==================== uart_tx_flat
==> uart_tx_flat/logic_types.png <==
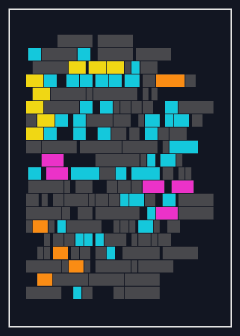

File: src/rtl/uart_pkg.sv
// uart_pkg: types, constants and helper functions shared by the UART blocks.
// Default line settings are also used by the UART_rx benches so that a
// transmitter and receiver built from the same constants agree on timing.
package uart_pkg;

    localparam int DEFAULT_BIT_RATE = 115200;
    localparam int DEFAULT_CLK_FREQ = 16_000_000;

    // Frame phases of the transmitter; PARITY is only visited when parity is built in.
    typedef enum logic [2:0] {
        IDLE   = 3'd0,
        START  = 3'd1,
        DATA   = 3'd2,
        PARITY = 3'd3,
        STOP   = 3'd4
    } uart_state_e;

    // Clock cycles per line bit, integer-truncated.
    function automatic int calc_clks_per_bit(input int clk_freq, input int bit_rate);
        return clk_freq / bit_rate;
    endfunction

    // Counter width able to hold 0..n-1, never narrower than one bit.
    function automatic int cnt_width(input int n);
        return (n > 1) ? $clog2(n) : 1;
    endfunction

endpackage

File: src/rtl/uart_tx_if.sv
// uart_tx_if: valid/ready word handshake between a producer and the UART transmitter.
interface uart_tx_if #(
    parameter int PAYLOAD_BITS = 8
);
    logic [PAYLOAD_BITS-1:0] io_i_data;
    logic                    io_i_valid;
    logic                    io_o_ready;

    modport master (
        output io_i_data,
        output io_i_valid,
        input  io_o_ready
    );

    modport slave (
        input  io_i_data,
        input  io_i_valid,
        output io_o_ready
    );
endinterface

File: src/rtl/uart_bit_timer.sv
// uart_bit_timer: counts clock cycles within one line bit and flags the last one.
// The count restarts at zero on every bit so no fractional error accumulates.
module uart_bit_timer
    import uart_pkg::*;
#(
    parameter int CLKS_PER_BIT = 138
) (
    input  logic clock,
    input  logic reset,
    input  logic clear,
    input  logic enable,
    output logic bit_end
);

    localparam int CNT_W = cnt_width(CLKS_PER_BIT);
    localparam logic [CNT_W-1:0] LAST_CNT = CNT_W'(CLKS_PER_BIT - 1);

    logic [CNT_W-1:0] count_q;
    logic [CNT_W-1:0] count_d;

    assign bit_end = enable && !clear && (count_q == LAST_CNT);

    // Next count: hold at zero when cleared, wrap on the final cycle of a bit.
    always_comb begin
        count_d = count_q;
        if (clear) begin
            count_d = '0;
        end else if (enable) begin
            count_d = bit_end ? '0 : count_q + CNT_W'(1);
        end
    end

    // Cycle counter register.
    always_ff @(posedge clock) begin
        if (reset) begin
            count_q <= '0;
        end else begin
            count_q <= count_d;
        end
    end

endmodule

File: src/rtl/uart_tx.sv
// uart_tx: serial UART transmitter (start bit, data LSB first, optional even
// parity, STOP_BITS stop bits). Even parity is built in when the macro
// UART_TX_PARITY_EN is defined; otherwise DATA goes straight to STOP.
module uart_tx
    import uart_pkg::*;
#(
    parameter int BIT_RATE     = DEFAULT_BIT_RATE,
    parameter int CLK_FREQ     = DEFAULT_CLK_FREQ,
    parameter int PAYLOAD_BITS = 8,
    parameter int STOP_BITS    = 1
) (
    input  logic       clock,
    input  logic       reset,
    uart_tx_if.slave   tx_if,
    output logic       io_o_serial_data,
    output logic       io_o_busy,
    output logic       io_o_tx_done
);

    localparam int CLKS_PER_BIT = calc_clks_per_bit(CLK_FREQ, BIT_RATE);
    localparam int IDX_W        = cnt_width(PAYLOAD_BITS);
    localparam logic [IDX_W-1:0] LAST_DATA_IDX = IDX_W'(PAYLOAD_BITS - 1);
    localparam logic [IDX_W-1:0] LAST_STOP_IDX = IDX_W'(STOP_BITS - 1);

    uart_state_e             state_q, state_d;
    logic [IDX_W-1:0]        idx_q, idx_d;
    logic [PAYLOAD_BITS-1:0] shift_q, shift_d;
    logic                    line_q, line_d;
    logic                    busy_q, busy_d;
`ifdef UART_TX_PARITY_EN
    logic                    parity_q, parity_d;
`endif

    logic accept;
    logic bit_end;
    logic timer_clear;
    logic timer_enable;

    assign tx_if.io_o_ready = (state_q == IDLE);
    assign accept           = tx_if.io_i_valid && (state_q == IDLE);
    assign timer_clear      = (state_q == IDLE);
    assign timer_enable     = (state_q != IDLE);

    assign io_o_serial_data = line_q;
    assign io_o_busy        = busy_q;
    // Final cycle of the last stop bit, decoded from registered state and count.
    assign io_o_tx_done     = (state_q == STOP) && bit_end && (idx_q == LAST_STOP_IDX);

    uart_bit_timer #(
        .CLKS_PER_BIT (CLKS_PER_BIT)
    ) u_bit_timer (
        .clock   (clock),
        .reset   (reset),
        .clear   (timer_clear),
        .enable  (timer_enable),
        .bit_end (bit_end)
    );

    // Frame sequencing: next state, bit index, shift register and next line level.
    always_comb begin
        state_d = state_q;
        idx_d   = idx_q;
        shift_d = shift_q;
        line_d  = line_q;
`ifdef UART_TX_PARITY_EN
        parity_d = parity_q;
`endif
        case (state_q)
            IDLE: begin
                line_d = 1'b1;
                idx_d  = '0;
                if (accept) begin
                    shift_d = tx_if.io_i_data;
`ifdef UART_TX_PARITY_EN
                    parity_d = ^tx_if.io_i_data;
`endif
                    state_d = START;
                    line_d  = 1'b0;
                end
            end
            START: begin
                if (bit_end) begin
                    state_d = DATA;
                    idx_d   = '0;
                    line_d  = shift_q[0];
                end
            end
            DATA: begin
                if (bit_end) begin
                    if (idx_q == LAST_DATA_IDX) begin
                        idx_d = '0;
`ifdef UART_TX_PARITY_EN
                        state_d = PARITY;
                        line_d  = parity_q;
`else
                        state_d = STOP;
                        line_d  = 1'b1;
`endif
                    end else begin
                        idx_d   = idx_q + IDX_W'(1);
                        shift_d = shift_q >> 1;
                        line_d  = shift_q[1];
                    end
                end
            end
`ifdef UART_TX_PARITY_EN
            PARITY: begin
                if (bit_end) begin
                    state_d = STOP;
                    idx_d   = '0;
                    line_d  = 1'b1;
                end
            end
`endif
            STOP: begin
                line_d = 1'b1;
                if (bit_end) begin
                    if (idx_q == LAST_STOP_IDX) begin
                        state_d = IDLE;
                        idx_d   = '0;
                    end else begin
                        idx_d = idx_q + IDX_W'(1);
                    end
                end
            end
            default: begin
                state_d = IDLE;
                idx_d   = '0;
                line_d  = 1'b1;
            end
        endcase
        busy_d = (state_d != IDLE);
    end

    // State and output registers; reset aborts any frame and idles the line high.
    always_ff @(posedge clock) begin
        if (reset) begin
            state_q <= IDLE;
            idx_q   <= '0;
            shift_q <= '0;
            line_q  <= 1'b1;
            busy_q  <= 1'b0;
`ifdef UART_TX_PARITY_EN
            parity_q <= 1'b0;
`endif
        end else begin
            state_q <= state_d;
            idx_q   <= idx_d;
            shift_q <= shift_d;
            line_q  <= line_d;
            busy_q  <= busy_d;
`ifdef UART_TX_PARITY_EN
            parity_q <= parity_d;
`endif
        end
    end

endmodule

File: src/flat_wrapper.sv
// flat-port wrapper written by rule: the top's interface ports become plain ports
module uart_tx_flat import uart_pkg::*;
#(
    parameter int BIT_RATE     = DEFAULT_BIT_RATE,
    parameter int CLK_FREQ     = DEFAULT_CLK_FREQ,
    parameter int PAYLOAD_BITS = 8,
    parameter int STOP_BITS    = 1
)
  (clock, reset, io_o_serial_data, io_o_busy, io_o_tx_done, tx_if_io_i_data, tx_if_io_i_valid, tx_if_io_o_ready);
  uart_tx_if #(.PAYLOAD_BITS(PAYLOAD_BITS)) tx_if_i ();
  input  logic clock;
  input  logic reset;
  output logic io_o_serial_data;
  output logic io_o_busy;
  output logic io_o_tx_done;
  input wire logic [$bits(tx_if_i.io_i_data)-1:0] tx_if_io_i_data;
  input wire logic [$bits(tx_if_i.io_i_valid)-1:0] tx_if_io_i_valid;
  output wire logic [$bits(tx_if_i.io_o_ready)-1:0] tx_if_io_o_ready;
  assign tx_if_i.io_i_data = tx_if_io_i_data;
  assign tx_if_i.io_i_valid = tx_if_io_i_valid;
  assign tx_if_io_o_ready = tx_if_i.io_o_ready;
  uart_tx #(.BIT_RATE(BIT_RATE), .CLK_FREQ(CLK_FREQ), .PAYLOAD_BITS(PAYLOAD_BITS), .STOP_BITS(STOP_BITS)) u_core (.clock(clock), .reset(reset), .tx_if(tx_if_i), .io_o_serial_data(io_o_serial_data), .io_o_busy(io_o_busy), .io_o_tx_done(io_o_tx_done));
endmodule
File: config.mk
export PLATFORM = sky130hd
export DESIGN_NAME = uart_tx_flat
export DESIGN_NICKNAME = d
export VERILOG_FILES = /design/src/rtl/uart_pkg.sv /design/src/rtl/uart_tx_if.sv /design/src/rtl/uart_bit_timer.sv /design/src/rtl/uart_tx.sv /design/src/flat_wrapper.sv
export SDC_FILE = /design/constraint.sdc
export NUM_CORES = 1
export LEC_CHECK = 0
export CORE_ASPECT_RATIO = 1.5
export CORE_MARGIN = 3
export CORE_UTILIZATION = 62
export CTS_BUF_LIST = sky130_fd_sc_hd__clkbuf_16
export DETAILED_ROUTE_END_ITERATION = 10
export DONT_BUFFER_PORTS = 1
export PLACE_DENSITY = 0.88
export SLEW_MARGIN = 20
export SYNTH_ARGS = -nofsm -noshare
export SYNTH_HDL_FRONTEND = slang
export SYNTH_HIERARCHICAL = 1
export SYNTH_SLANG_ARGS = --single-unit
File: constraint.sdc
create_clock -name clock -period 2.7 [get_ports clock]
set_input_delay 0.27 -clock clock [delete_from_list [all_inputs] [get_ports clock]]
set_output_delay 0.27 -clock clock [all_outputs]
set_load 0.05 [all_outputs]
==================== mdc_delay_commutator
## src/rtl/mdc_delay_commutator.sv

```systemverilog
// Radix-2 MDC delay-commutator stage for the 32-point FFT datapath.
// Upper delay line, 2x2 switch toggling every DELAY beats, lower delay line.
module mdc_delay_commutator #(
    parameter int WIDTH = 9,
    parameter int DELAY = 8
) (
    input  logic                    clk,
    input  logic                    rst,
    input  logic                    bypass,
    input  logic                    in_valid,
    input  logic signed [WIDTH-1:0] up_in_re,
    input  logic signed [WIDTH-1:0] up_in_im,
    input  logic signed [WIDTH-1:0] low_in_re,
    input  logic signed [WIDTH-1:0] low_in_im,
    output logic                    out_valid,
    output logic signed [WIDTH-1:0] up_out_re,
    output logic signed [WIDTH-1:0] up_out_im,
    output logic signed [WIDTH-1:0] low_out_re,
    output logic signed [WIDTH-1:0] low_out_im
);

    localparam int CW = $clog2(DELAY) + 1;
    localparam int DW = 2 * WIDTH;

    logic [CW-1:0] cnt;
    logic          primed;
    logic          sel;
    logic          beat;

    logic [DW-1:0] up_line  [DELAY];
    logic [DW-1:0] low_line [DELAY];

    logic [DW-1:0] up_pair;
    logic [DW-1:0] low_pair;
    logic [DW-1:0] a_d;
    logic [DW-1:0] low_d;
    logic [DW-1:0] sw_up;
    logic [DW-1:0] sw_low;

    assign beat     = in_valid & ~bypass;
    assign sel      = cnt[CW-1];
    assign up_pair  = {up_in_re, up_in_im};
    assign low_pair = {low_in_re, low_in_im};
    assign a_d      = up_line[DELAY-1];
    assign low_d    = low_line[DELAY-1];

    // 2x2 switch: straight in the first half-frame, crossed in the second
    always_comb begin
        sw_up  = a_d;
        sw_low = low_pair;
        if (sel) begin
            sw_up  = low_pair;
            sw_low = a_d;
        end
    end

    // Frame counter and prime flag, advanced only on delay-path beats
    always_ff @(posedge clk) begin
        if (rst) begin
            cnt    <= '0;
            primed <= 1'b0;
        end else if (beat) begin
            cnt <= cnt + CW'(1);
            if (cnt == CW'(DELAY - 1)) begin
                primed <= 1'b1;
            end
        end
    end

    // Valid-gated shift registers; entry DELAY-1 is the oldest sample
    always_ff @(posedge clk) begin
        if (rst) begin
            for (int i = 0; i < DELAY; i++) begin
                up_line[i]  <= '0;
                low_line[i] <= '0;
            end
        end else if (beat) begin
            up_line[0]  <= up_pair;
            low_line[0] <= sw_low;
            for (int i = 1; i < DELAY; i++) begin
                up_line[i]  <= up_line[i-1];
                low_line[i] <= low_line[i-1];
            end
        end
    end

    // Output register: bypass passes inputs straight through, else switch/line
    always_ff @(posedge clk) begin
        if (rst) begin
            out_valid  <= 1'b0;
            up_out_re  <= '0;
            up_out_im  <= '0;
            low_out_re <= '0;
            low_out_im <= '0;
        end else begin
            out_valid <= in_valid & (bypass | primed);
            if (in_valid) begin
                if (bypass) begin
                    {up_out_re, up_out_im}   <= up_pair;
                    {low_out_re, low_out_im} <= low_pair;
                end else begin
                    {up_out_re, up_out_im}   <= sw_up;
                    {low_out_re, low_out_im} <= low_d;
                end
            end
        end
    end

endmodule
```

## config.mk

```make
export PLATFORM = sky130hd
export DESIGN_NAME = mdc_delay_commutator
export DESIGN_NICKNAME = d
export VERILOG_FILES = /design/src/rtl/mdc_delay_commutator.sv
export SDC_FILE = /design/constraint.sdc
export NUM_CORES = 1
export LEC_CHECK = 0
export CAP_MARGIN = 25
export CORE_AREA = 4 4 237 193
export DETAILED_ROUTE_END_ITERATION = 8
export DIE_AREA = 0 0 241 197
export PLACE_DENSITY = 0.52
export SETUP_SLACK_MARGIN = 0.4
export SLEW_MARGIN = 20
export SYNTH_ARGS = -nofsm -noshare
export SYNTH_HDL_FRONTEND = slang
export SYNTH_SLANG_ARGS = --single-unit
export TNS_END_PERCENT = 5
```

## constraint.sdc

```tcl
create_clock -name clk -period 10.3 [get_ports clk]
set_clock_uncertainty 0.05 [all_clocks]
set_input_delay 1.03 -clock clk [delete_from_list [all_inputs] [get_ports clk]]
set_output_delay 1.03 -clock clk [all_outputs]
set_load 0.02 [all_outputs]
```

==================== mem_wb_stage
**src/rtl/mem_wb_stage_pkg.sv**
```systemverilog
// mem_wb_stage_pkg: load-type encodings shared by the decoder and the write-back stage
package mem_wb_stage_pkg;

    typedef enum logic [2:0] {
        LT_LW  = 3'b000,
        LT_LH  = 3'b001,
        LT_LHU = 3'b010,
        LT_LB  = 3'b011,
        LT_LBU = 3'b100
    } load_type_e;

    // Halfword loads need offset[0]=0; word loads (and unknown codes, treated as word) need offset 00.
    function automatic logic is_misaligned(input logic [2:0] lt, input logic [1:0] offset);
        return (lt == LT_LH || lt == LT_LHU) ? offset[0] :
               (lt == LT_LB || lt == LT_LBU) ? 1'b0 : (offset != 2'b00);
    endfunction

endpackage

```
**src/rtl/mem_wb_stage_load_extract.sv**
```systemverilog
// load_extract: picks the addressed byte/half out of a little-endian memory word and extends it
module load_extract
    import mem_wb_stage_pkg::*;
#(
    parameter int XLEN = 32
) (
    input  logic [2:0]      load_type,
    input  logic [1:0]      offset,
    input  logic [XLEN-1:0] read_data,
    output logic [XLEN-1:0] data
);

    logic [15:0] half;
    logic [7:0]  bt;

    // Lane selection by offset, then sign or zero extension by load type
    always_comb begin
        half = offset[1] ? read_data[31:16] : read_data[15:0];
        bt   = offset == 2'd0 ? read_data[7:0] :
               offset == 2'd1 ? read_data[15:8] :
               offset == 2'd2 ? read_data[23:16] : read_data[31:24];
        data = load_type == LT_LH  ? {{(XLEN-16){half[15]}}, half} :
               load_type == LT_LHU ? {{(XLEN-16){1'b0}}, half} :
               load_type == LT_LB  ? {{(XLEN-8){bt[7]}}, bt} :
               load_type == LT_LBU ? {{(XLEN-8){1'b0}}, bt} : read_data;
    end

endmodule

```
**src/rtl/mem_wb_stage.sv**
```systemverilog
// mem_wb_stage: MEM/WB pipeline register with load extraction, retire counter and misalignment flag
module mem_wb_stage
    import mem_wb_stage_pkg::*;
#(
    parameter int XLEN  = 32,
    parameter int CNT_W = 32
) (
    input  logic             clk,
    input  logic             reset,
    input  logic             mem_valid,
    input  logic [XLEN-1:0]  mem_alu_result,
    input  logic [XLEN-1:0]  mem_read_data,
    input  logic [4:0]       mem_dest_reg,
    input  logic             mem_reg_write,
    input  logic             mem_mem_to_reg,
    input  logic [2:0]       mem_load_type,
    input  logic             stall_wb,
    input  logic             flush_wb,
    output logic [4:0]       WriteRegister,
    output logic [XLEN-1:0]  WriteData,
    output logic             regWrite,
    output logic             wb_valid,
    output logic [CNT_W-1:0] retired_count,
    output logic             misalign_err
);

    logic [XLEN-1:0] load_data;
    logic [XLEN-1:0] next_data;
    logic            misaligned;
    logic            next_write;

    load_extract #(.XLEN(XLEN)) u_extract (
        .load_type (mem_load_type),
        .offset    (mem_alu_result[1:0]),
        .read_data (mem_read_data),
        .data      (load_data)
    );

    // Result selection and write qualification happen before the register, so outputs are flop-driven
    always_comb begin
        misaligned = mem_mem_to_reg && is_misaligned(mem_load_type, mem_alu_result[1:0]);
        next_data  = mem_mem_to_reg ? load_data : mem_alu_result;
        next_write = mem_valid && mem_reg_write && (mem_dest_reg != 5'd0) && !misaligned;
    end

    // Flush kills the incoming slot even during a stall; a plain stall holds everything
    always_ff @(posedge clk or negedge reset) begin
        if (!reset) begin
            wb_valid      <= 1'b0;
            regWrite      <= 1'b0;
            WriteRegister <= '0;
            WriteData     <= '0;
            retired_count <= '0;
            misalign_err  <= 1'b0;
        end else if (flush_wb) begin
            wb_valid <= 1'b0;
            regWrite <= 1'b0;
        end else if (!stall_wb) begin
            wb_valid      <= mem_valid;
            regWrite      <= next_write;
            WriteRegister <= mem_dest_reg;
            WriteData     <= next_data;
            if (mem_valid)
                retired_count <= retired_count + CNT_W'(1);
            if (mem_valid && misaligned)
                misalign_err <= 1'b1;
        end
    end

endmodule

```
**config.mk**
```make
export PLATFORM = sky130hd
export DESIGN_NAME = mem_wb_stage
export DESIGN_NICKNAME = d
export VERILOG_FILES = /design/src/rtl/mem_wb_stage_pkg.sv /design/src/rtl/mem_wb_stage_load_extract.sv /design/src/rtl/mem_wb_stage.sv
export SDC_FILE = /design/constraint.sdc
export NUM_CORES = 1
export LEC_CHECK = 0
export CORE_MARGIN = 8
export CORE_UTILIZATION = 40
export CTS_CLUSTER_SIZE = 12
export DETAILED_ROUTE_END_ITERATION = 10
export PLACE_DENSITY_LB_ADDON = 0.15
export SETUP_SLACK_MARGIN = 0.02
export SLEW_MARGIN = 10
export SYNTH_ARGS = -nofsm -noshare
export SYNTH_HDL_FRONTEND = slang
export SYNTH_SLANG_ARGS = --single-unit
```
**constraint.sdc**
```tcl
create_clock -name clk -period 2 [get_ports clk]
set_clock_uncertainty 0.2 [all_clocks]
set_input_delay 0.3 -clock clk [delete_from_list [all_inputs] [get_ports clk]]
set_output_delay 0.3 -clock clk [all_outputs]
set_load 0.02 [all_outputs]
```
==================== bounce_gen
File: config.mk
export PLATFORM = sky130hd
export DESIGN_NAME = bounce_gen
export DESIGN_NICKNAME = d
export VERILOG_FILES = /design/src/rtl/bounce_pkg.sv /design/src/rtl/bounce_gen_lfsr16.sv /design/src/rtl/bounce_gen.sv
export SDC_FILE = /design/constraint.sdc
export NUM_CORES = 1
export LEC_CHECK = 0
export ABC_AREA = 0
export CAP_MARGIN = 20
export CORE_ASPECT_RATIO = 1.75
export CORE_UTILIZATION = 50
export DETAILED_ROUTE_END_ITERATION = 8
export GPL_ROUTABILITY_DRIVEN = 0
export PLACE_DENSITY = 0.7
export SKIP_CTS_REPAIR_TIMING = 1
export SYNTH_ARGS = -nofsm -noshare
export SYNTH_HDL_FRONTEND = slang
export SYNTH_SLANG_ARGS = --single-unit
File: constraint.sdc
create_clock -name clk -period 4.2 [get_ports clk]
set_clock_uncertainty 0.1 [all_clocks]
set_input_delay 0.84 -clock clk [delete_from_list [all_inputs] [get_ports clk]]
set_output_delay 0.84 -clock clk [all_outputs]
set_load 0.02 [all_outputs]
File: src/rtl/bounce_pkg.sv
// Shared definitions for the contact-bounce emulator: state encoding,
// LFSR constants and the bounce-window length helper (also usable by
// debouncer benches that need the same millisecond-to-cycle conversion).
package bounce_pkg;

    // Two-state bounce FSM encoding.
    typedef enum logic {
        ST_IDLE   = 1'b0,
        ST_BOUNCE = 1'b1
    } state_e;

    // Galois feedback mask for x^16 + x^14 + x^13 + x^11 + 1.
    localparam logic [15:0] LFSR_MASK         = 16'hB400;
    localparam logic [15:0] LFSR_DEFAULT_SEED = 16'hACE1;

    // Number of clock cycles in a window of time_ms milliseconds.
    function automatic int unsigned bounce_cycles(input int unsigned clk_freq_hz,
                                                  input int unsigned time_ms);
        longint unsigned prod;
        prod = longint'(clk_freq_hz) * longint'(time_ms);
        return int'(prod / 64'd1000);
    endfunction

    // Counter width able to hold 0..n-1, never narrower than one bit.
    function automatic int unsigned cnt_width(input int unsigned n);
        return (n > 1) ? $clog2(n) : 1;
    endfunction

endpackage

File: src/rtl/bounce_gen_lfsr16.sv
// Free-running 16-bit Galois LFSR. It supplies the pseudo-random gap
// lengths between output toggles and steps on every clock that is not
// in reset, so the toggle pattern is reproducible from the reset point.
module lfsr16
    import bounce_pkg::*;
#(
    parameter logic [15:0] SEED = LFSR_DEFAULT_SEED
) (
    input  logic        clk,
    input  logic        rst,
    output logic [15:0] q
);

    // An all-zero seed would lock the register at zero forever.
    if (SEED == 16'h0000) begin : g_bad_seed
        $error("lfsr16: SEED must be non-zero");
    end

    logic [15:0] q_q;
    logic [15:0] q_d;

    // Next LFSR value: shift right, fold the feedback mask in when bit 0 falls out.
    always_comb begin
        // NOTE: every combinational output gets a default first, so no path leaves it unassigned and no latch is inferred.
        q_d = {1'b0, q_q[15:1]};
        if (q_q[0]) begin
            q_d = q_d ^ LFSR_MASK;
        end
    end

    // LFSR state register with synchronous reset to the seed.
    always_ff @(posedge clk) begin
        // NOTE: sequential state uses non-blocking assignments so every flop samples pre-edge values.
        if (rst) begin
            q_q <= SEED;
        end else begin
            q_q <= q_d;
        end
    end

    assign q = q_q;

endmodule

File: src/rtl/bounce_gen.sv
// Contact-bounce emulator. A change on signal_in starts a bounce window
// during which signal_out chatters with pseudo-random gaps, then settles
// to the commanded level. A further input change restarts the window.
module bounce_gen
    import bounce_pkg::*;
#(
    parameter int unsigned CLK_FREQ_HZ    = 100000,
    parameter int unsigned BOUNCE_TIME_MS = 5,
    parameter int unsigned GAP_BITS       = 4,
    parameter logic [15:0] LFSR_SEED      = LFSR_DEFAULT_SEED
) (
    input  logic clk,
    input  logic rst,
    input  logic signal_in,
    output logic signal_out,
    output logic busy
);

    localparam int unsigned BOUNCE_CYCLES = bounce_cycles(CLK_FREQ_HZ, BOUNCE_TIME_MS);
    localparam int unsigned WIN_W         = cnt_width(BOUNCE_CYCLES);
    localparam int unsigned GAP_W         = GAP_BITS + 1;

    localparam logic [WIN_W-1:0] WIN_RELOAD = WIN_W'(BOUNCE_CYCLES - 1);
    localparam logic [GAP_W-1:0] GAP_ONE    = GAP_W'(1);

    if (BOUNCE_CYCLES < 1) begin : g_bad_window
        $error("bounce_gen: bounce window must be at least one cycle");
    end
    if (GAP_BITS < 1 || GAP_BITS > 15) begin : g_bad_gap
        $error("bounce_gen: GAP_BITS must be in 1..15");
    end

    // ------------------------------------------------------------------
    // Random source
    // ------------------------------------------------------------------
    logic [15:0]      lfsr;
    logic [GAP_W-1:0] gap_val;
    logic             lfsr_unused;

    lfsr16 #(
        .SEED (LFSR_SEED)
    ) u_lfsr (
        .clk (clk),
        .rst (rst),
        .q   (lfsr)
    );

    // Gap of 1..2^GAP_BITS cycles from the low LFSR bits; upper bits are not needed.
    assign gap_val     = {1'b0, lfsr[GAP_BITS-1:0]} + GAP_ONE;
    assign lfsr_unused = ^lfsr[15:GAP_BITS];

    // ------------------------------------------------------------------
    // State
    // ------------------------------------------------------------------
    state_e           state_q,      state_d;
    logic             signal_out_q, signal_out_d;
    logic             stable_q,     stable_d;
    logic             target_q,     target_d;
    logic [WIN_W-1:0] win_cnt_q,    win_cnt_d;
    logic [GAP_W-1:0] gap_cnt_q,    gap_cnt_d;

    // FSM state register.
    always_ff @(posedge clk) begin
        if (rst) begin
            state_q <= ST_IDLE;
        end else begin
            state_q <= state_d;
        end
    end

    // Next state: leave IDLE on any input change, settle when the window
    // expires unless the input moved again on that same cycle.
    always_comb begin
        state_d = state_q;
        case (state_q)
            ST_IDLE: begin
                if (signal_in != stable_q) begin
                    state_d = ST_BOUNCE;
                end
            end
            ST_BOUNCE: begin
                if (signal_in == target_q && win_cnt_q == '0) begin
                    state_d = ST_IDLE;
                end
            end
            default: state_d = ST_IDLE;
        endcase
    end

    // FSM outputs: busy follows the state, the level is always a flop output.
    always_comb begin
        signal_out = signal_out_q;
        busy       = 1'b0;
        case (state_q)
            ST_IDLE:   busy = 1'b0;
            ST_BOUNCE: busy = 1'b1;
            default:   busy = 1'b0;
        endcase
    end

    // Datapath: first edge on entry, random toggles inside the window,
    // window restart on input change, forced settle on expiry.
    always_comb begin
        signal_out_d = signal_out_q;
        stable_d     = stable_q;
        target_d     = target_q;
        win_cnt_d    = win_cnt_q;
        gap_cnt_d    = gap_cnt_q;
        case (state_q)
            ST_IDLE: begin
                if (signal_in != stable_q) begin
                    target_d     = signal_in;
                    signal_out_d = ~signal_out_q;
                    win_cnt_d    = WIN_RELOAD;
                    gap_cnt_d    = gap_val;
                end
            end
            ST_BOUNCE: begin
                // Gap timer runs independently of the window.
                if (gap_cnt_q == GAP_ONE) begin
                    signal_out_d = ~signal_out_q;
                    gap_cnt_d    = gap_val;
                end else begin
                    gap_cnt_d = gap_cnt_q - GAP_ONE;
                end

                if (signal_in != target_q) begin
                    // New command restarts the window; the level is not forced.
                    target_d  = signal_in;
                    win_cnt_d = WIN_RELOAD;
                end else if (win_cnt_q == '0) begin
                    // Settle overrides any toggle that was due this cycle.
                    signal_out_d = target_q;
                    stable_d     = target_q;
                    gap_cnt_d    = gap_cnt_q;
                end else begin
                    win_cnt_d = win_cnt_q - WIN_W'(1);
                end
            end
            default: ;
        endcase
    end

    // Datapath registers; reset clears all of them so a mid-window reset aborts cleanly.
    always_ff @(posedge clk) begin
        if (rst) begin
            signal_out_q <= 1'b0;
            stable_q     <= 1'b0;
            target_q     <= 1'b0;
            win_cnt_q    <= '0;
            gap_cnt_q    <= '0;
        end else begin
            signal_out_q <= signal_out_d;
            stable_q     <= stable_d;
            target_q     <= target_d;
            win_cnt_q    <= win_cnt_d;
            gap_cnt_q    <= gap_cnt_d;
        end
    end

endmodule

==> bounce_gen/logic_types.png <==
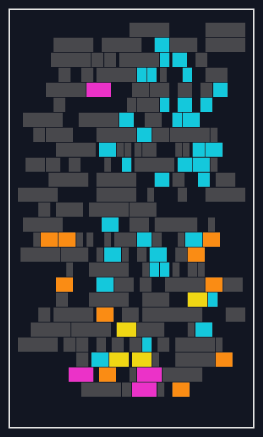
color	family	cells
orange	xor and xnor cells	10
cyan	aoi and oai cells	34
magenta	fa/ha/maj cells	4
yellow	mux cells	4
Comb/total area: 47.0%
final std cells w/o fill: 195
most frequent logic cell in the layout: dfxtp_1

==> impl_metrics.tcl, bounce_gen <==
# implementation run metrics
set metrics [dict create \
    core_area_um2 2930 \
    tool_warnings 27 \
    dp_slack_ns 1.09 \
    worstSetupStartpointType "primary input" \
    synth_cell_types 45 \
    async_reset_ff_share_pct 0 \
    power_w 0.000806 \
    power_density_nw_per_um2 472 \
    status "complete, no violations" \
    worstReg2RegStart "win_cnt_q[0]$_SDFFE_PP0P_" \
    irDropWorstVdd_mv 0.278 \
    comb_area_um2 802 \
    fin_nets 174 \
    path_clk_slew_ns 0.07 \
    rows 26 \
    buf_share_pct 2.78 \
    antenna_found_initial 0 \
    sh_seq_area_pct 39.9 \
]
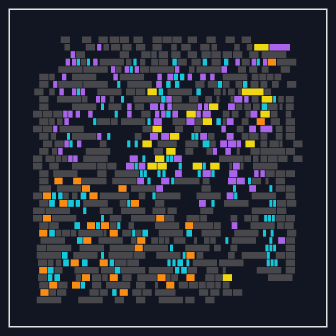
(mem_wb_stage/logic_types.png)
color	family	cells
yellow	mux cells	19
orange	xor and xnor cells	33
purple	aoi and oai cells	92
cyan	nand cells	108
Comb/total area: 32.4%
most frequent logic cell in the layout: clkdlybuf4s50_1
final std cells w/o fill: 751

==> mem_wb_stage/placement_by_type.png <==
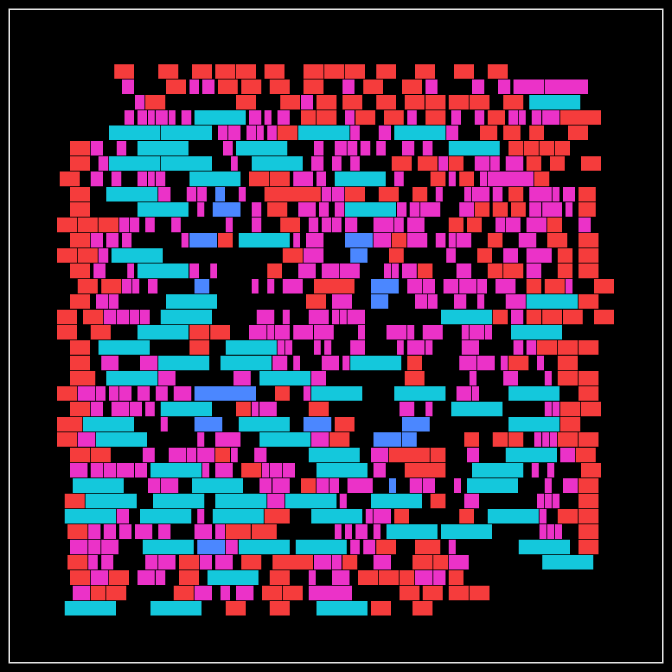
color	class	cells
red	remaining buffers and delay cells	206
magenta	combinational and other logic	324
cyan	sequential cells	72
blue	clock drivers and dummy loads	16
core area: 9680 um^2
post-layout util: 64.2%
sequential cell area share: 29.0%
Rows: 36

==> impl_metrics.tcl, mem_wb_stage <==
# implementation run metrics
set metrics [dict create \
    drv_cap 0 \
    max_slew_margin_pct 76.1 \
    slowest_stage "clkdlybuf4s50_1" \
    htree_levels 3 \
    inv_count 7 \
    fill_cells 867 \
    setup_viol 0 \
    holdWs_ns 0.168 \
    reg.largest.list "WriteData (32), retired_count (32), WriteRegister (5)" \
    final-hold-violation-count 0 \
    grt-busiest-layer "met2" \
    async_reset_ff_share_pct 100 \
    comb_area_um2 2010 \
    cp_max_fo 8 \
    grt_pass1_vias 4275 \
    period_minus_slack_ns 1.94 \
    grt_use_met1_pct 28.1 \
    num-nonclk-buffers 206 \
    crit_start "mem_alu_result[0]" \
    wl_um 14200 \
    status "complete, no violations" \
    worstSetupStartpointType "primary input" \
    timing.rr.end "retired_count[28]$_DFFE_PN0P_" \
    yosysMostFrequentCell "dfrtp_1" \
    yosys_warnings 0 \
    flop_area_um2 1800 \
    tightest_slew_ns 0.358 \
    maxClockFrequency_mhz 515 \
    dr_wl_met3_um 1300 \
    simple_gate_share_pct 21.5 \
    power_switching_w 0.00138 \
    logic_gate_count 317 \
    routed-wl-met2_um 6470 \
    edf_count 0 \
    compound_area_share_pct 16.0 \
    tool_warnings 26 \
    grt_pass1_wl_um 22500 \
    drc 0 \
]
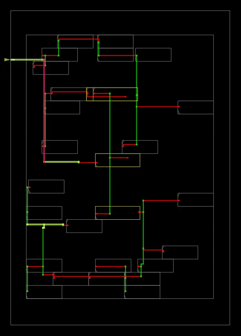
(uart_tx_flat/clocks.png)
clk_skew: 0.00257 ns
clk pwr: 0.000314 W
clock buffers: 3

About uart_tx_flat/logic_types.png:
color	family	cells
orange	xor and xnor cells	5
magenta	fa/ha/maj cells	5
yellow	mux cells	8
cyan	aoi and oai cells	39
Comb/total area: 56.5%
final std cells w/o fill: 177
most frequent logic cell in the layout: dfxtp_1

==> impl_metrics.tcl, uart_tx_flat <==
# implementation run metrics
set metrics [dict create \
    final_area_um2 1550 \
    tool_warnings 28 \
    antenna_found_initial 0 \
    setup_viol 0 \
    cp_max_fo 4 \
    fill_cells 145 \
    grt-busiest-layer "met2" \
    place.port_buffers 0 \
    status "complete, no violations" \
    irDropWorstVdd_mv 0.433 \
    worst_setup_path_endpoint "io_o_tx_done" \
    hp-class "in -> reg" \
    drive_above_1_share_pct 13.5 \
    fin_nets 172 \
    simple_gate_share_pct 22.8 \
    min_to "u_core/shift_q[4]$_SDFFE_PP0P_" \
    dpl_cell_area_um2 1470 \
    min_from "reset" \
    hold_buffers 0 \
    power_switching_w 0.000185 \
    ios 15 \
    grt.met3_usage_pct 3.61 \
    wl_um 2930 \
]
==> mdc_delay_commutator/placement_by_type.png <==
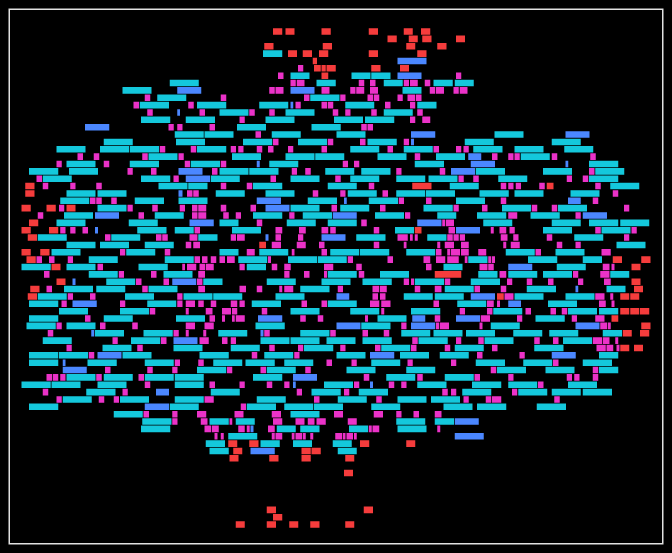
color	class	cells
blue	clock drivers and dummy loads	62
cyan	sequential cells	330
red	remaining buffers and delay cells	84
magenta	combinational and other logic	472
post-layout util: 35.4%
core area: 43,100 um^2
sequential cell area share: 62.2%

==> impl_metrics.tcl, mdc_delay_commutator <==
# implementation run metrics
set metrics [dict create \
    timing.setup.tns_ns 0 \
    p_int_w 0.00236 \
    cts_setup_buffers 0 \
    rrSetupSlack_ns 8.38 \
    synth.yosys.num_cells 859 \
    largestClassByArea "registers" \
    cts_buffer_depth 3 \
    slew_violations 0 \
    path_clk_slew_ns 0.06 \
    buf_share_pct 5.51 \
    async_reset_ff_share_pct 0 \
    chipArea_um2 47500 \
    ys_top_logic_family "simple AND/OR/NAND/NOR gates" \
    via_per_inst 4.34 \
    pg_clk_w 0.00125 \
    grt.met3_usage_pct 2.21 \
    leakagePower_nw 5.46 \
    tool_warnings 28 \
    slowest_delay_ns 0.74 \
    min_period_over_period_pct 41.4 \
    flop-count 330 \
    rows 68 \
    reg.largest.list "low_line (144), up_line (144)" \
    path_common_cell "buf_4" \
    worstSetupStartpointType "primary input" \
    worstSetupPathType "in -> reg" \
    final-clk-cell-share_pct 7.43 \
    place.port_buffers 76 \
    area_delta_synth_final_pct 18.8 \
    drive_above_1_share_pct 6.33 \
    edf_count 288 \
    max_slew_margin_pct 21.8 \
    flop_cell "edfxtp_1" \
    die_y_um 197 \
    top_area_share_pct 67.3 \
    postSynthAreaPerCell_um2 14.9 \
    clkbuf_count 55 \
    irDropWorstVdd_mv 0.0864 \
    fill_cells 4180 \
    ys_seq_share_pct 73.9 \
    htree_levels 2 \
    comb_area_um2 3090 \
    worstReg2RegStart "cnt[3]$_SDFFE_PP0P_" \
    ant_nets 0 \
    power_frac_comb_pct 5.5 \
    numClockSinks 330 \
    cp_max_fo 198 \
    root_buffer "clkbuf_16" \
    power_w 0.00298 \
    crit_cells 6 \
    crit_family "buffers and inverters" \
    synthXorXnorAreaFrac_pct 0.136 \
    maxClockFrequency_mhz 235 \
    num-nonclk-buffers 84 \
    routed-wl-met2_um 10900 \
    top_cells_by_count "edfxtp_1 (288), and2_1 (215), nor2b_1 (92)" \
    worst_setup_path_endpoint "low_line[0][52]$_SDFFCE_PN0P_" \
    ys_sh_adder_pct 0.0974 \
    lay_top_count "edfxtp_1" \
    hpwl_um 13900 \
    min_from "low_out_re[6]$_SDFFE_PP0P_" \
    antenna_found_initial 0 \
    p_clk_share_pct 41.8 \
    period_minus_slack_ns 4.26 \
    mux_area_share_pct 2.97 \
    status "complete, no violations" \
    whs_path_depth 2 \
    p_seq_share_pct 52.7 \
    comb_area_share_pct 20.3 \
    ios 77 \
]

## Gallery

Clock network drawn from the DEF.
shot_01.png
Bar = 10 um.
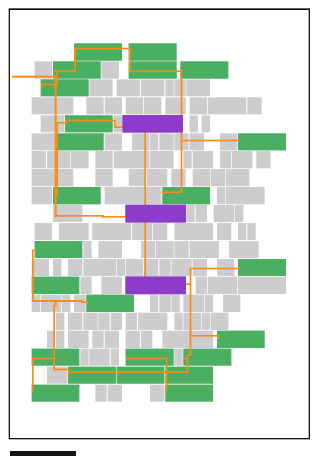
shot_02.png
Bar = 50 um.
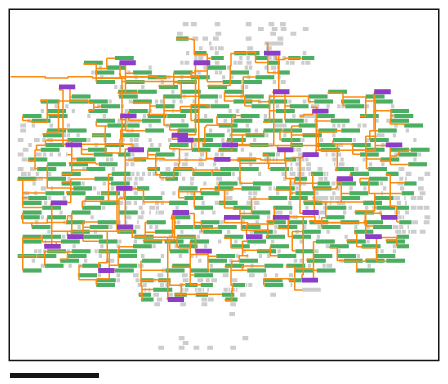
shot_03.png
Bar = 20 um.
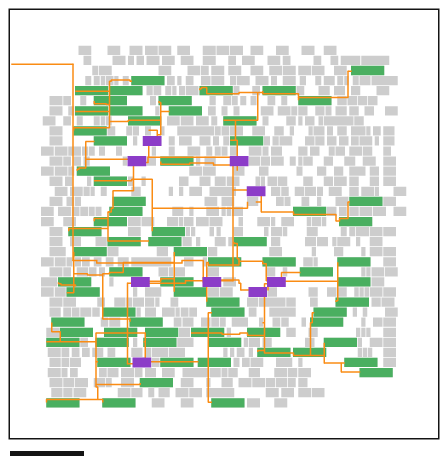
shot_04.png
Bar = 10 um.
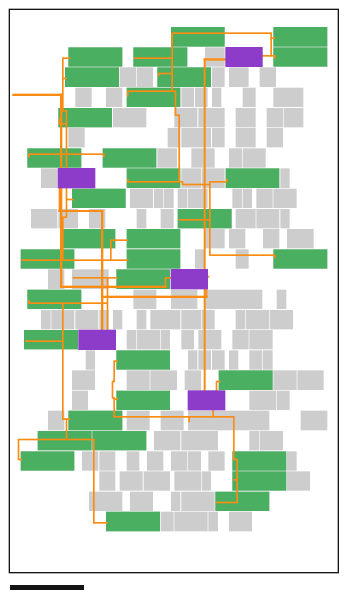
mem_wb_stage -> shot_03.png
bounce_gen -> shot_04.png
mdc_delay_commutator -> shot_02.png
uart_tx_flat -> shot_01.png

Key to shot_01.png:
[green] flip-flops | count: 24
[orange] clock wires | length: 261 um
[purple] clock drivers | count: 3
routed clock nets	4


==================== jtvigil_vgen
==> jtvigil_vgen/clk_routes.png <==
Bar = 20 um.
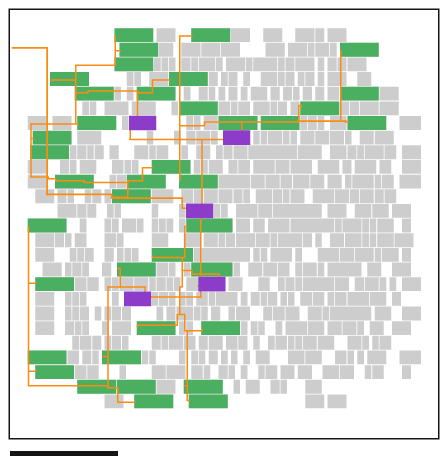

`config.mk`:
```
export PLATFORM = sky130hd
export DESIGN_NAME = jtvigil_vgen
export DESIGN_NICKNAME = d
export VERILOG_FILES = /design/src/rtl/jtvigil_vgen.sv
export SDC_FILE = /design/constraint.sdc
export NUM_CORES = 1
export LEC_CHECK = 0
export ABC_AREA = 1
export CAP_MARGIN = 20
export CORE_MARGIN = 3
export CORE_UTILIZATION = 49
export CTS_BUF_LIST = sky130_fd_sc_hd__clkbuf_4 sky130_fd_sc_hd__clkbuf_8
export CTS_CLUSTER_DIAMETER = 60
export CTS_CLUSTER_SIZE = 12
export DETAILED_ROUTE_END_ITERATION = 8
export PLACE_DENSITY = 0.79
export SLEW_MARGIN = 25
export SYNTH_ARGS = -nofsm -noshare
export SYNTH_HDL_FRONTEND = slang
export SYNTH_SLANG_ARGS = --single-unit
```
`constraint.sdc`:
```
create_clock -name clk -period 2.5 [get_ports clk]
set_input_delay 0.5 -clock clk [delete_from_list [all_inputs] [get_ports clk]]
set_output_delay 0.5 -clock clk [all_outputs]
set_load 0.01 [all_outputs]
```
`src/rtl/jtvigil_vgen.sv`:
```
// Video timing generator: pixel enables, H/V raster counters, blanking/sync flags,
// render-line lookahead, with per-frame line-count mode and vertical flip.
module jtvigil_vgen #(
    parameter int W             = 9,
    parameter int CEN_DIV       = 8,
    parameter int HCNT_END      = 383,
    parameter int HB_END        = 9,
    parameter int HB_START      = 265,
    parameter int HS_START      = 304,
    parameter int HS_END        = 336,
    parameter int V_START       = 0,
    parameter int VB_START      = 255,
    parameter int VS_START      = 260,
    parameter int VS_LEN        = 3,
    parameter int VCNT_END_A    = 283,
    parameter int VCNT_END_B    = 263,
    parameter int VRENDER_AHEAD = 1
) (
    input  logic         clk,
    input  logic         rst_n,
    input  logic         vmode,
    input  logic         flip,
    output logic         pxl_cen,
    output logic         pxl2_cen,
    output logic [W-1:0] h,
    output logic [W-1:0] v,
    output logic [W-1:0] vrender,
    output logic         hinit,
    output logic         vinit,
    output logic         LHBL,
    output logic         LVBL,
    output logic         HS,
    output logic         VS,
    output logic         vmode_act,
    output logic         flip_act,
    output logic [7:0]   frame_cnt
);

    localparam int CW = $clog2(CEN_DIV);
    localparam logic [CW-1:0] CNT_LAST = CW'(CEN_DIV - 1);
    localparam logic [CW-1:0] CNT_HALF = CW'(CEN_DIV / 2 - 1);
    localparam logic [W-1:0]  H_LAST   = W'(HCNT_END);
    localparam logic [W-1:0]  V_FIRST  = W'(V_START);
    localparam logic [W-1:0]  VEND_A   = W'(VCNT_END_A);
    localparam logic [W-1:0]  VEND_B   = W'(VCNT_END_B);

    function automatic logic in_range(input logic [W-1:0] x, input int lo, input int hi);
        return (int'(x) >= lo) && (int'(x) < hi);
    endfunction

    logic [CW-1:0] cnt_reg;
    logic [W-1:0]  h_reg, h_next;
    logic [W-1:0]  vc_reg, vc_next;
    logic [W-1:0]  vend;
    logic [W:0]    vr_sum;
    logic [W-1:0]  vr;
    logic          tick, h_wrap, frame_wrap;
    logic          pxl_cen_reg, pxl2_cen_reg, hinit_reg, vinit_reg;
    logic          lhbl_reg, lvbl_reg, hs_reg, vs_reg;
    logic          vmode_act_reg, flip_act_reg;
    logic [7:0]    frame_cnt_reg;

    assign tick = (cnt_reg == CNT_LAST);

    always_comb begin
        vend       = vmode_act_reg ? VEND_B : VEND_A;
        h_wrap     = (h_reg == H_LAST);
        frame_wrap = h_wrap && (vc_reg == vend);
        h_next     = h_wrap ? '0 : h_reg + 1'b1;
        vc_next    = vc_reg;
        if (h_wrap) begin
            vc_next = frame_wrap ? V_FIRST : vc_reg + 1'b1;
        end
        // One extra bit so the lookahead sum cannot alias before the wrap test
        vr_sum = {1'b0, vc_reg} + (W+1)'(VRENDER_AHEAD);
        if (vr_sum > {1'b0, vend}) begin
            vr = V_FIRST + W'(vr_sum - {1'b0, vend} - 1'b1);
        end else begin
            vr = vr_sum[W-1:0];
        end
    end

    always_ff @(posedge clk) begin
        if (!rst_n) begin
            cnt_reg       <= '0;
            h_reg         <= '0;
            vc_reg        <= V_FIRST;
            frame_cnt_reg <= '0;
            vmode_act_reg <= 1'b0;
            flip_act_reg  <= 1'b0;
            pxl_cen_reg   <= 1'b0;
            pxl2_cen_reg  <= 1'b0;
            hinit_reg     <= 1'b0;
            vinit_reg     <= 1'b0;
            lhbl_reg      <= in_range('0, HB_END, HB_START);
            hs_reg        <= in_range('0, HS_START, HS_END);
            lvbl_reg      <= in_range(V_FIRST, 0, VB_START);
            vs_reg        <= in_range(V_FIRST, VS_START, VS_START + VS_LEN);
        end else begin
            cnt_reg      <= tick ? '0 : cnt_reg + 1'b1;
            pxl_cen_reg  <= tick;
            pxl2_cen_reg <= tick || (cnt_reg == CNT_HALF);
            hinit_reg    <= tick && h_wrap;
            vinit_reg    <= tick && frame_wrap;
            if (tick) begin
                h_reg    <= h_next;
                vc_reg   <= vc_next;
                // Flags decode the next-state counters so they line up with h/v
                lhbl_reg <= in_range(h_next, HB_END, HB_START);
                hs_reg   <= in_range(h_next, HS_START, HS_END);
                lvbl_reg <= in_range(vc_next, 0, VB_START);
                vs_reg   <= in_range(vc_next, VS_START, VS_START + VS_LEN);
                if (frame_wrap) begin
                    vmode_act_reg <= vmode;
                    flip_act_reg  <= flip;
                    frame_cnt_reg <= frame_cnt_reg + 1'b1;
                end
            end
        end
    end

    assign pxl_cen   = pxl_cen_reg;
    assign pxl2_cen  = pxl2_cen_reg;
    assign h         = h_reg;
    assign v         = flip_act_reg ? ~vc_reg : vc_reg;
    assign vrender   = flip_act_reg ? ~vr : vr;
    assign hinit     = hinit_reg;
    assign vinit     = vinit_reg;
    assign LHBL      = lhbl_reg;
    assign LVBL      = lvbl_reg;
    assign HS        = hs_reg;
    assign VS        = vs_reg;
    assign vmode_act = vmode_act_reg;
    assign flip_act  = flip_act_reg;
    assign frame_cnt = frame_cnt_reg;

endmodule

```
==================== lfsr_rng_arb
<file path="src/rtl/lfsr_rng_pkg.sv">
// Shared definitions for the LFSR-backed random-number arbiter.
package lfsr_rng_pkg;

    localparam int unsigned LFSR_W = 3;
    localparam int unsigned REQ_N  = 2;

    localparam logic [LFSR_W-1:0] SEED_RST_DEF = 3'b001;
    localparam logic [LFSR_W-1:0] LOCKUP_SUB   = 3'b001;

    typedef enum logic [1:0] {
        ST_IDLE = 2'd0,
        ST_STEP = 2'd1,
        ST_ACK  = 2'd2
    } state_e;

    // Fibonacci step: period 7 over the non-zero states.
    function automatic logic [LFSR_W-1:0] lfsr_next(input logic [LFSR_W-1:0] cur);
        return {cur[1:0], cur[2] ^ cur[1]};
    endfunction

endpackage

</file>
<file path="src/rtl/lfsr3_core.sv">
// 3-bit Fibonacci LFSR with synchronous load and single-step advance.
module lfsr3_core
    import lfsr_rng_pkg::*;
#(
    parameter logic [LFSR_W-1:0] SEED_RST = SEED_RST_DEF
) (
    input  logic              sys_clk,
    input  logic              sys_rst,
    input  logic              load,
    input  logic [LFSR_W-1:0] load_val,
    input  logic              step,
    output logic [LFSR_W-1:0] q
);

    // All-zero would lock the register, so it is replaced on load.
    always_ff @(posedge sys_clk) begin
        if (sys_rst) begin
            q <= SEED_RST;
        end else if (load) begin
            q <= (load_val == '0) ? LOCKUP_SUB : load_val;
        end else if (step) begin
            q <= lfsr_next(q);
        end
    end

endmodule

</file>
<file path="src/rtl/lfsr_rng_arb.sv">
// Two-requester round-robin arbiter handing out one LFSR value per grant.
module lfsr_rng_arb
    import lfsr_rng_pkg::*;
#(
    parameter logic [LFSR_W-1:0] SEED_RST = SEED_RST_DEF
) (
    input  logic              sys_clk,
    input  logic              sys_rst,
    input  logic [REQ_N-1:0]  req,
    input  logic              seed_we,
    input  logic [LFSR_W-1:0] seed,
    output logic [REQ_N-1:0]  ack,
    output logic [LFSR_W-1:0] rnd_data,
    output logic              busy
);

    state_e            state;
    logic              grant_idx;
    logic              last_srv;
    logic [LFSR_W-1:0] lfsr_q;
    logic              lfsr_load_c;
    logic              lfsr_step_c;
    logic              rr_pick_c;

    // Seeding only accepted while idle; stepping only in STEP.
    assign lfsr_load_c = (state == ST_IDLE) && seed_we;
    assign lfsr_step_c = (state == ST_STEP);

    // With both requesting, the one not served last wins.
    assign rr_pick_c = (req == 2'b11) ? ~last_srv : req[1];

    lfsr3_core #(
        .SEED_RST (SEED_RST)
    ) u_core (
        .sys_clk  (sys_clk),
        .sys_rst  (sys_rst),
        .load     (lfsr_load_c),
        .load_val (seed),
        .step     (lfsr_step_c),
        .q        (lfsr_q)
    );

    always_ff @(posedge sys_clk) begin
        if (sys_rst) begin
            state     <= ST_IDLE;
            grant_idx <= 1'b0;
            last_srv  <= 1'b1;
            ack       <= '0;
            rnd_data  <= '0;
            busy      <= 1'b0;
        end else begin
            case (state)
                ST_IDLE: begin
                    ack <= '0;
                    if (!seed_we && (req != '0)) begin
                        grant_idx <= rr_pick_c;
                        busy      <= 1'b1;
                        state     <= ST_STEP;
                    end
                end
                ST_STEP: begin
                    // Publish the post-step value together with the ack.
                    ack      <= REQ_N'(1) << grant_idx;
                    rnd_data <= lfsr_next(lfsr_q);
                    state    <= ST_ACK;
                end
                ST_ACK: begin
                    ack      <= '0;
                    last_srv <= grant_idx;
                    busy     <= 1'b0;
                    state    <= ST_IDLE;
                end
                default: begin
                    ack   <= '0;
                    busy  <= 1'b0;
                    state <= ST_IDLE;
                end
            endcase
        end
    end

endmodule

</file>
<file path="config.mk">
export PLATFORM = sky130hd
export DESIGN_NAME = lfsr_rng_arb
export DESIGN_NICKNAME = d
export VERILOG_FILES = /design/src/rtl/lfsr_rng_pkg.sv /design/src/rtl/lfsr3_core.sv /design/src/rtl/lfsr_rng_arb.sv
export SDC_FILE = /design/constraint.sdc
export NUM_CORES = 1
export LEC_CHECK = 0
export CAP_MARGIN = 20
export CORE_MARGIN = 3
export CORE_UTILIZATION = 25
export DETAILED_ROUTE_END_ITERATION = 10
export GPL_ROUTABILITY_DRIVEN = 0
export SETUP_SLACK_MARGIN = 0.3
export SKIP_LAST_GASP = 1
export SYNTH_ARGS = -nofsm -noshare
export SYNTH_HDL_FRONTEND = slang
export SYNTH_SLANG_ARGS = --single-unit
</file>
<file path="constraint.sdc">
create_clock -name sys_clk -period 1.5 [get_ports sys_clk]
set_input_delay 0.15 -clock sys_clk [delete_from_list [all_inputs] [get_ports sys_clk]]
set_output_delay 0.15 -clock sys_clk [all_outputs]
set_load 0.01 [all_outputs]
</file>
==> jtvigil_vgen/clocks.png <==
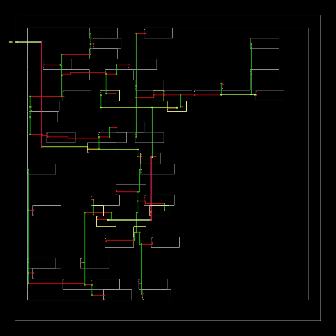
Num CTS Buffers: 5
clock buffers: 5
FF+latch count: 39

## Picture notes: jtvigil_vgen/clk_routes.png
[green] flip-flops | count: 39
[orange] clock wires | length: 475 um
[purple] clock drivers | count: 5
routed clock nets	6
clk_skew: 0.00600 ns
power share of the clock group: 39.8%
clk pwr: 0.000434 W
worst skew pair latency: 0.29 ns

==> impl_metrics.tcl, jtvigil_vgen <==
# implementation run metrics
set metrics [dict create \
    irDropWorstVdd_mv 0.341 \
    failed_checks "negative setup slack" \
    status "finished, violations left" \
    grt_setup_unrepaired "true" \
    top_cells_by_area "dfxtp_1 (30%), nand2_1 (14%), inv_1 (8.0%)" \
    power_frac_comb_pct 2.8 \
    compound_area_share_pct 10.6 \
    crit_family "buffers and inverters" \
    crit_buf_inv 4 \
    via_per_inst 5.16 \
    fill_cells 387 \
    path_clk_slew_ns 0.08 \
    cp_max_fo 3 \
    min_period_over_period_pct 123 \
    wl_per_cell_um 13.5 \
    path_common_cell "ha_4" \
    fin_ws_ns -0.575 \
    cts_tree "yes" \
    hpwl_um 5480 \
    period_minus_slack_ns 3.08 \
    dr_wl_met3_um 302 \
    ys_area_um2 2640 \
    layout_top_cells "nand2_1 (88), inv_1 (52), buf_4 (48), clkdlybuf4s50_1 (41), dfxtp_1 (36)" \
    cts_buffer_depth 2 \
    setup_viol 7 \
]
==> lfsr_rng_arb/clk_routes.png <==
Bar = 20 um.
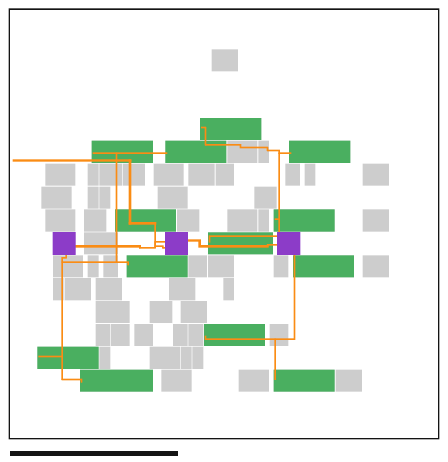
[purple] clock drivers | count: 3
[orange] clock wires | length: 169 um
[green] flip-flops | count: 13
routed clock nets	4
power share of the clock group: 30.7%
worst skew pair latency: 0.27 ns
clk pwr: 0.000212 W

==> impl_metrics.tcl, lfsr_rng_arb <==
# implementation run metrics
set metrics [dict create \
    htree_levels 1 \
    tightest_slew_ns 0.328 \
    worstSetupStartpointType "flip-flop" \
    yosysMostFrequentCell "dfxtp_1" \
    grt_use_met1_pct 11.1 \
    dr.pass1.iters 4 \
    seq_cell_power_w 0.000379 \
    fill_cells 194 \
    status "complete, no violations" \
    logic_gate_count 36 \
    worstSetupPathType "reg -> reg" \
    irDropWorstVdd_mv 0.815 \
    crit_cells 3 \
    top_power_group "sequential cells" \
    overflow 0 \
    ys_top_logic_family "simple AND/OR/NAND/NOR gates" \
    taps 25 \
    leakagePower_nw 0.318 \
    antenna_found_initial 0 \
    sh_seq_area_pct 37.9 \
    simple_gate_share_pct 23.1 \
    postSynthAreaPerCell_um2 9.67 \
    syn_area_um2 503 \
    setup_viol 0 \
]

==================== branch_pred_host_driver_flat
$ cat config.mk
export PLATFORM = sky130hd
export DESIGN_NAME = branch_pred_host_driver_flat
export DESIGN_NICKNAME = d
export VERILOG_FILES = /design/src/rtl/branch_pred_host_driver_if.sv /design/src/rtl/branch_pred_host_driver.sv /design/src/flat_wrapper.sv
export SDC_FILE = /design/constraint.sdc
export NUM_CORES = 1
export LEC_CHECK = 0
export CAP_MARGIN = 20
export CORE_UTILIZATION = 45
export CTS_CLUSTER_SIZE = 24
export DETAILED_ROUTE_END_ITERATION = 10
export PLACE_DENSITY = 0.78
export SYNTH_ARGS = -nofsm -noshare
export SYNTH_HDL_FRONTEND = slang
export SYNTH_SLANG_ARGS = --single-unit
$ cat constraint.sdc
create_clock -name clk -period 2.72 [get_ports clk]
set_input_delay 0.544 -clock clk [delete_from_list [all_inputs] [get_ports clk]]
set_output_delay 0.544 -clock clk [all_outputs]
set_load 0.005 [all_outputs]
$ cat src/rtl/branch_pred_host_driver_if.sv
// Handshake bundle between the host driver, its trace source and the branch
// predictor pins. The host driver uses the master view. The trace source and
// the predictor (or a testbench standing in for both) use the slave view.
interface branch_pred_host_driver_if;
    // Trace-source side: branch records offered to the record FIFO
    logic       in_valid;
    logic       in_ready;
    logic [7:0] in_pc_byte;
    logic       in_taken;

    // Predictor side: ui_in / uio_in outputs and uo_out inputs
    logic [7:0] inst_lowest_byte;
    logic       new_data_avail;
    logic       direction_ground_truth;
    logic       pred_ready;
    logic       prediction;
    logic       training_done;
    logic       mem_reset_done;

    modport master (
        input  in_valid, in_pc_byte, in_taken,
        input  pred_ready, prediction, training_done, mem_reset_done,
        output in_ready, inst_lowest_byte, new_data_avail, direction_ground_truth
    );

    modport slave (
        output in_valid, in_pc_byte, in_taken,
        output pred_ready, prediction, training_done, mem_reset_done,
        input  in_ready, inst_lowest_byte, new_data_avail, direction_ground_truth
    );
endinterface

$ cat src/rtl/branch_pred_host_driver.sv
// Host-side initiator for the branch predictor handshake. Branch records are
// queued in a small FIFO, issued one at a time to the predictor, and the
// returned prediction is scored against the actual outcome.
// Optional watchdog: define BRANCH_PRED_HOST_TIMEOUT_EN to abort a record that
// stalls for TIMEOUT_CYCLES cycles and raise the sticky timeout_err flag.
module branch_pred_host_driver #(
    parameter int FIFO_DEPTH     = 4,
    parameter int CNT_W          = 16,
    parameter int TIMEOUT_CYCLES = 255
) (
    input  logic                        clk,
    input  logic                        rst,
    branch_pred_host_driver_if.master   bus,
    output logic                        res_valid,
    output logic                        res_prediction,
    output logic                        res_correct,
    output logic [CNT_W-1:0]            total_cnt,
    output logic [CNT_W-1:0]            mispred_cnt,
    output logic                        busy,
    output logic                        timeout_err
);

    localparam int PTR_W  = $clog2(FIFO_DEPTH);
    localparam int FCNT_W = $clog2(FIFO_DEPTH + 1);

    // Reject configurations the pointer arithmetic cannot support
    if (FIFO_DEPTH < 2 || (FIFO_DEPTH & (FIFO_DEPTH - 1)) != 0) begin : g_bad_depth
        $error("branch_pred_host_driver: FIFO_DEPTH must be a power of two >= 2");
    end
    if (TIMEOUT_CYCLES < 1) begin : g_bad_timeout
        $error("branch_pred_host_driver: TIMEOUT_CYCLES must be >= 1");
    end

    typedef enum logic [2:0] {
        S_WAIT_MEM,
        S_IDLE,
        S_SETUP,
        S_WAIT_PRED,
        S_WAIT_TRAIN,
        S_RELEASE
    } state_e;

    typedef struct packed {
        logic [7:0] pc;
        logic       taken;
    } rec_t;

    // ------------------------------------------------------------------
    // Record FIFO
    // ------------------------------------------------------------------
    rec_t              fifo_mem_q [FIFO_DEPTH];
    logic [PTR_W-1:0]  wr_ptr_q, wr_ptr_d;
    logic [PTR_W-1:0]  rd_ptr_q, rd_ptr_d;
    logic [FCNT_W-1:0] fifo_cnt_q, fifo_cnt_d;
    logic              fifo_full, fifo_empty;
    logic              push, pop;
    rec_t              head;

    assign fifo_full  = (fifo_cnt_q == FCNT_W'(FIFO_DEPTH));
    assign fifo_empty = (fifo_cnt_q == '0);
    // Acceptance looks only at registered occupancy, so a same-cycle pop never frees a slot early
    assign push       = bus.in_valid && !fifo_full;
    assign head       = fifo_mem_q[rd_ptr_q];

    // Pointer and occupancy update; pointers wrap naturally since depth is a power of two
    always_comb begin
        wr_ptr_d   = push ? wr_ptr_q + PTR_W'(1) : wr_ptr_q;
        rd_ptr_d   = pop  ? rd_ptr_q + PTR_W'(1) : rd_ptr_q;
        fifo_cnt_d = fifo_cnt_q;
        case ({push, pop})
            2'b10:   fifo_cnt_d = fifo_cnt_q + FCNT_W'(1);
            2'b01:   fifo_cnt_d = fifo_cnt_q - FCNT_W'(1);
            default: fifo_cnt_d = fifo_cnt_q;
        endcase
    end

    // Record storage write port
    // NOTE: the storage array has no reset; fifo_cnt_q alone decides which entries are meaningful.
    always_ff @(posedge clk) begin
        if (push) begin
            fifo_mem_q[wr_ptr_q] <= '{pc: bus.in_pc_byte, taken: bus.in_taken};
        end
    end

    // ------------------------------------------------------------------
    // Handshake FSM and result datapath
    // ------------------------------------------------------------------
    state_e           state_q, state_d;
    logic [7:0]       inst_q, inst_d;
    logic             dir_q, dir_d;
    logic             nda_q, nda_d;
    logic             res_valid_q, res_valid_d;
    logic             res_pred_q, res_pred_d;
    logic             res_correct_q, res_correct_d;
    logic [CNT_W-1:0] total_q, total_d;
    logic [CNT_W-1:0] mispred_q, mispred_d;
    logic             finish;
    logic             finish_pred;

`ifdef BRANCH_PRED_HOST_TIMEOUT_EN
    localparam int WDOG_W = $clog2(TIMEOUT_CYCLES + 1);
    logic [WDOG_W-1:0] wdog_q, wdog_d;
    logic              timeout_err_q, timeout_err_d;
`endif

    // Next-state, issue, capture and scoring logic
    // NOTE: every signal written here gets its default first, so no path leaves a value unassigned and no latch is inferred.
    always_comb begin
        state_d       = state_q;
        inst_d        = inst_q;
        dir_d         = dir_q;
        nda_d         = nda_q;
        res_valid_d   = 1'b0;
        res_pred_d    = res_pred_q;
        res_correct_d = res_correct_q;
        total_d       = total_q;
        mispred_d     = mispred_q;
        pop           = 1'b0;
        finish        = 1'b0;
        finish_pred   = res_pred_q;

        case (state_q)
            S_WAIT_MEM: begin
                nda_d = 1'b0;
                if (bus.mem_reset_done) state_d = S_IDLE;
            end
            S_IDLE: begin
                nda_d = 1'b0;
                if (!fifo_empty) begin
                    pop     = 1'b1;
                    inst_d  = head.pc;
                    dir_d   = head.taken;
                    state_d = S_SETUP;
                end
            end
            S_SETUP: begin
                // Data has been stable for a full cycle; raise the strobe
                nda_d   = 1'b1;
                state_d = S_WAIT_PRED;
            end
            S_WAIT_PRED: begin
                if (bus.pred_ready) begin
                    res_pred_d = bus.prediction;
                    if (bus.training_done) begin
                        finish      = 1'b1;
                        finish_pred = bus.prediction;
                    end else begin
                        state_d = S_WAIT_TRAIN;
                    end
                end
            end
            S_WAIT_TRAIN: begin
                if (bus.training_done) begin
                    finish      = 1'b1;
                    finish_pred = res_pred_q;
                end
            end
            S_RELEASE: begin
                nda_d = 1'b0;
                if (!bus.pred_ready && !bus.training_done) state_d = S_IDLE;
            end
            default: state_d = S_WAIT_MEM;
        endcase

        // Training finished: publish the result and update saturating statistics
        if (finish) begin
            res_valid_d   = 1'b1;
            res_correct_d = (finish_pred == dir_q);
            total_d       = (&total_q) ? total_q : total_q + CNT_W'(1);
            if (finish_pred != dir_q && !(&mispred_q)) begin
                mispred_d = mispred_q + CNT_W'(1);
            end
            nda_d   = 1'b0;
            state_d = S_RELEASE;
        end

`ifdef BRANCH_PRED_HOST_TIMEOUT_EN
        // Watchdog: an expired record is dropped without touching results or counters
        wdog_d        = wdog_q;
        timeout_err_d = timeout_err_q;
        if (state_q == S_SETUP) begin
            wdog_d = '0;
        end else if (state_q inside {S_WAIT_PRED, S_WAIT_TRAIN, S_RELEASE}) begin
            if (wdog_q == WDOG_W'(TIMEOUT_CYCLES - 1)) begin
                timeout_err_d = 1'b1;
                nda_d         = 1'b0;
                state_d       = S_IDLE;
                res_valid_d   = 1'b0;
                res_pred_d    = res_pred_q;
                res_correct_d = res_correct_q;
                total_d       = total_q;
                mispred_d     = mispred_q;
            end else begin
                wdog_d = wdog_q + WDOG_W'(1);
            end
        end
`endif
    end

    // State and datapath registers with synchronous reset
    // NOTE: sequential state uses non-blocking assignment so all flops update together from pre-edge values.
    always_ff @(posedge clk) begin
        if (rst) begin
            state_q       <= S_WAIT_MEM;
            wr_ptr_q      <= '0;
            rd_ptr_q      <= '0;
            fifo_cnt_q    <= '0;
            inst_q        <= '0;
            dir_q         <= 1'b0;
            nda_q         <= 1'b0;
            res_valid_q   <= 1'b0;
            res_pred_q    <= 1'b0;
            res_correct_q <= 1'b0;
            total_q       <= '0;
            mispred_q     <= '0;
        end else begin
            state_q       <= state_d;
            wr_ptr_q      <= wr_ptr_d;
            rd_ptr_q      <= rd_ptr_d;
            fifo_cnt_q    <= fifo_cnt_d;
            inst_q        <= inst_d;
            dir_q         <= dir_d;
            nda_q         <= nda_d;
            res_valid_q   <= res_valid_d;
            res_pred_q    <= res_pred_d;
            res_correct_q <= res_correct_d;
            total_q       <= total_d;
            mispred_q     <= mispred_d;
        end
    end

`ifdef BRANCH_PRED_HOST_TIMEOUT_EN
    // Watchdog counter and sticky error flag
    always_ff @(posedge clk) begin
        if (rst) begin
            wdog_q        <= '0;
            timeout_err_q <= 1'b0;
        end else begin
            wdog_q        <= wdog_d;
            timeout_err_q <= timeout_err_d;
        end
    end
    assign timeout_err = timeout_err_q;
`else
    assign timeout_err = 1'b0;
`endif

    // Output mapping; waiting for predictor memory init is not counted as work
    assign bus.in_ready               = !fifo_full;
    assign bus.inst_lowest_byte       = inst_q;
    assign bus.direction_ground_truth = dir_q;
    assign bus.new_data_avail         = nda_q;
    assign res_valid                  = res_valid_q;
    assign res_prediction             = res_pred_q;
    assign res_correct                = res_correct_q;
    assign total_cnt                  = total_q;
    assign mispred_cnt                = mispred_q;
    assign busy                       = (state_q != S_IDLE && state_q != S_WAIT_MEM) || !fifo_empty;

endmodule
$ cat src/flat_wrapper.sv
// flat-port wrapper written by rule: the top's interface ports become plain ports
module branch_pred_host_driver_flat 
#(
    parameter int FIFO_DEPTH     = 4,
    parameter int CNT_W          = 16,
    parameter int TIMEOUT_CYCLES = 255
)
  (clk, rst, res_valid, res_prediction, res_correct, total_cnt, mispred_cnt, busy, timeout_err, bus_in_valid, bus_in_pc_byte, bus_in_taken, bus_pred_ready, bus_prediction, bus_training_done, bus_mem_reset_done, bus_in_ready, bus_inst_lowest_byte, bus_new_data_avail, bus_direction_ground_truth);
  branch_pred_host_driver_if bus_i ();
  input  logic clk;
  input  logic rst;
  output logic res_valid;
  output logic res_prediction;
  output logic res_correct;
  output logic [CNT_W-1:0] total_cnt;
  output logic [CNT_W-1:0] mispred_cnt;
  output logic busy;
  output logic timeout_err;
  input wire logic [$bits(bus_i.in_valid)-1:0] bus_in_valid;
  input wire logic [$bits(bus_i.in_pc_byte)-1:0] bus_in_pc_byte;
  input wire logic [$bits(bus_i.in_taken)-1:0] bus_in_taken;
  input wire logic [$bits(bus_i.pred_ready)-1:0] bus_pred_ready;
  input wire logic [$bits(bus_i.prediction)-1:0] bus_prediction;
  input wire logic [$bits(bus_i.training_done)-1:0] bus_training_done;
  input wire logic [$bits(bus_i.mem_reset_done)-1:0] bus_mem_reset_done;
  output wire logic [$bits(bus_i.in_ready)-1:0] bus_in_ready;
  output wire logic [$bits(bus_i.inst_lowest_byte)-1:0] bus_inst_lowest_byte;
  output wire logic [$bits(bus_i.new_data_avail)-1:0] bus_new_data_avail;
  output wire logic [$bits(bus_i.direction_ground_truth)-1:0] bus_direction_ground_truth;
  assign bus_i.in_valid = bus_in_valid;
  assign bus_i.in_pc_byte = bus_in_pc_byte;
  assign bus_i.in_taken = bus_in_taken;
  assign bus_i.pred_ready = bus_pred_ready;
  assign bus_i.prediction = bus_prediction;
  assign bus_i.training_done = bus_training_done;
  assign bus_i.mem_reset_done = bus_mem_reset_done;
  assign bus_in_ready = bus_i.in_ready;
  assign bus_inst_lowest_byte = bus_i.inst_lowest_byte;
  assign bus_new_data_avail = bus_i.new_data_avail;
  assign bus_direction_ground_truth = bus_i.direction_ground_truth;
  branch_pred_host_driver #(.FIFO_DEPTH(FIFO_DEPTH), .CNT_W(CNT_W), .TIMEOUT_CYCLES(TIMEOUT_CYCLES)) u_core (.clk(clk), .rst(rst), .bus(bus_i), .res_valid(res_valid), .res_prediction(res_prediction), .res_correct(res_correct), .total_cnt(total_cnt), .mispred_cnt(mispred_cnt), .busy(busy), .timeout_err(timeout_err));
endmodule
==================== av_pmod_output
<file path="src/rtl/av_pmod_output.sv">
// av_pmod_output
// Audio/video pin stage for the TinyVGA PMOD plus one PDM audio pin.
// Wider colour is reduced to 2 bits per channel with a 2x2 ordered dither.
// Colour is blanked outside the visible area. A multi-bit PCM sample becomes
// a first-order sigma-delta bit stream. Every pin passes through the same
// PIPE_STAGES-deep register chain, so video and audio latency are fixed.
//
// Ports
//   clk, reset     : system clock, synchronous active-high reset
//   rgb            : {r,g,b}, COLOR_BITS each, MSB-first
//   active         : visible-pixel qualifier (drives blanking and parity)
//   hsync, vsync   : syncs, passed through without blanking or inversion
//   new_frame      : one-cycle frame-start pulse, clears row parity
//   dither_en      : 1 = ordered dither, 0 = truncate to top 2 bits
//   audio_sample   : unsigned PCM, loaded when audio_valid is high
//   uo_out         : {hsync,b0,g0,r0,vsync,b1,g1,r1}
//   uio_out        : [7] PDM audio, [6:0] tied low
//   uio_oe         : constant 8'h80

// One colour channel: 2-bit level from a COLOR_BITS-wide input.
module av_pmod_dither #(
    parameter int COLOR_BITS = 2
) (
    input  logic [COLOR_BITS-1:0] chan,
    input  logic                  dither_en,
    input  logic [1:0]            thresh,
    output logic [1:0]            level
);
    logic [1:0] top;
    assign top = chan[COLOR_BITS-1 -: 2];

    generate
        if (COLOR_BITS > 2) begin : g_dither
            localparam int E = COLOR_BITS - 2;
            logic [1:0] frac;
            // Left-align the E leftover bits into a 2-bit fraction; with E=1
            // the missing low bit is zero-filled.
            assign frac = 2'({chan[E-1:0], 2'b00} >> E);

            always_comb begin
                level = top;
                // Round up when the fraction beats this cell's threshold,
                // but never past the top code.
                if (dither_en && (frac > thresh) && (top != 2'd3))
                    level = top + 2'd1;
            end
        end else begin : g_pass
            assign level = top;
            logic unused_ok;
            assign unused_ok = ^{dither_en, thresh};
        end
    endgenerate
endmodule

module av_pmod_output #(
    parameter int COLOR_BITS  = 2,
    parameter int AUDIO_BITS  = 8,
    parameter int PIPE_STAGES = 1
) (
    input  logic                    clk,
    input  logic                    reset,
    input  logic [3*COLOR_BITS-1:0] rgb,
    input  logic                    active,
    input  logic                    hsync,
    input  logic                    vsync,
    input  logic                    new_frame,
    input  logic                    dither_en,
    input  logic [AUDIO_BITS-1:0]   audio_sample,
    input  logic                    audio_valid,
    output logic [7:0]              uo_out,
    output logic [7:0]              uio_out,
    output logic [7:0]              uio_oe
);
    typedef struct packed {
        logic [7:0] pins;
        logic       pdm;
    } pin_word_t;

    // ---------------- position parity ----------------
    logic xp, yp, active_q;

    always_ff @(posedge clk) begin
        if (reset) begin
            xp       <= 1'b0;
            yp       <= 1'b0;
            active_q <= 1'b0;
        end else begin
            active_q <= active;
            xp       <= active ? ~xp : 1'b0;
            // Frame start beats the end-of-line toggle when both land together.
            if (new_frame)
                yp <= 1'b0;
            else if (active_q && !active)
                yp <= ~yp;
        end
    end

    // 2x2 Bayer thresholds indexed by (xp,yp); uses pre-update parity.
    logic [1:0] thresh;
    always_comb begin
        case ({xp, yp})
            2'b00:   thresh = 2'd0;
            2'b10:   thresh = 2'd2;
            2'b01:   thresh = 2'd3;
            default: thresh = 2'd1;
        endcase
    end

    // ---------------- colour channels ----------------
    // index 0 = b, 1 = g, 2 = r (matches {r,g,b} packing of rgb)
    logic [2:0][1:0] level;
    logic [2:0][1:0] level_b;

    for (genvar ch = 0; ch < 3; ch++) begin : g_chan
        av_pmod_dither #(.COLOR_BITS(COLOR_BITS)) u_dither (
            .chan      (rgb[ch*COLOR_BITS +: COLOR_BITS]),
            .dither_en (dither_en),
            .thresh    (thresh),
            .level     (level[ch])
        );
    end

    assign level_b = active ? level : '0;

    logic [7:0] mapped;
    assign mapped = {hsync, level_b[0][0], level_b[1][0], level_b[2][0],
                     vsync, level_b[0][1], level_b[1][1], level_b[2][1]};

    // ---------------- sigma-delta audio ----------------
    logic [AUDIO_BITS-1:0] sample_q, acc;
    logic [AUDIO_BITS:0]   sum;
    logic                  pdm_bit;

    // The carry out of the wrapping accumulator is the 1-bit output.
    assign sum = {1'b0, acc} + {1'b0, sample_q};

    always_ff @(posedge clk) begin
        if (reset) begin
            sample_q <= '0;
            acc      <= '0;
            pdm_bit  <= 1'b0;
        end else begin
            if (audio_valid)
                sample_q <= audio_sample;
            acc     <= sum[AUDIO_BITS-1:0];
            pdm_bit <= sum[AUDIO_BITS];
        end
    end

    // ---------------- output retiming ----------------
    pin_word_t stage0;
    pin_word_t pipe_q [PIPE_STAGES];

    assign stage0 = '{pins: mapped, pdm: pdm_bit};

    always_ff @(posedge clk) begin
        if (reset) begin
            for (int i = 0; i < PIPE_STAGES; i++)
                pipe_q[i] <= '0;
        end else begin
            pipe_q[0] <= stage0;
            for (int i = 1; i < PIPE_STAGES; i++)
                pipe_q[i] <= pipe_q[i-1];
        end
    end

    assign uo_out  = pipe_q[PIPE_STAGES-1].pins;
    assign uio_out = {pipe_q[PIPE_STAGES-1].pdm, 7'b0};
    assign uio_oe  = 8'h80;
endmodule

</file>
<file path="config.mk">
export PLATFORM = sky130hd
export DESIGN_NAME = av_pmod_output
export DESIGN_NICKNAME = d
export VERILOG_FILES = /design/src/rtl/av_pmod_output.sv
export SDC_FILE = /design/constraint.sdc
export NUM_CORES = 1
export LEC_CHECK = 0
export CELL_PAD_IN_SITES_DETAIL_PLACEMENT = 1
export CELL_PAD_IN_SITES_GLOBAL_PLACEMENT = 2
export CORE_MARGIN = 2
export CORE_UTILIZATION = 35
export CTS_BUF_LIST = sky130_fd_sc_hd__clkbuf_4 sky130_fd_sc_hd__clkbuf_8 sky130_fd_sc_hd__clkbuf_16
export CTS_CLUSTER_DIAMETER = 60
export CTS_CLUSTER_SIZE = 10
export DETAILED_ROUTE_END_ITERATION = 16
export DONT_BUFFER_PORTS = 1
export GPL_TIMING_DRIVEN = 0
export PLACE_DENSITY_LB_ADDON = 0.3
export SLEW_MARGIN = 30
export SYNTH_ARGS = -nofsm -noshare
export SYNTH_HDL_FRONTEND = slang
export SYNTH_SLANG_ARGS = --single-unit
</file>
<file path="constraint.sdc">
create_clock -name clk -period 2.4 [get_ports clk]
set_input_delay 0.48 -clock clk [delete_from_list [all_inputs] [get_ports clk]]
set_output_delay 0.48 -clock clk [all_outputs]
set_load 0.01 [all_outputs]
</file>
==> av_pmod_output/logic_types.png <==
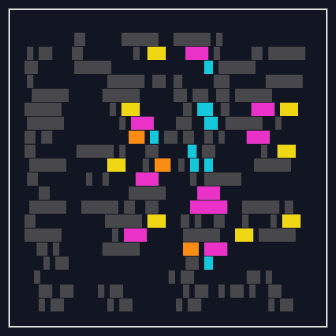
color	family	cells
orange	xor and xnor cells	3
cyan	aoi and oai cells	8
yellow	mux cells	8
magenta	fa/ha/maj cells	9
most frequent logic cell in the layout: dfxtp_1
final std cells w/o fill: 176
Comb/total area: 43.6%

==> impl_metrics.tcl, av_pmod_output <==
# implementation run metrics
set metrics [dict create \
    wl_met1_um 865 \
    worstSetupPathType "reg -> reg" \
    reg.largest.list "pipe_q (9), acc (8), sample_q (8)" \
    flop_cell "dfxtp_1" \
    slowest_stage "fa_1" \
    synth.yosys.num_cells 116 \
    grt_use_met1_pct 14.8 \
    antenna_found_initial 0 \
    layout_top_cells "dfxtp_1 (26), buf_4 (15), conb_1 (15), nor2_1 (14)" \
    power_switching_w 0.000211 \
    largest_reg_flops 9 \
    p_clk_share_pct 23.0 \
    rr_worst_depth 6 \
    ys_seq_share_pct 45.0 \
    buf_share_pct 9.76 \
    slew_violations 0 \
    max_slew_margin_pct 66.2 \
    crit_start "sample_q[0]$_SDFFE_PP0P_" \
    flop_area_um2 520 \
    clkbuf_count 3 \
    cp_max_fo 3 \
    core_util_floorplan_pct 37.3 \
    pg_clk_w 0.000183 \
    grtUsageMet2_pct 20.8 \
    vias 785 \
    place.port_buffers 0 \
    min_to "pipe_q[0][7]$_SDFF_PP0_" \
    compound_area_share_pct 8.87 \
    syn_area_um2 1160 \
    chipArea_um2 3780 \
    cts_tree "yes" \
    routed-wl-met2_um 1000 \
    top_cells_by_area "dfxtp_1 (45%), buf_4 (9.7%), ha_1 (8.7%)" \
    ys_sh_adder_pct 10.4 \
    dpl_cell_area_um2 1260 \
    fin_ws_ns 0.472 \
    rows 20 \
    top_layer "met4" \
    timing.setup.tns_ns 0 \
    grt.met3_usage_pct 4.20 \
    clk_latency_ns 0.32 \
    seq_cell_power_w 0.000477 \
    ys_area_um2 1160 \
    largest_register "pipe_q" \
    crit_path_cell_trace "ha_1 -> fa_1 -> a21o_1 -> a311oi_1 -> nor2_1 -> o31a_1" \
    dp_slack_ns 0.483 \
    cts_resized 0 \
    simple_gate_share_pct 15.0 \
    antennaDiodeCount 0 \
    grt_pass1_wl_um 3400 \
    dp_cells 173 \
    grt_usage_pct 12.4 \
    status "complete, no violations" \
    final-clk-cell-share_pct 1.76 \
    final_area_um2 1280 \
    maxClockFrequency_mhz 519 \
    pg_comb_w 0.000136 \
]
==> branch_pred_host_driver_flat/flops_by_reg.png <==
Other sequential cells in the stronger gray, the rest of the logic in the fainter gray.
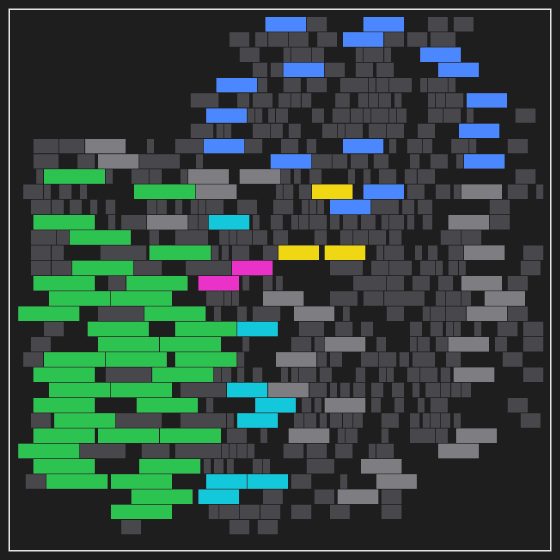
color	signal	sequential cells
blue	u_core.total_cnt	16
yellow	u_core.state_q	3
green	u_core.fifo_mem_q	36
cyan	u_core.bus.inst_lowest_byte	8
magenta	u_core.rd_ptr_q	2
not colored	26
seq pwr: 0.00166 W
post-layout util: 57.3%

==> branch_pred_host_driver_flat/placement_by_type.png <==
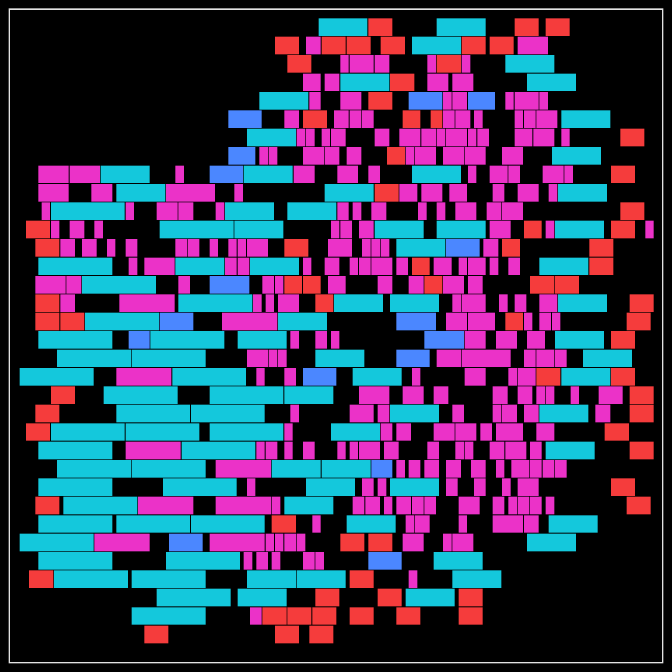
color	class	cells
blue	clock drivers and dummy loads	16
red	remaining buffers and delay cells	72
cyan	sequential cells	91
magenta	combinational and other logic	267
Finished Cell Area: 4980 um^2
sequential cell area share: 43.9%

==> impl_metrics.tcl, branch_pred_host_driver_flat <==
# implementation run metrics
set metrics [dict create \
    rr_worst_depth 8 \
    dpl_cell_area_um2 4760 \
    pg_clk_w 0.000943 \
    largestClassByArea "registers" \
    min_to "u_core.bus.inst_lowest_byte[7]$_SDFFE_PP0P_" \
    grt_pass1_vias 2792 \
    dr_wl_met3_um 303 \
    power_switching_w 0.00108 \
    synthXorXnorAreaFrac_pct 5.46 \
    top_area_share_pct 27.5 \
    grt_pass1_wl_um 13000 \
    final-hold-violation-count 0 \
    p_seq_share_pct 48.6 \
    fin_nets 465 \
    min_from "u_core.bus.inst_lowest_byte[7]$_SDFFE_PP0P_" \
    antennaDiodeCount 0 \
    fp_nets 399 \
    timing.setup.tns_ns 0 \
    largest_reg_flops 36 \
    crit_buf_inv 2 \
    switching_share_pct 31.7 \
    ys_ff 91 \
    yosys_warnings 0 \
    grt.met3_usage_pct 3.76 \
    timing.rr.end "u_core.fifo_cnt_q[2]$_SDFFE_PP0P_" \
    power_w 0.00342 \
    top_cells_by_count "dfxtp_1 (55), nor2_1 (40), nand2_1 (38)" \
    rows 34 \
    fill_cells 758 \
    status "complete, no violations" \
    core_util_floorplan_pct 46.2 \
    critPathArrivalTime_ns 2.63 \
    antenna_found_initial 0 \
    synth.yosys.num_cells 375 \
    skew_ns 0.0106 \
    whs_path_depth 2 \
    tool_warnings 29 \
    place.gp.congestion 0.858 \
    ys_top_logic_family "simple AND/OR/NAND/NOR gates" \
    edf_count 36 \
    tritoncts.num_buffers 9 \
    yosysMostFrequentCell "dfxtp_1" \
    grt-busiest-layer "met2" \
    leakagePower_nw 1.66 \
    worstSetupPathType "reg -> reg" \
    htree_levels 3 \
    flop_cell "dfxtp_1" \
    ys_sh_adder_pct 2.68 \
    compound_area_share_pct 9.68 \
    clkbuf_count 9 \
    crit_cells 8 \
]

==================== serial_adder
==> serial_adder/clk_routes.png <==
Bar = 10 um.
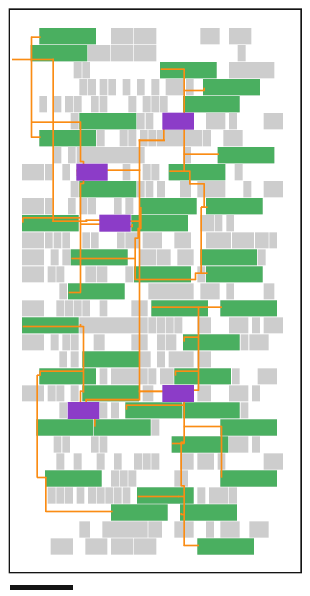

--- src/rtl/alu_pkg.sv ---
// Shared definitions for the serial adder: FSM state encoding
// and the default operand width.
package alu_pkg;

    typedef enum logic [1:0] {
        IDLE = 2'd0,
        RUN  = 2'd1,
        DONE = 2'd2
    } state_t;

    localparam int WIDTH_DEF = 8;

endpackage

--- src/rtl/full_adder_cell.sv ---
// One-bit full adder built from two half adders and an OR.
// The serial adder reuses this single cell for every bit position.
module full_adder_cell (
    input  logic i1,
    input  logic i2,
    input  logic cin,
    output logic sum,
    output logic carry
);

    logic h1_s;
    logic h1_c;
    logic h2_c;

    // first half adder: the two operand bits
    assign h1_s = i1 ^ i2;
    assign h1_c = i1 & i2;

    // second half adder: partial sum plus incoming carry
    assign h2_c = h1_s & cin;

    assign sum   = h1_s ^ cin;
    assign carry = h1_c | h2_c;

endmodule

--- src/rtl/serial_adder.sv ---
// Bit-serial adder: one full-adder cell, LSB first, WIDTH cycles.
// Optional ovf output when SERIAL_ADDER_OVF_EN is defined.
module serial_adder
    import alu_pkg::*;
#(
    parameter int WIDTH = WIDTH_DEF
) (
    input  logic             clk,
    input  logic             rst,
    input  logic             start,
    input  logic [WIDTH-1:0] a,
    input  logic [WIDTH-1:0] b,
    input  logic             cin,
    output logic             busy,
    output logic             done,
    output logic [WIDTH-1:0] sum,
    output logic             cout
`ifdef SERIAL_ADDER_OVF_EN
    ,
    output logic             ovf
`endif
);

    localparam int CW = $clog2(WIDTH + 1);

    state_t           state_q;
    state_t           state_d;
    logic [WIDTH-1:0] a_q;
    logic [WIDTH-1:0] b_q;
    logic [WIDTH-1:0] res_q;
    logic             c_q;
    logic [CW-1:0]    cnt_q;
    logic [WIDTH-1:0] sum_q;
    logic             cout_q;
    logic             fa_sum;
    logic             fa_carry;
    logic             accept;
    logic             last;

    // start is honoured only when no addition is in flight
    assign accept = start && (state_q == IDLE || state_q == DONE);
    // the WIDTH-th RUN edge finishes the operation
    assign last   = (state_q == RUN) && (cnt_q == CW'(WIDTH - 1));

    full_adder_cell u_fa (
        .i1    (a_q[0]),
        .i2    (b_q[0]),
        .cin   (c_q),
        .sum   (fa_sum),
        .carry (fa_carry)
    );

    // state register
    always_ff @(posedge clk or posedge rst) begin
        if (rst) begin
            state_q <= IDLE;
        end else begin
            state_q <= state_d;
        end
    end

    // next-state logic
    always_comb begin
        state_d = state_q;
        unique case (state_q)
            IDLE:    if (start) state_d = RUN;
            RUN:     if (last) state_d = DONE;
            DONE:    state_d = start ? RUN : IDLE;
            default: state_d = IDLE;
        endcase
    end

    // status outputs decoded from the state
    always_comb begin
        busy = 1'b0;
        done = 1'b0;
        unique case (state_q)
            RUN:     busy = 1'b1;
            DONE:    done = 1'b1;
            default: ;
        endcase
    end

    // operand capture, bit-serial shifting and result load
    always_ff @(posedge clk or posedge rst) begin
        if (rst) begin
            a_q    <= '0;
            b_q    <= '0;
            res_q  <= '0;
            c_q    <= 1'b0;
            cnt_q  <= '0;
            sum_q  <= '0;
            cout_q <= 1'b0;
        end else if (accept) begin
            a_q   <= a;
            b_q   <= b;
            c_q   <= cin;
            res_q <= '0;
            cnt_q <= '0;
        end else if (state_q == RUN) begin
            a_q   <= a_q >> 1;
            b_q   <= b_q >> 1;
            c_q   <= fa_carry;
            res_q <= {fa_sum, res_q[WIDTH-1:1]};
            cnt_q <= cnt_q + CW'(1);
            if (last) begin
                sum_q  <= {fa_sum, res_q[WIDTH-1:1]};
                cout_q <= fa_carry;
            end
        end
    end

`ifdef SERIAL_ADDER_OVF_EN
    logic ovf_q;

    // signed overflow: carry into MSB differs from carry out of MSB
    always_ff @(posedge clk or posedge rst) begin
        if (rst) begin
            ovf_q <= 1'b0;
        end else if (last && !accept) begin
            ovf_q <= c_q ^ fa_carry;
        end
    end

    assign ovf = ovf_q;
`endif

    assign sum  = sum_q;
    assign cout = cout_q;

endmodule

--- config.mk ---
export PLATFORM = sky130hd
export DESIGN_NAME = serial_adder
export DESIGN_NICKNAME = d
export VERILOG_FILES = /design/src/rtl/alu_pkg.sv /design/src/rtl/full_adder_cell.sv /design/src/rtl/serial_adder.sv
export SDC_FILE = /design/constraint.sdc
export NUM_CORES = 1
export LEC_CHECK = 0
export ABC_AREA = 1
export CORE_ASPECT_RATIO = 2
export CORE_MARGIN = 1.5
export CORE_UTILIZATION = 47
export CTS_CLUSTER_DIAMETER = 60
export DETAILED_ROUTE_END_ITERATION = 7
export HOLD_SLACK_MARGIN = 0.15
export PLACE_DENSITY_LB_ADDON = 0.25
export SLEW_MARGIN = 20
export SYNTH_ARGS = -nofsm -noshare
export SYNTH_HDL_FRONTEND = slang
export SYNTH_SLANG_ARGS = --single-unit
export TNS_END_PERCENT = 50
--- constraint.sdc ---
create_clock -name clk -period 1.3 [get_ports clk]
set_input_delay 0.195 -clock clk [delete_from_list [all_inputs] [get_ports clk]]
set_output_delay 0.195 -clock clk [all_outputs]
set_load 0.01 [all_outputs]
==================== expansion_pin_tester
===== config.mk =====
export PLATFORM = sky130hd
export DESIGN_NAME = expansion_pin_tester
export DESIGN_NICKNAME = d
export VERILOG_FILES = /design/src/rtl/expansion_pin_tester.sv
export SDC_FILE = /design/constraint.sdc
export NUM_CORES = 1
export LEC_CHECK = 0
export CAP_MARGIN = 20
export CORE_UTILIZATION = 52
export CTS_BUF_LIST = sky130_fd_sc_hd__clkbuf_4
export DETAILED_ROUTE_END_ITERATION = 8
export PLACE_DENSITY = 0.75
export SYNTH_ARGS = -nofsm -noshare
export SYNTH_HDL_FRONTEND = slang
export SYNTH_SLANG_ARGS = --single-unit

===== constraint.sdc =====
create_clock -name i_clk100 -period 3.5 [get_ports i_clk100]
set_input_delay 1.05 -clock i_clk100 [delete_from_list [all_inputs] [get_ports i_clk100]]
set_output_delay 1.05 -clock i_clk100 [all_outputs]
set_load 0.05 [all_outputs]

===== src/rtl/expansion_pin_tester.sv =====
// expansion_pin_tester: bring-up driver for the expansion connector pins.
// Manual, walking-one, toggle and bus loopback modes behind 2-flop synchronisers.
module expansion_pin_tester #(
    parameter int PINS         = 8,
    parameter int GROUPS       = 3,
    parameter int BUS_GROUP    = 1,
    parameter int DWELL_CYCLES = 100000000,
    parameter int PWM_BITS     = 3,
    localparam int GW = $clog2(GROUPS),
    localparam int PW = $clog2(PINS),
    localparam int NW = GROUPS * PINS,
    localparam int SW = $clog2(NW),
    localparam int DW = $clog2(DWELL_CYCLES)
) (
    input  logic          i_clk100,
    input  logic          i_nreset,
    input  logic [1:0]    i_mode,
    input  logic [GW-1:0] i_group,
    input  logic [PW-1:0] i_pin,
    input  logic          i_level,
    input  logic          i_dirIn,
    input  logic [PINS-1:0] i_busIn,
    output logic [NW-1:0] o_drive,
    output logic [PINS-1:0] o_busOe,
    output logic          o_led,
    output logic          o_err,
    output logic [7:0]    o_errCount,
    output logic [SW-1:0] o_step
);

    typedef enum logic [1:0] {
        M_MANUAL = 2'b00,
        M_WALK   = 2'b01,
        M_TOGGLE = 2'b10,
        M_LOOP   = 2'b11
    } mode_t;

    localparam int SYW = 2 + GW + PW + 2 + PINS;

    logic [SYW-1:0]  r_sync1;
    logic [SYW-1:0]  r_sync2;
    logic [1:0]      w_modeRaw;
    mode_t           w_mode;
    logic [GW-1:0]   w_group;
    logic [PW-1:0]   w_pin;
    logic            w_level;
    logic            w_dirIn;
    logic [PINS-1:0] w_busIn;

    mode_t           r_mode;
    logic [DW-1:0]   r_dwell;
    logic [SW-1:0]   r_step;
    logic            r_tog;
    logic [1:0]      r_cmp;
    logic [PWM_BITS-1:0] r_pwm;
    logic [NW-1:0]   r_drive;
    logic [PINS-1:0] r_oe;
    logic            r_led;
    logic            r_err;
    logic [7:0]      r_errCount;

    logic            w_chg;
    logic            w_tick;
    logic            w_valid;
    logic            w_selBus;
    logic [SW-1:0]   w_sel;
    logic [DW-1:0]   w_dwellN;
    logic [SW-1:0]   w_stepN;
    logic            w_togN;
    logic [1:0]      w_cmpN;
    logic [NW-1:0]   w_driveN;
    logic [PINS-1:0] w_oeN;
    logic            w_errN;
    logic [7:0]      w_cntN;
    logic            w_src;

    assign {w_modeRaw, w_group, w_pin, w_level, w_dirIn, w_busIn} = r_sync2;
    assign w_mode   = mode_t'(w_modeRaw);
    assign w_valid  = (int'(w_group) < GROUPS) && (int'(w_pin) < PINS);
    assign w_selBus = w_valid && (int'(w_group) == BUS_GROUP);
    assign w_sel    = SW'(int'(w_group) * PINS + int'(w_pin));

    always_comb begin
        w_chg    = (w_mode != r_mode);
        w_tick   = (r_dwell == DW'(DWELL_CYCLES - 1));
        w_dwellN = w_tick ? '0 : r_dwell + DW'(1);
        w_stepN  = r_step;
        w_togN   = r_tog;
        // A mode change outranks a coincident tick.
        if (w_chg) begin
            w_dwellN = '0;
            w_stepN  = '0;
            w_togN   = 1'b0;
        end else if (w_tick) begin
            case (w_mode)
                M_WALK:   w_stepN = (r_step == SW'(NW - 1)) ? '0 : r_step + SW'(1);
                M_TOGGLE: w_togN  = ~r_tog;
                M_LOOP:   w_stepN = (r_step == SW'(PINS - 1)) ? '0 : r_step + SW'(1);
                default:  ;
            endcase
        end

        w_driveN = '0;
        w_oeN    = '0;
        case (w_mode)
            M_MANUAL: begin
                if (!w_dirIn && w_valid) begin
                    w_driveN[w_sel] = w_level;
                    w_oeN[w_pin]    = w_selBus;
                end
            end
            M_WALK: begin
                w_driveN[w_stepN] = 1'b1;
                w_oeN = w_driveN[BUS_GROUP*PINS +: PINS];
            end
            M_TOGGLE: begin
                if (w_valid) begin
                    w_driveN[w_sel] = w_togN;
                    w_oeN[w_pin]    = w_selBus;
                end
            end
            default: begin
                w_driveN[BUS_GROUP*PINS +: PINS] = PINS'(1) << w_stepN;
                w_oeN = '1;
            end
        endcase

        // Compare once the new pattern has crossed the readback synchroniser.
        w_cmpN = (r_cmp != 2'd0) ? r_cmp - 2'd1 : 2'd0;
        w_errN = r_err;
        w_cntN = r_errCount;
        if (w_chg) begin
            w_errN = 1'b0;
            w_cntN = '0;
        end else if (w_mode == M_LOOP && r_cmp == 2'd1 &&
                     w_busIn != r_drive[BUS_GROUP*PINS +: PINS]) begin
            w_errN = 1'b1;
            if (r_errCount != 8'hFF) w_cntN = r_errCount + 8'd1;
        end
        if (w_mode == M_LOOP && (w_chg || w_tick)) w_cmpN = 2'd3;
        else if (w_chg) w_cmpN = 2'd0;

        w_src = 1'b0;
        case (w_mode)
            M_MANUAL: w_src = w_dirIn ? (w_valid & w_busIn[w_pin]) : w_level;
            M_WALK,
            M_TOGGLE: w_src = w_valid & w_driveN[w_sel];
            default:  w_src = w_errN;
        endcase
    end

    always_ff @(posedge i_clk100 or negedge i_nreset) begin
        if (!i_nreset) begin
            r_sync1    <= '0;
            r_sync2    <= '0;
            r_mode     <= M_MANUAL;
            r_dwell    <= '0;
            r_step     <= '0;
            r_tog      <= 1'b0;
            r_cmp      <= '0;
            r_pwm      <= '0;
            r_drive    <= '0;
            r_oe       <= '0;
            r_led      <= 1'b0;
            r_err      <= 1'b0;
            r_errCount <= '0;
        end else begin
            r_sync1    <= {i_mode, i_group, i_pin, i_level, i_dirIn, i_busIn};
            r_sync2    <= r_sync1;
            r_mode     <= w_mode;
            r_dwell    <= w_dwellN;
            r_step     <= w_stepN;
            r_tog      <= w_togN;
            r_cmp      <= w_cmpN;
            r_pwm      <= r_pwm + PWM_BITS'(1);
            r_drive    <= w_driveN;
            r_oe       <= w_oeN;
            r_led      <= ~r_pwm[PWM_BITS-1] & w_src;
            r_err      <= w_errN;
            r_errCount <= w_cntN;
        end
    end

    assign o_drive    = r_drive;
    assign o_busOe    = r_oe;
    assign o_led      = r_led;
    assign o_err      = r_err;
    assign o_errCount = r_errCount;
    assign o_step     = r_step;

endmodule


==================== pwm_capture
$ cat config.mk
export PLATFORM = sky130hd
export DESIGN_NAME = pwm_capture
export DESIGN_NICKNAME = d
export VERILOG_FILES = /design/src/rtl/pwm_capture.sv
export SDC_FILE = /design/constraint.sdc
export NUM_CORES = 1
export LEC_CHECK = 0
export CORE_MARGIN = 5
export CORE_UTILIZATION = 52
export CTS_CLUSTER_DIAMETER = 150
export DETAILED_ROUTE_END_ITERATION = 8
export PLACE_DENSITY = 0.79
export SKIP_CTS_REPAIR_TIMING = 1
export SYNTH_ARGS = -nofsm -noshare
export SYNTH_HDL_FRONTEND = slang
export SYNTH_SLANG_ARGS = --single-unit
$ cat constraint.sdc
create_clock -name clk -period 1.95 [get_ports clk]
set_input_delay 0.195 -clock clk [delete_from_list [all_inputs] [get_ports clk]]
set_output_delay 0.195 -clock clk [all_outputs]
set_load 0.01 [all_outputs]
$ cat src/rtl/pwm_capture.sv
// pwm_capture: measures period and high time of an asynchronous PWM input
// in system-clock cycles, with a no-edge timeout.
// Define PWM_CAPTURE_DUTY_EN to build the sequential duty-cycle divider;
// without it duty and duty_valid are tied to zero.
module pwm_capture #(
    parameter int CLK_MHZ      = 50,
    parameter int MIN_FREQ_KHZ = 1,
    parameter int CNT_W        = 16
) (
    input  logic             clk,
    input  logic             rst,
    input  logic             in,
    output logic [CNT_W-1:0] period,
    output logic [CNT_W-1:0] high_time,
    output logic             valid,
    output logic             timeout,
    output logic [6:0]       duty,
    output logic             duty_valid
);

    localparam int               TIMEOUT_CYC = 1000 * CLK_MHZ / MIN_FREQ_KHZ;
    localparam logic [CNT_W-1:0] TIMEOUT_CNT = CNT_W'(TIMEOUT_CYC);

    // The saturation value must be representable in the counter.
    if ((TIMEOUT_CYC >> CNT_W) != 0) begin : g_cnt_w_check
        $error("pwm_capture: TIMEOUT_CYC does not fit in CNT_W bits");
    end

    typedef enum logic [1:0] {
        IDLE  = 2'd0,
        ARMED = 2'd1,
        RUN   = 2'd2
    } state_t;

    logic             sync1_q, sync1_d;
    logic             sync2_q, sync2_d;
    logic             sprev_q, sprev_d;
    logic             rise, fall, tmo_hit;
    logic [CNT_W-1:0] cnt_q, cnt_d;
    logic [CNT_W-1:0] hi_lat_q, hi_lat_d;
    logic [CNT_W-1:0] period_q, period_d;
    logic [CNT_W-1:0] high_time_q, high_time_d;
    logic             valid_q, valid_d;
    logic             timeout_q, timeout_d;
    state_t           state_q, state_d;

    // Two-flop synchronizer plus a delayed copy for edge detection
    always_comb begin
        sync1_d = in;
        sync2_d = sync1_q;
        sprev_d = sync2_q;
    end

    assign rise    = sync2_q & ~sprev_q;
    assign fall    = ~sync2_q & sprev_q;
    // A rise in the saturation cycle still counts as a normal edge.
    assign tmo_hit = (cnt_q == TIMEOUT_CNT) && !rise;

    // Cycle counter restarted by each rise and latched into hi_lat on each fall
    always_comb begin
        cnt_d    = cnt_q;
        hi_lat_d = hi_lat_q;
        if (rise) begin
            cnt_d = CNT_W'(1);
        end else if (cnt_q != TIMEOUT_CNT) begin
            cnt_d = cnt_q + CNT_W'(1);
        end
        if (fall) begin
            hi_lat_d = cnt_q;
        end
    end

    // Measurement FSM: the first rise only arms, later rises publish a period
    always_comb begin
        state_d     = state_q;
        period_d    = period_q;
        high_time_d = high_time_q;
        valid_d     = 1'b0;
        timeout_d   = timeout_q;
        if (rise) begin
            timeout_d = 1'b0;
            case (state_q)
                IDLE: begin
                    state_d = ARMED;
                end
                default: begin
                    period_d    = cnt_q;
                    high_time_d = hi_lat_q;
                    valid_d     = 1'b1;
                    state_d     = RUN;
                end
            endcase
        end else if (tmo_hit) begin
            timeout_d   = 1'b1;
            period_d    = '0;
            high_time_d = '0;
            state_d     = IDLE;
        end
    end

    // Synchronizer, counter, measurement and state registers
    always_ff @(posedge clk) begin
        if (rst) begin
            sync1_q     <= 1'b0;
            sync2_q     <= 1'b0;
            sprev_q     <= 1'b0;
            cnt_q       <= '0;
            hi_lat_q    <= '0;
            period_q    <= '0;
            high_time_q <= '0;
            valid_q     <= 1'b0;
            timeout_q   <= 1'b0;
            state_q     <= IDLE;
        end else begin
            sync1_q     <= sync1_d;
            sync2_q     <= sync2_d;
            sprev_q     <= sprev_d;
            cnt_q       <= cnt_d;
            hi_lat_q    <= hi_lat_d;
            period_q    <= period_d;
            high_time_q <= high_time_d;
            valid_q     <= valid_d;
            timeout_q   <= timeout_d;
            state_q     <= state_d;
        end
    end

    assign period    = period_q;
    assign high_time = high_time_q;
    assign valid     = valid_q;
    assign timeout   = timeout_q;

`ifdef PWM_CAPTURE_DUTY_EN
    localparam int Q_W  = CNT_W + 7;
    localparam int IT_W = $clog2(Q_W + 1);

    logic             busy_q, busy_d;
    logic [IT_W-1:0]  it_q, it_d;
    logic [Q_W-1:0]   quo_q, quo_d;
    logic [CNT_W-1:0] rem_q, rem_d;
    logic [CNT_W-1:0] dsr_q, dsr_d;
    logic [6:0]       duty_q, duty_d;
    logic             dv_q, dv_d;
    logic [CNT_W:0]   rem_shift;
    logic [CNT_W:0]   rem_sub;

    // Clamp the quotient to a percentage; only reachable with a zero divisor.
    function automatic logic [6:0] sat_duty(input logic [Q_W-1:0] q);
        if (q > Q_W'(100)) begin
            return 7'd100;
        end
        return q[6:0];
    endfunction

    // Restoring divider, one quotient bit per cycle; a new valid restarts it
    // with fresh operands so a stale quotient is never strobed.
    always_comb begin
        busy_d    = busy_q;
        it_d      = it_q;
        quo_d     = quo_q;
        rem_d     = rem_q;
        dsr_d     = dsr_q;
        duty_d    = duty_q;
        dv_d      = 1'b0;
        rem_shift = {rem_q, quo_q[Q_W-1]};
        rem_sub   = rem_shift - {1'b0, dsr_q};
        if (tmo_hit) begin
            busy_d = 1'b0;
            duty_d = '0;
        end else if (valid_q) begin
            busy_d = 1'b1;
            it_d   = IT_W'(Q_W);
            quo_d  = Q_W'(high_time_q) * Q_W'(100);
            rem_d  = '0;
            dsr_d  = period_q;
        end else if (busy_q) begin
            if (rem_shift >= {1'b0, dsr_q}) begin
                rem_d = rem_sub[CNT_W-1:0];
                quo_d = {quo_q[Q_W-2:0], 1'b1};
            end else begin
                rem_d = rem_shift[CNT_W-1:0];
                quo_d = {quo_q[Q_W-2:0], 1'b0};
            end
            it_d = it_q - IT_W'(1);
            if (it_q == IT_W'(1)) begin
                busy_d = 1'b0;
                duty_d = sat_duty(quo_d);
                dv_d   = 1'b1;
            end
        end
    end

    // Divider registers
    always_ff @(posedge clk) begin
        if (rst) begin
            busy_q <= 1'b0;
            it_q   <= '0;
            quo_q  <= '0;
            rem_q  <= '0;
            dsr_q  <= '0;
            duty_q <= '0;
            dv_q   <= 1'b0;
        end else begin
            busy_q <= busy_d;
            it_q   <= it_d;
            quo_q  <= quo_d;
            rem_q  <= rem_d;
            dsr_q  <= dsr_d;
            duty_q <= duty_d;
            dv_q   <= dv_d;
        end
    end

    assign duty       = duty_q;
    assign duty_valid = dv_q;
`else
    assign duty       = 7'd0;
    assign duty_valid = 1'b0;
`endif

endmodule

==> serial_adder/logic_types.png <==
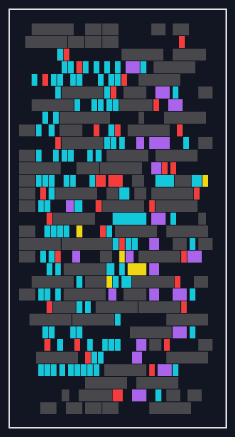
color	family	cells
yellow	nor cells	5
cyan	nand cells	102
purple	aoi and oai cells	21
red	inv cells	33
most frequent logic cell in the layout: nand2_1
Comb/total area: 27.5%
final std cells w/o fill: 296

==> serial_adder/placement_by_type.png <==
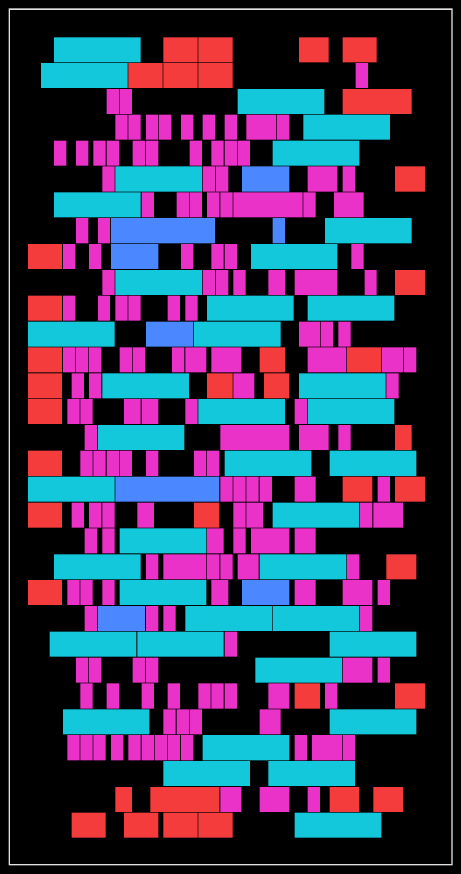
color	class	cells
red	remaining buffers and delay cells	37
cyan	sequential cells	39
blue	clock drivers and dummy loads	8
magenta	combinational and other logic	163
sequential cell area share: 42.6%
Rows: 31
Finished Cell Area: 2290 um^2
post-layout util: 63.5%
core area: 3610 um^2

Notes on serial_adder/clk_routes.png above:
[green] flip-flops | count: 39
[orange] clock wires | length: 454 um
[purple] clock drivers | count: 5
routed clock nets	6
clk_skew: 0.00592 ns
clk pwr: 0.00117 W
power share of the clock group: 21.1%
worst skew pair latency: 0.29 ns

==> impl_metrics.tcl, serial_adder <==
# implementation run metrics
set metrics [dict create \
    crit_required_ns 1.49 \
    antenna_found_initial 0 \
    pg_comb_w 0.00235 \
    crit_cells 6 \
    grt-busiest-layer "met2" \
    cp_max_fo 11 \
    critPathCaptureType "flip-flop" \
    antennaDiodeCount 0 \
    grt_pass1_vias 1328 \
    worstSetupPathType "reg -> reg" \
    cts_resized 14 \
    htree_levels 2 \
    status "complete, no violations" \
    p_seq_share_pct 36.7 \
    slowest_stage "dfrtp_1" \
    tritoncts.num_buffers 5 \
    slowest_delay_ns 0.40 \
    yosys_warnings 0 \
    ant_nets 0 \
    synth_cell_types 20 \
    seq_cell_power_w 0.00204 \
    ys_top_logic_family "simple AND/OR/NAND/NOR gates" \
    period_minus_slack_ns 1.24 \
    p_int_w 0.00351 \
    setup_viol 0 \
    timing.setup.tns_ns 0 \
    drc 0 \
    mux_area_share_pct 0 \
    core_util_floorplan_pct 49.2 \
    irDropWorstVdd_mv 1.46 \
    dp_cells 288 \
    hold_buffers 0 \
    hpwl_um 2200 \
    dp_slack_ns -0.0148 \
    place.gp.congestion 0.773 \
    syn_area_um2 1770 \
    top_layer "met4" \
    flop_area_um2 976 \
    crit_family "flip-flops" \
    power_density_nw_per_um2 2430 \
    cts_tree "yes" \
]
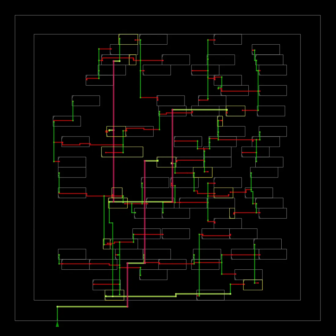
(pwm_capture/clocks.png)
worst skew pair latency: 0.34 ns
TritonCTS Sinks: 71
Num CTS Buffers: 9

==> impl_metrics.tcl, pwm_capture <==
# implementation run metrics
set metrics [dict create \
    ys_ff 71 \
    compound_area_share_pct 16.8 \
    mux_area_share_pct 0.380 \
    p_seq_share_pct 55.1 \
    worstSetupStartpointType "flip-flop" \
    flop-count 71 \
    critPathCaptureType "flip-flop" \
    whs_path_depth 2 \
    period_minus_slack_ns 1.76 \
    power_frac_comb_pct 3.9 \
    grt_setup_unrepaired "false" \
    via_per_inst 5.25 \
    drive_above_1_share_pct 11.1 \
    worstReg2RegStart "cnt_q[3]$_SDFFE_PP0P_" \
    top_area_cell "dfxtp_1" \
    status "complete, no violations" \
    final_util_pct 64.7 \
    drv_cap 0 \
    min_from "in" \
    die_y_um 81.2 \
    switching_share_pct 22.2 \
    sh_seq_area_pct 43.8 \
    synthCells 269 \
    seq_cell_power_w 0.00146 \
    comb_area_um2 1070 \
    antenna_found_initial 0 \
]
==> expansion_pin_tester/placement_by_type.png <==
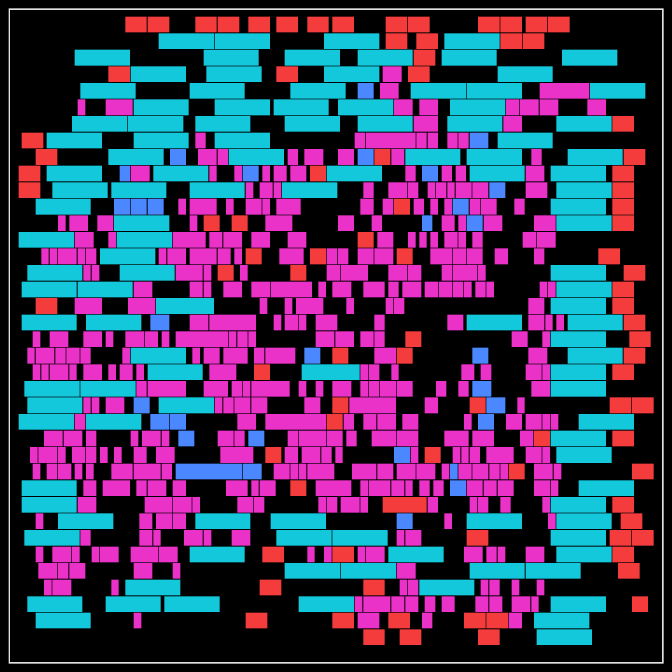
color	class	cells
magenta	combinational and other logic	400
cyan	sequential cells	116
blue	clock drivers and dummy loads	31
red	remaining buffers and delay cells	89
post-layout util: 63.7%
core area: 10,800 um^2
sequential cell area share: 42.2%
Finished Cell Area: 6880 um^2

==> expansion_pin_tester/clk_routes.png <==
Bar = 20 um.
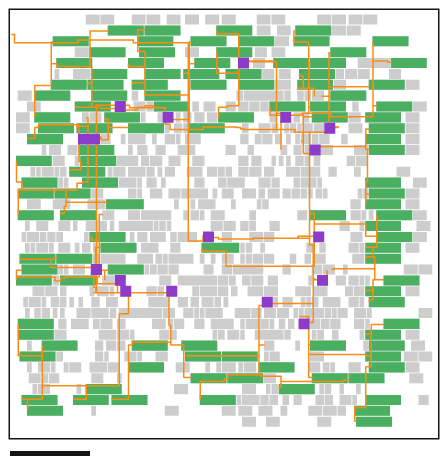
[orange] clock wires | length: 1,390 um
[purple] clock drivers | count: 17
[green] flip-flops | count: 116
routed clock nets	18
flops lie	all over the die
clk_skew: 0.0199 ns
clk pwr: 0.000903 W
power share of the clock group: 35.3%
worst skew pair latency: 0.53 ns

==> impl_metrics.tcl, expansion_pin_tester <==
# implementation run metrics
set metrics [dict create \
    slew_violations 0 \
    chipArea_um2 11500 \
    critPathCaptureType "flip-flop" \
    status "complete, no violations" \
    p_seq_share_pct 55.0 \
    power_switching_w 0.000741 \
    comb_area_um2 2650 \
    rows 38 \
    dr.pass1.iters 5 \
    numClockSinks 116 \
    pg_comb_w 0.000249 \
    antenna_found_initial 0 \
    dp_slack_ns 0.173 \
    tool_warnings 29 \
    instances_no_fill 776 \
]

==> screenshots <==
Sequential cells colored by netlist name.
Other sequential cells in the stronger gray, the rest of the logic in the fainter gray.
(a)
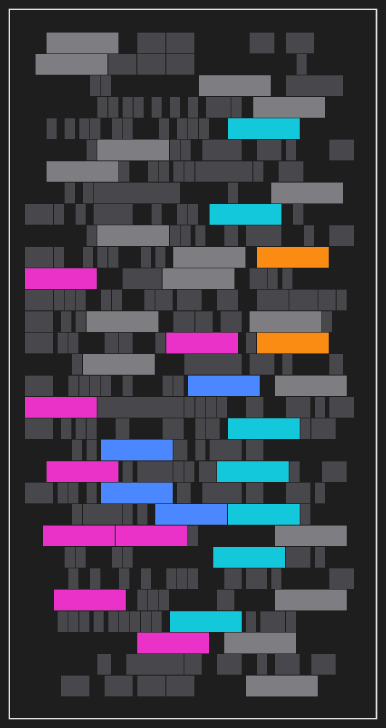
(b)
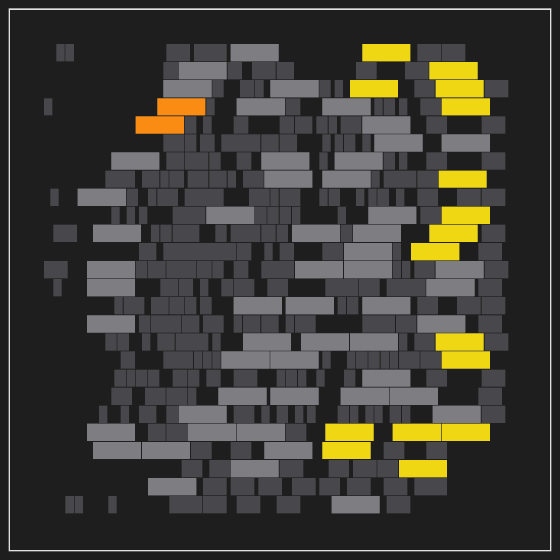
(c)
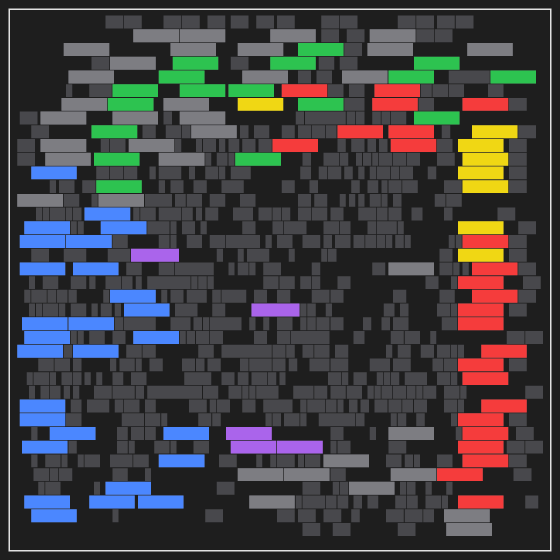
pwm_capture: (b)
serial_adder: (a)
expansion_pin_tester: (c)


==================== uart_tx_serializer
==> uart_tx_serializer/clocks.png <==
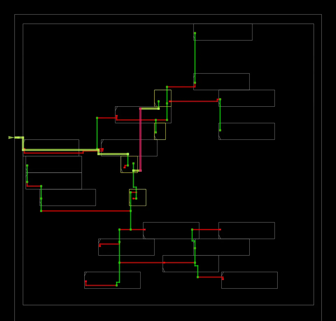
==> uart_tx_serializer/logic_types.png <==
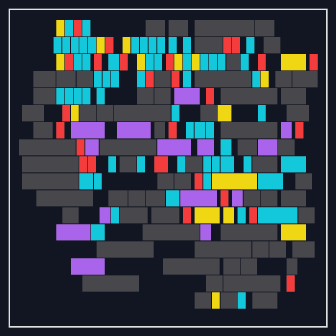
[config.mk]
export PLATFORM = sky130hd
export DESIGN_NAME = uart_tx_serializer
export DESIGN_NICKNAME = d
export VERILOG_FILES = /design/src/rtl/uart_tx_serializer.sv
export SDC_FILE = /design/constraint.sdc
export NUM_CORES = 1
export LEC_CHECK = 0
export ABC_AREA = 1
export CAP_MARGIN = 40
export CORE_UTILIZATION = 45
export CTS_CLUSTER_SIZE = 24
export DETAILED_ROUTE_END_ITERATION = 6
export HOLD_SLACK_MARGIN = 0.08
export PLACE_DENSITY = 0.8
export SYNTH_ARGS = -nofsm -noshare
export SYNTH_HDL_FRONTEND = slang
export SYNTH_SLANG_ARGS = --single-unit
export TNS_END_PERCENT = 100
[constraint.sdc]
create_clock -name clk -period 1.3 [get_ports clk]
set_clock_uncertainty 0.1 [all_clocks]
set_input_delay 0.325 -clock clk [delete_from_list [all_inputs] [get_ports clk]]
set_output_delay 0.325 -clock clk [all_outputs]
set_load 0.01 [all_outputs]
[src/rtl/uart_tx_serializer.sv]
// UART transmit serializer: accepts one byte per valid/ready handshake and drives
// start, 8 data bits LSB first, optional parity and stop on an idle-high line.
module uart_tx_serializer #(
  parameter int unsigned CLKS_PER_BIT = 1,
  parameter int unsigned PARITY_EN    = 1,
  parameter int unsigned PARITY_ODD   = 0
) (
  input  logic       clk,
  input  logic       rstn,
  input  logic [7:0] tx_data_in,
  input  logic       tx_valid,
  output logic       tx_ready,
  output logic       tx_out,
  output logic       tx_busy,
  output logic       tx_done
);

  localparam int unsigned BAUD_W = (CLKS_PER_BIT > 1) ? $clog2(CLKS_PER_BIT) : 1;
  localparam logic [BAUD_W-1:0] BAUD_LAST = BAUD_W'(CLKS_PER_BIT - 1);

  typedef enum logic [2:0] {
    S_IDLE   = 3'd0,
    S_START  = 3'd1,
    S_DATA   = 3'd2,
    S_PARITY = 3'd3,
    S_STOP   = 3'd4
  } state_t;

  state_t            r_state;
  state_t            w_state_nx;
  logic [BAUD_W-1:0] r_baud;
  logic [BAUD_W-1:0] w_baud_nx;
  logic [2:0]        r_idx;
  logic [2:0]        w_idx_nx;
  logic [7:0]        r_shreg;
  logic [7:0]        w_shreg_nx;
  logic              r_par;
  logic              w_par_nx;
  logic              r_tx_out;
  logic              w_line_nx;
  logic              r_done;
  logic              w_done_nx;
  logic              w_bit_end;
  logic              w_accept;

  assign w_bit_end = (r_baud == BAUD_LAST);
  assign w_accept  = tx_valid && (r_state == S_IDLE);

  // State and datapath registers; reset aborts any frame and forces the line high.
  always_ff @(posedge clk or negedge rstn) begin
    if (!rstn) begin
      r_state  <= S_IDLE;
      r_baud   <= '0;
      r_idx    <= '0;
      r_shreg  <= '0;
      r_par    <= 1'b0;
      r_tx_out <= 1'b1;
      r_done   <= 1'b0;
    end else begin
      r_state  <= w_state_nx;
      r_baud   <= w_baud_nx;
      r_idx    <= w_idx_nx;
      r_shreg  <= w_shreg_nx;
      r_par    <= w_par_nx;
      r_tx_out <= w_line_nx;
      r_done   <= w_done_nx;
    end
  end

  // Next state, counters, shift register and the line value for the upcoming bit.
  always_comb begin
    w_state_nx = r_state;
    w_baud_nx  = r_baud;
    w_idx_nx   = r_idx;
    w_shreg_nx = r_shreg;
    w_par_nx   = r_par;
    w_line_nx  = 1'b1;
    w_done_nx  = 1'b0;

    if (r_state != S_IDLE) begin
      w_baud_nx = w_bit_end ? '0 : r_baud + BAUD_W'(1);
    end else begin
      w_baud_nx = '0;
    end

    case (r_state)
      S_IDLE: begin
        if (w_accept) begin
          w_state_nx = S_START;
          w_shreg_nx = tx_data_in;
          w_idx_nx   = '0;
          w_par_nx   = (PARITY_ODD != 0) ? ~^tx_data_in : ^tx_data_in;
        end
      end
      S_START: begin
        if (w_bit_end) begin
          w_state_nx = S_DATA;
        end
      end
      S_DATA: begin
        if (w_bit_end) begin
          w_shreg_nx = {1'b0, r_shreg[7:1]};
          w_idx_nx   = r_idx + 3'd1;
          if (r_idx == 3'd7) begin
            w_state_nx = (PARITY_EN != 0) ? S_PARITY : S_STOP;
          end
        end
      end
      S_PARITY: begin
        if (w_bit_end) begin
          w_state_nx = S_STOP;
        end
      end
      S_STOP: begin
        if (w_bit_end) begin
          w_state_nx = S_IDLE;
          w_done_nx  = 1'b1;
        end
      end
      default: begin
        w_state_nx = S_IDLE;
      end
    endcase

    case (w_state_nx)
      S_START:  w_line_nx = 1'b0;
      S_DATA:   w_line_nx = w_shreg_nx[0];
      S_PARITY: w_line_nx = w_par_nx;
      default:  w_line_nx = 1'b1;
    endcase
  end

  assign tx_ready = (r_state == S_IDLE);
  assign tx_busy  = (r_state != S_IDLE);
  assign tx_out   = r_tx_out;
  assign tx_done  = r_done;

endmodule

==> impl_metrics.tcl <==
# implementation run metrics
set metrics [dict create \
    status "finished, violations left" \
    failed_checks "negative setup slack" \
    antennaDiodeCount 0 \
    slowest_stage "dfrtp_1" \
    max_slew_margin_pct 84.0 \
    wl_per_cell_um 11.7 \
    top_power_group "combinational logic" \
    synthXorXnorAreaFrac_pct 1.65 \
    async_reset_ff_share_pct 100 \
    synth_cell_types 26 \
    edf_count 0 \
    setup_viol 15 \
    ant_nets 0 \
    grt_max_degree 18 \
    fin_ws_ns -0.229 \
    buf_share_pct 22.5 \
    top_cells_by_area "dfrtp_1 (38%), nand2_1 (18%), inv_1 (7.4%)" \
    yosysMostFrequentCell "nand2_1" \
    min_period_over_period_pct 118 \
    ios 15 \
    synth.yosys.num_cells 139 \
    top_cells_by_count "nand2_1 (52), inv_1 (21), dfrtp_1 (16)" \
]
## Picture notes: uart_tx_serializer/clocks.png
worst skew pair latency: 0.29 ns
FF+latch count: 17
clock buffers: 3
TritonCTS Sinks: 17

## Picture notes: uart_tx_serializer/logic_types.png
color	family	cells
cyan	nand cells	59
yellow	nor cells	16
red	inv cells	26
purple	aoi and oai cells	14
final std cells w/o fill: 211
Comb/total area: 38.4%
most frequent logic cell in the layout: nand2_1



==> gallery <==
Clock wiring as the flow saved it.
panel A
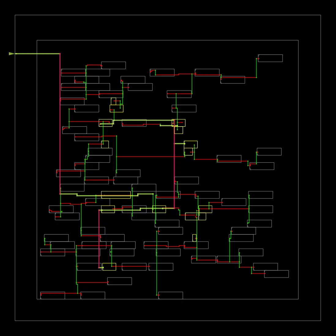
panel B
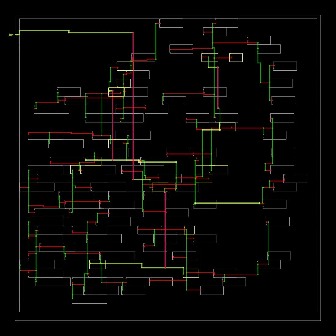
panel C
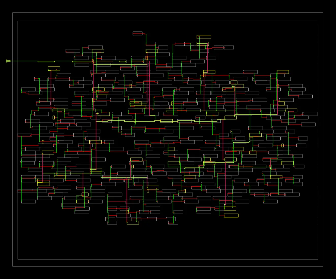
panel D
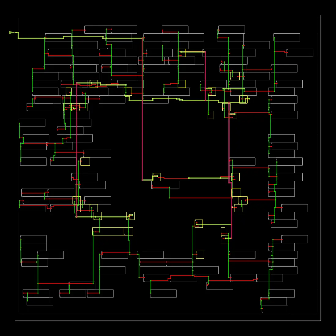
panel E
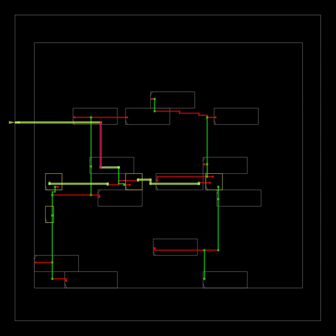
panel F
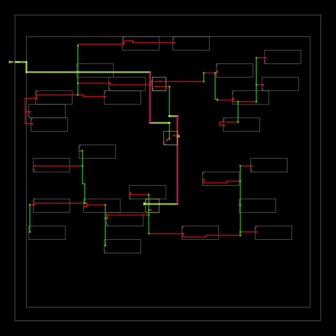
- panel D = expansion_pin_tester
- panel A = mem_wb_stage
- panel E = lfsr_rng_arb
- panel C = mdc_delay_commutator
- panel B = branch_pred_host_driver_flat
- panel F = av_pmod_output
The one with the most sequential cells is panel C.
The one with the fewest sequential cells is panel E.


==> gallery <==
Selected gate families.
Plate I
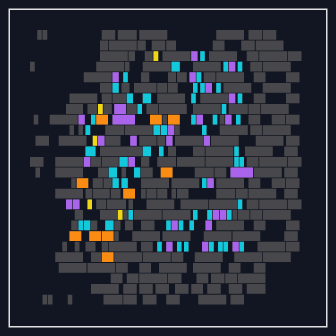
Plate II
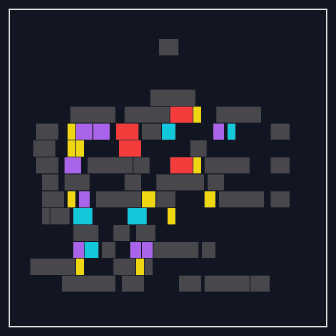
Plate III
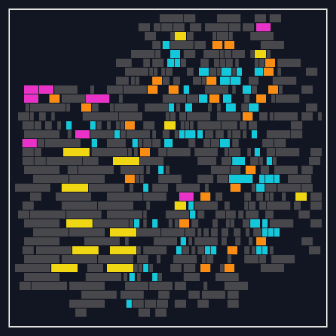
Plate IV
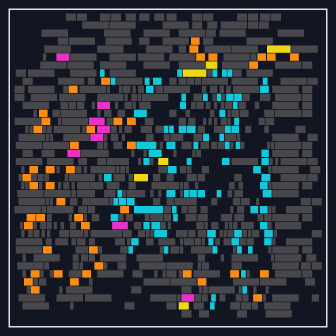
Plate V
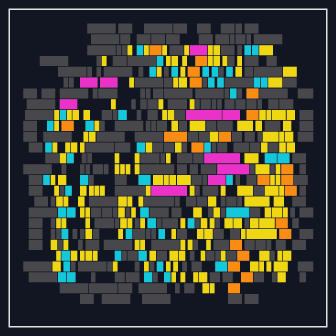
Plate VI
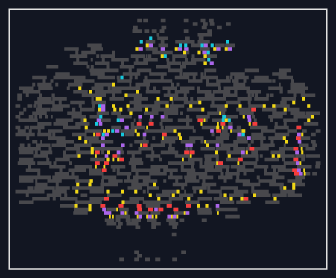
Plate I comes from pwm_capture.
Plate III comes from branch_pred_host_driver_flat.
Plate IV comes from expansion_pin_tester.
Plate VI comes from mdc_delay_commutator.
Plate II comes from lfsr_rng_arb.
Plate V comes from jtvigil_vgen.
The one with the most cells is Plate VI.
The one with the fewest cells is Plate II.

Key to Plate II:
color	family	cells
cyan	nand cells	5
purple	aoi and oai cells	8
yellow	nor cells	11
red	mux cells	4

No activity file was given, so power comes from the tool's default toggle rates.
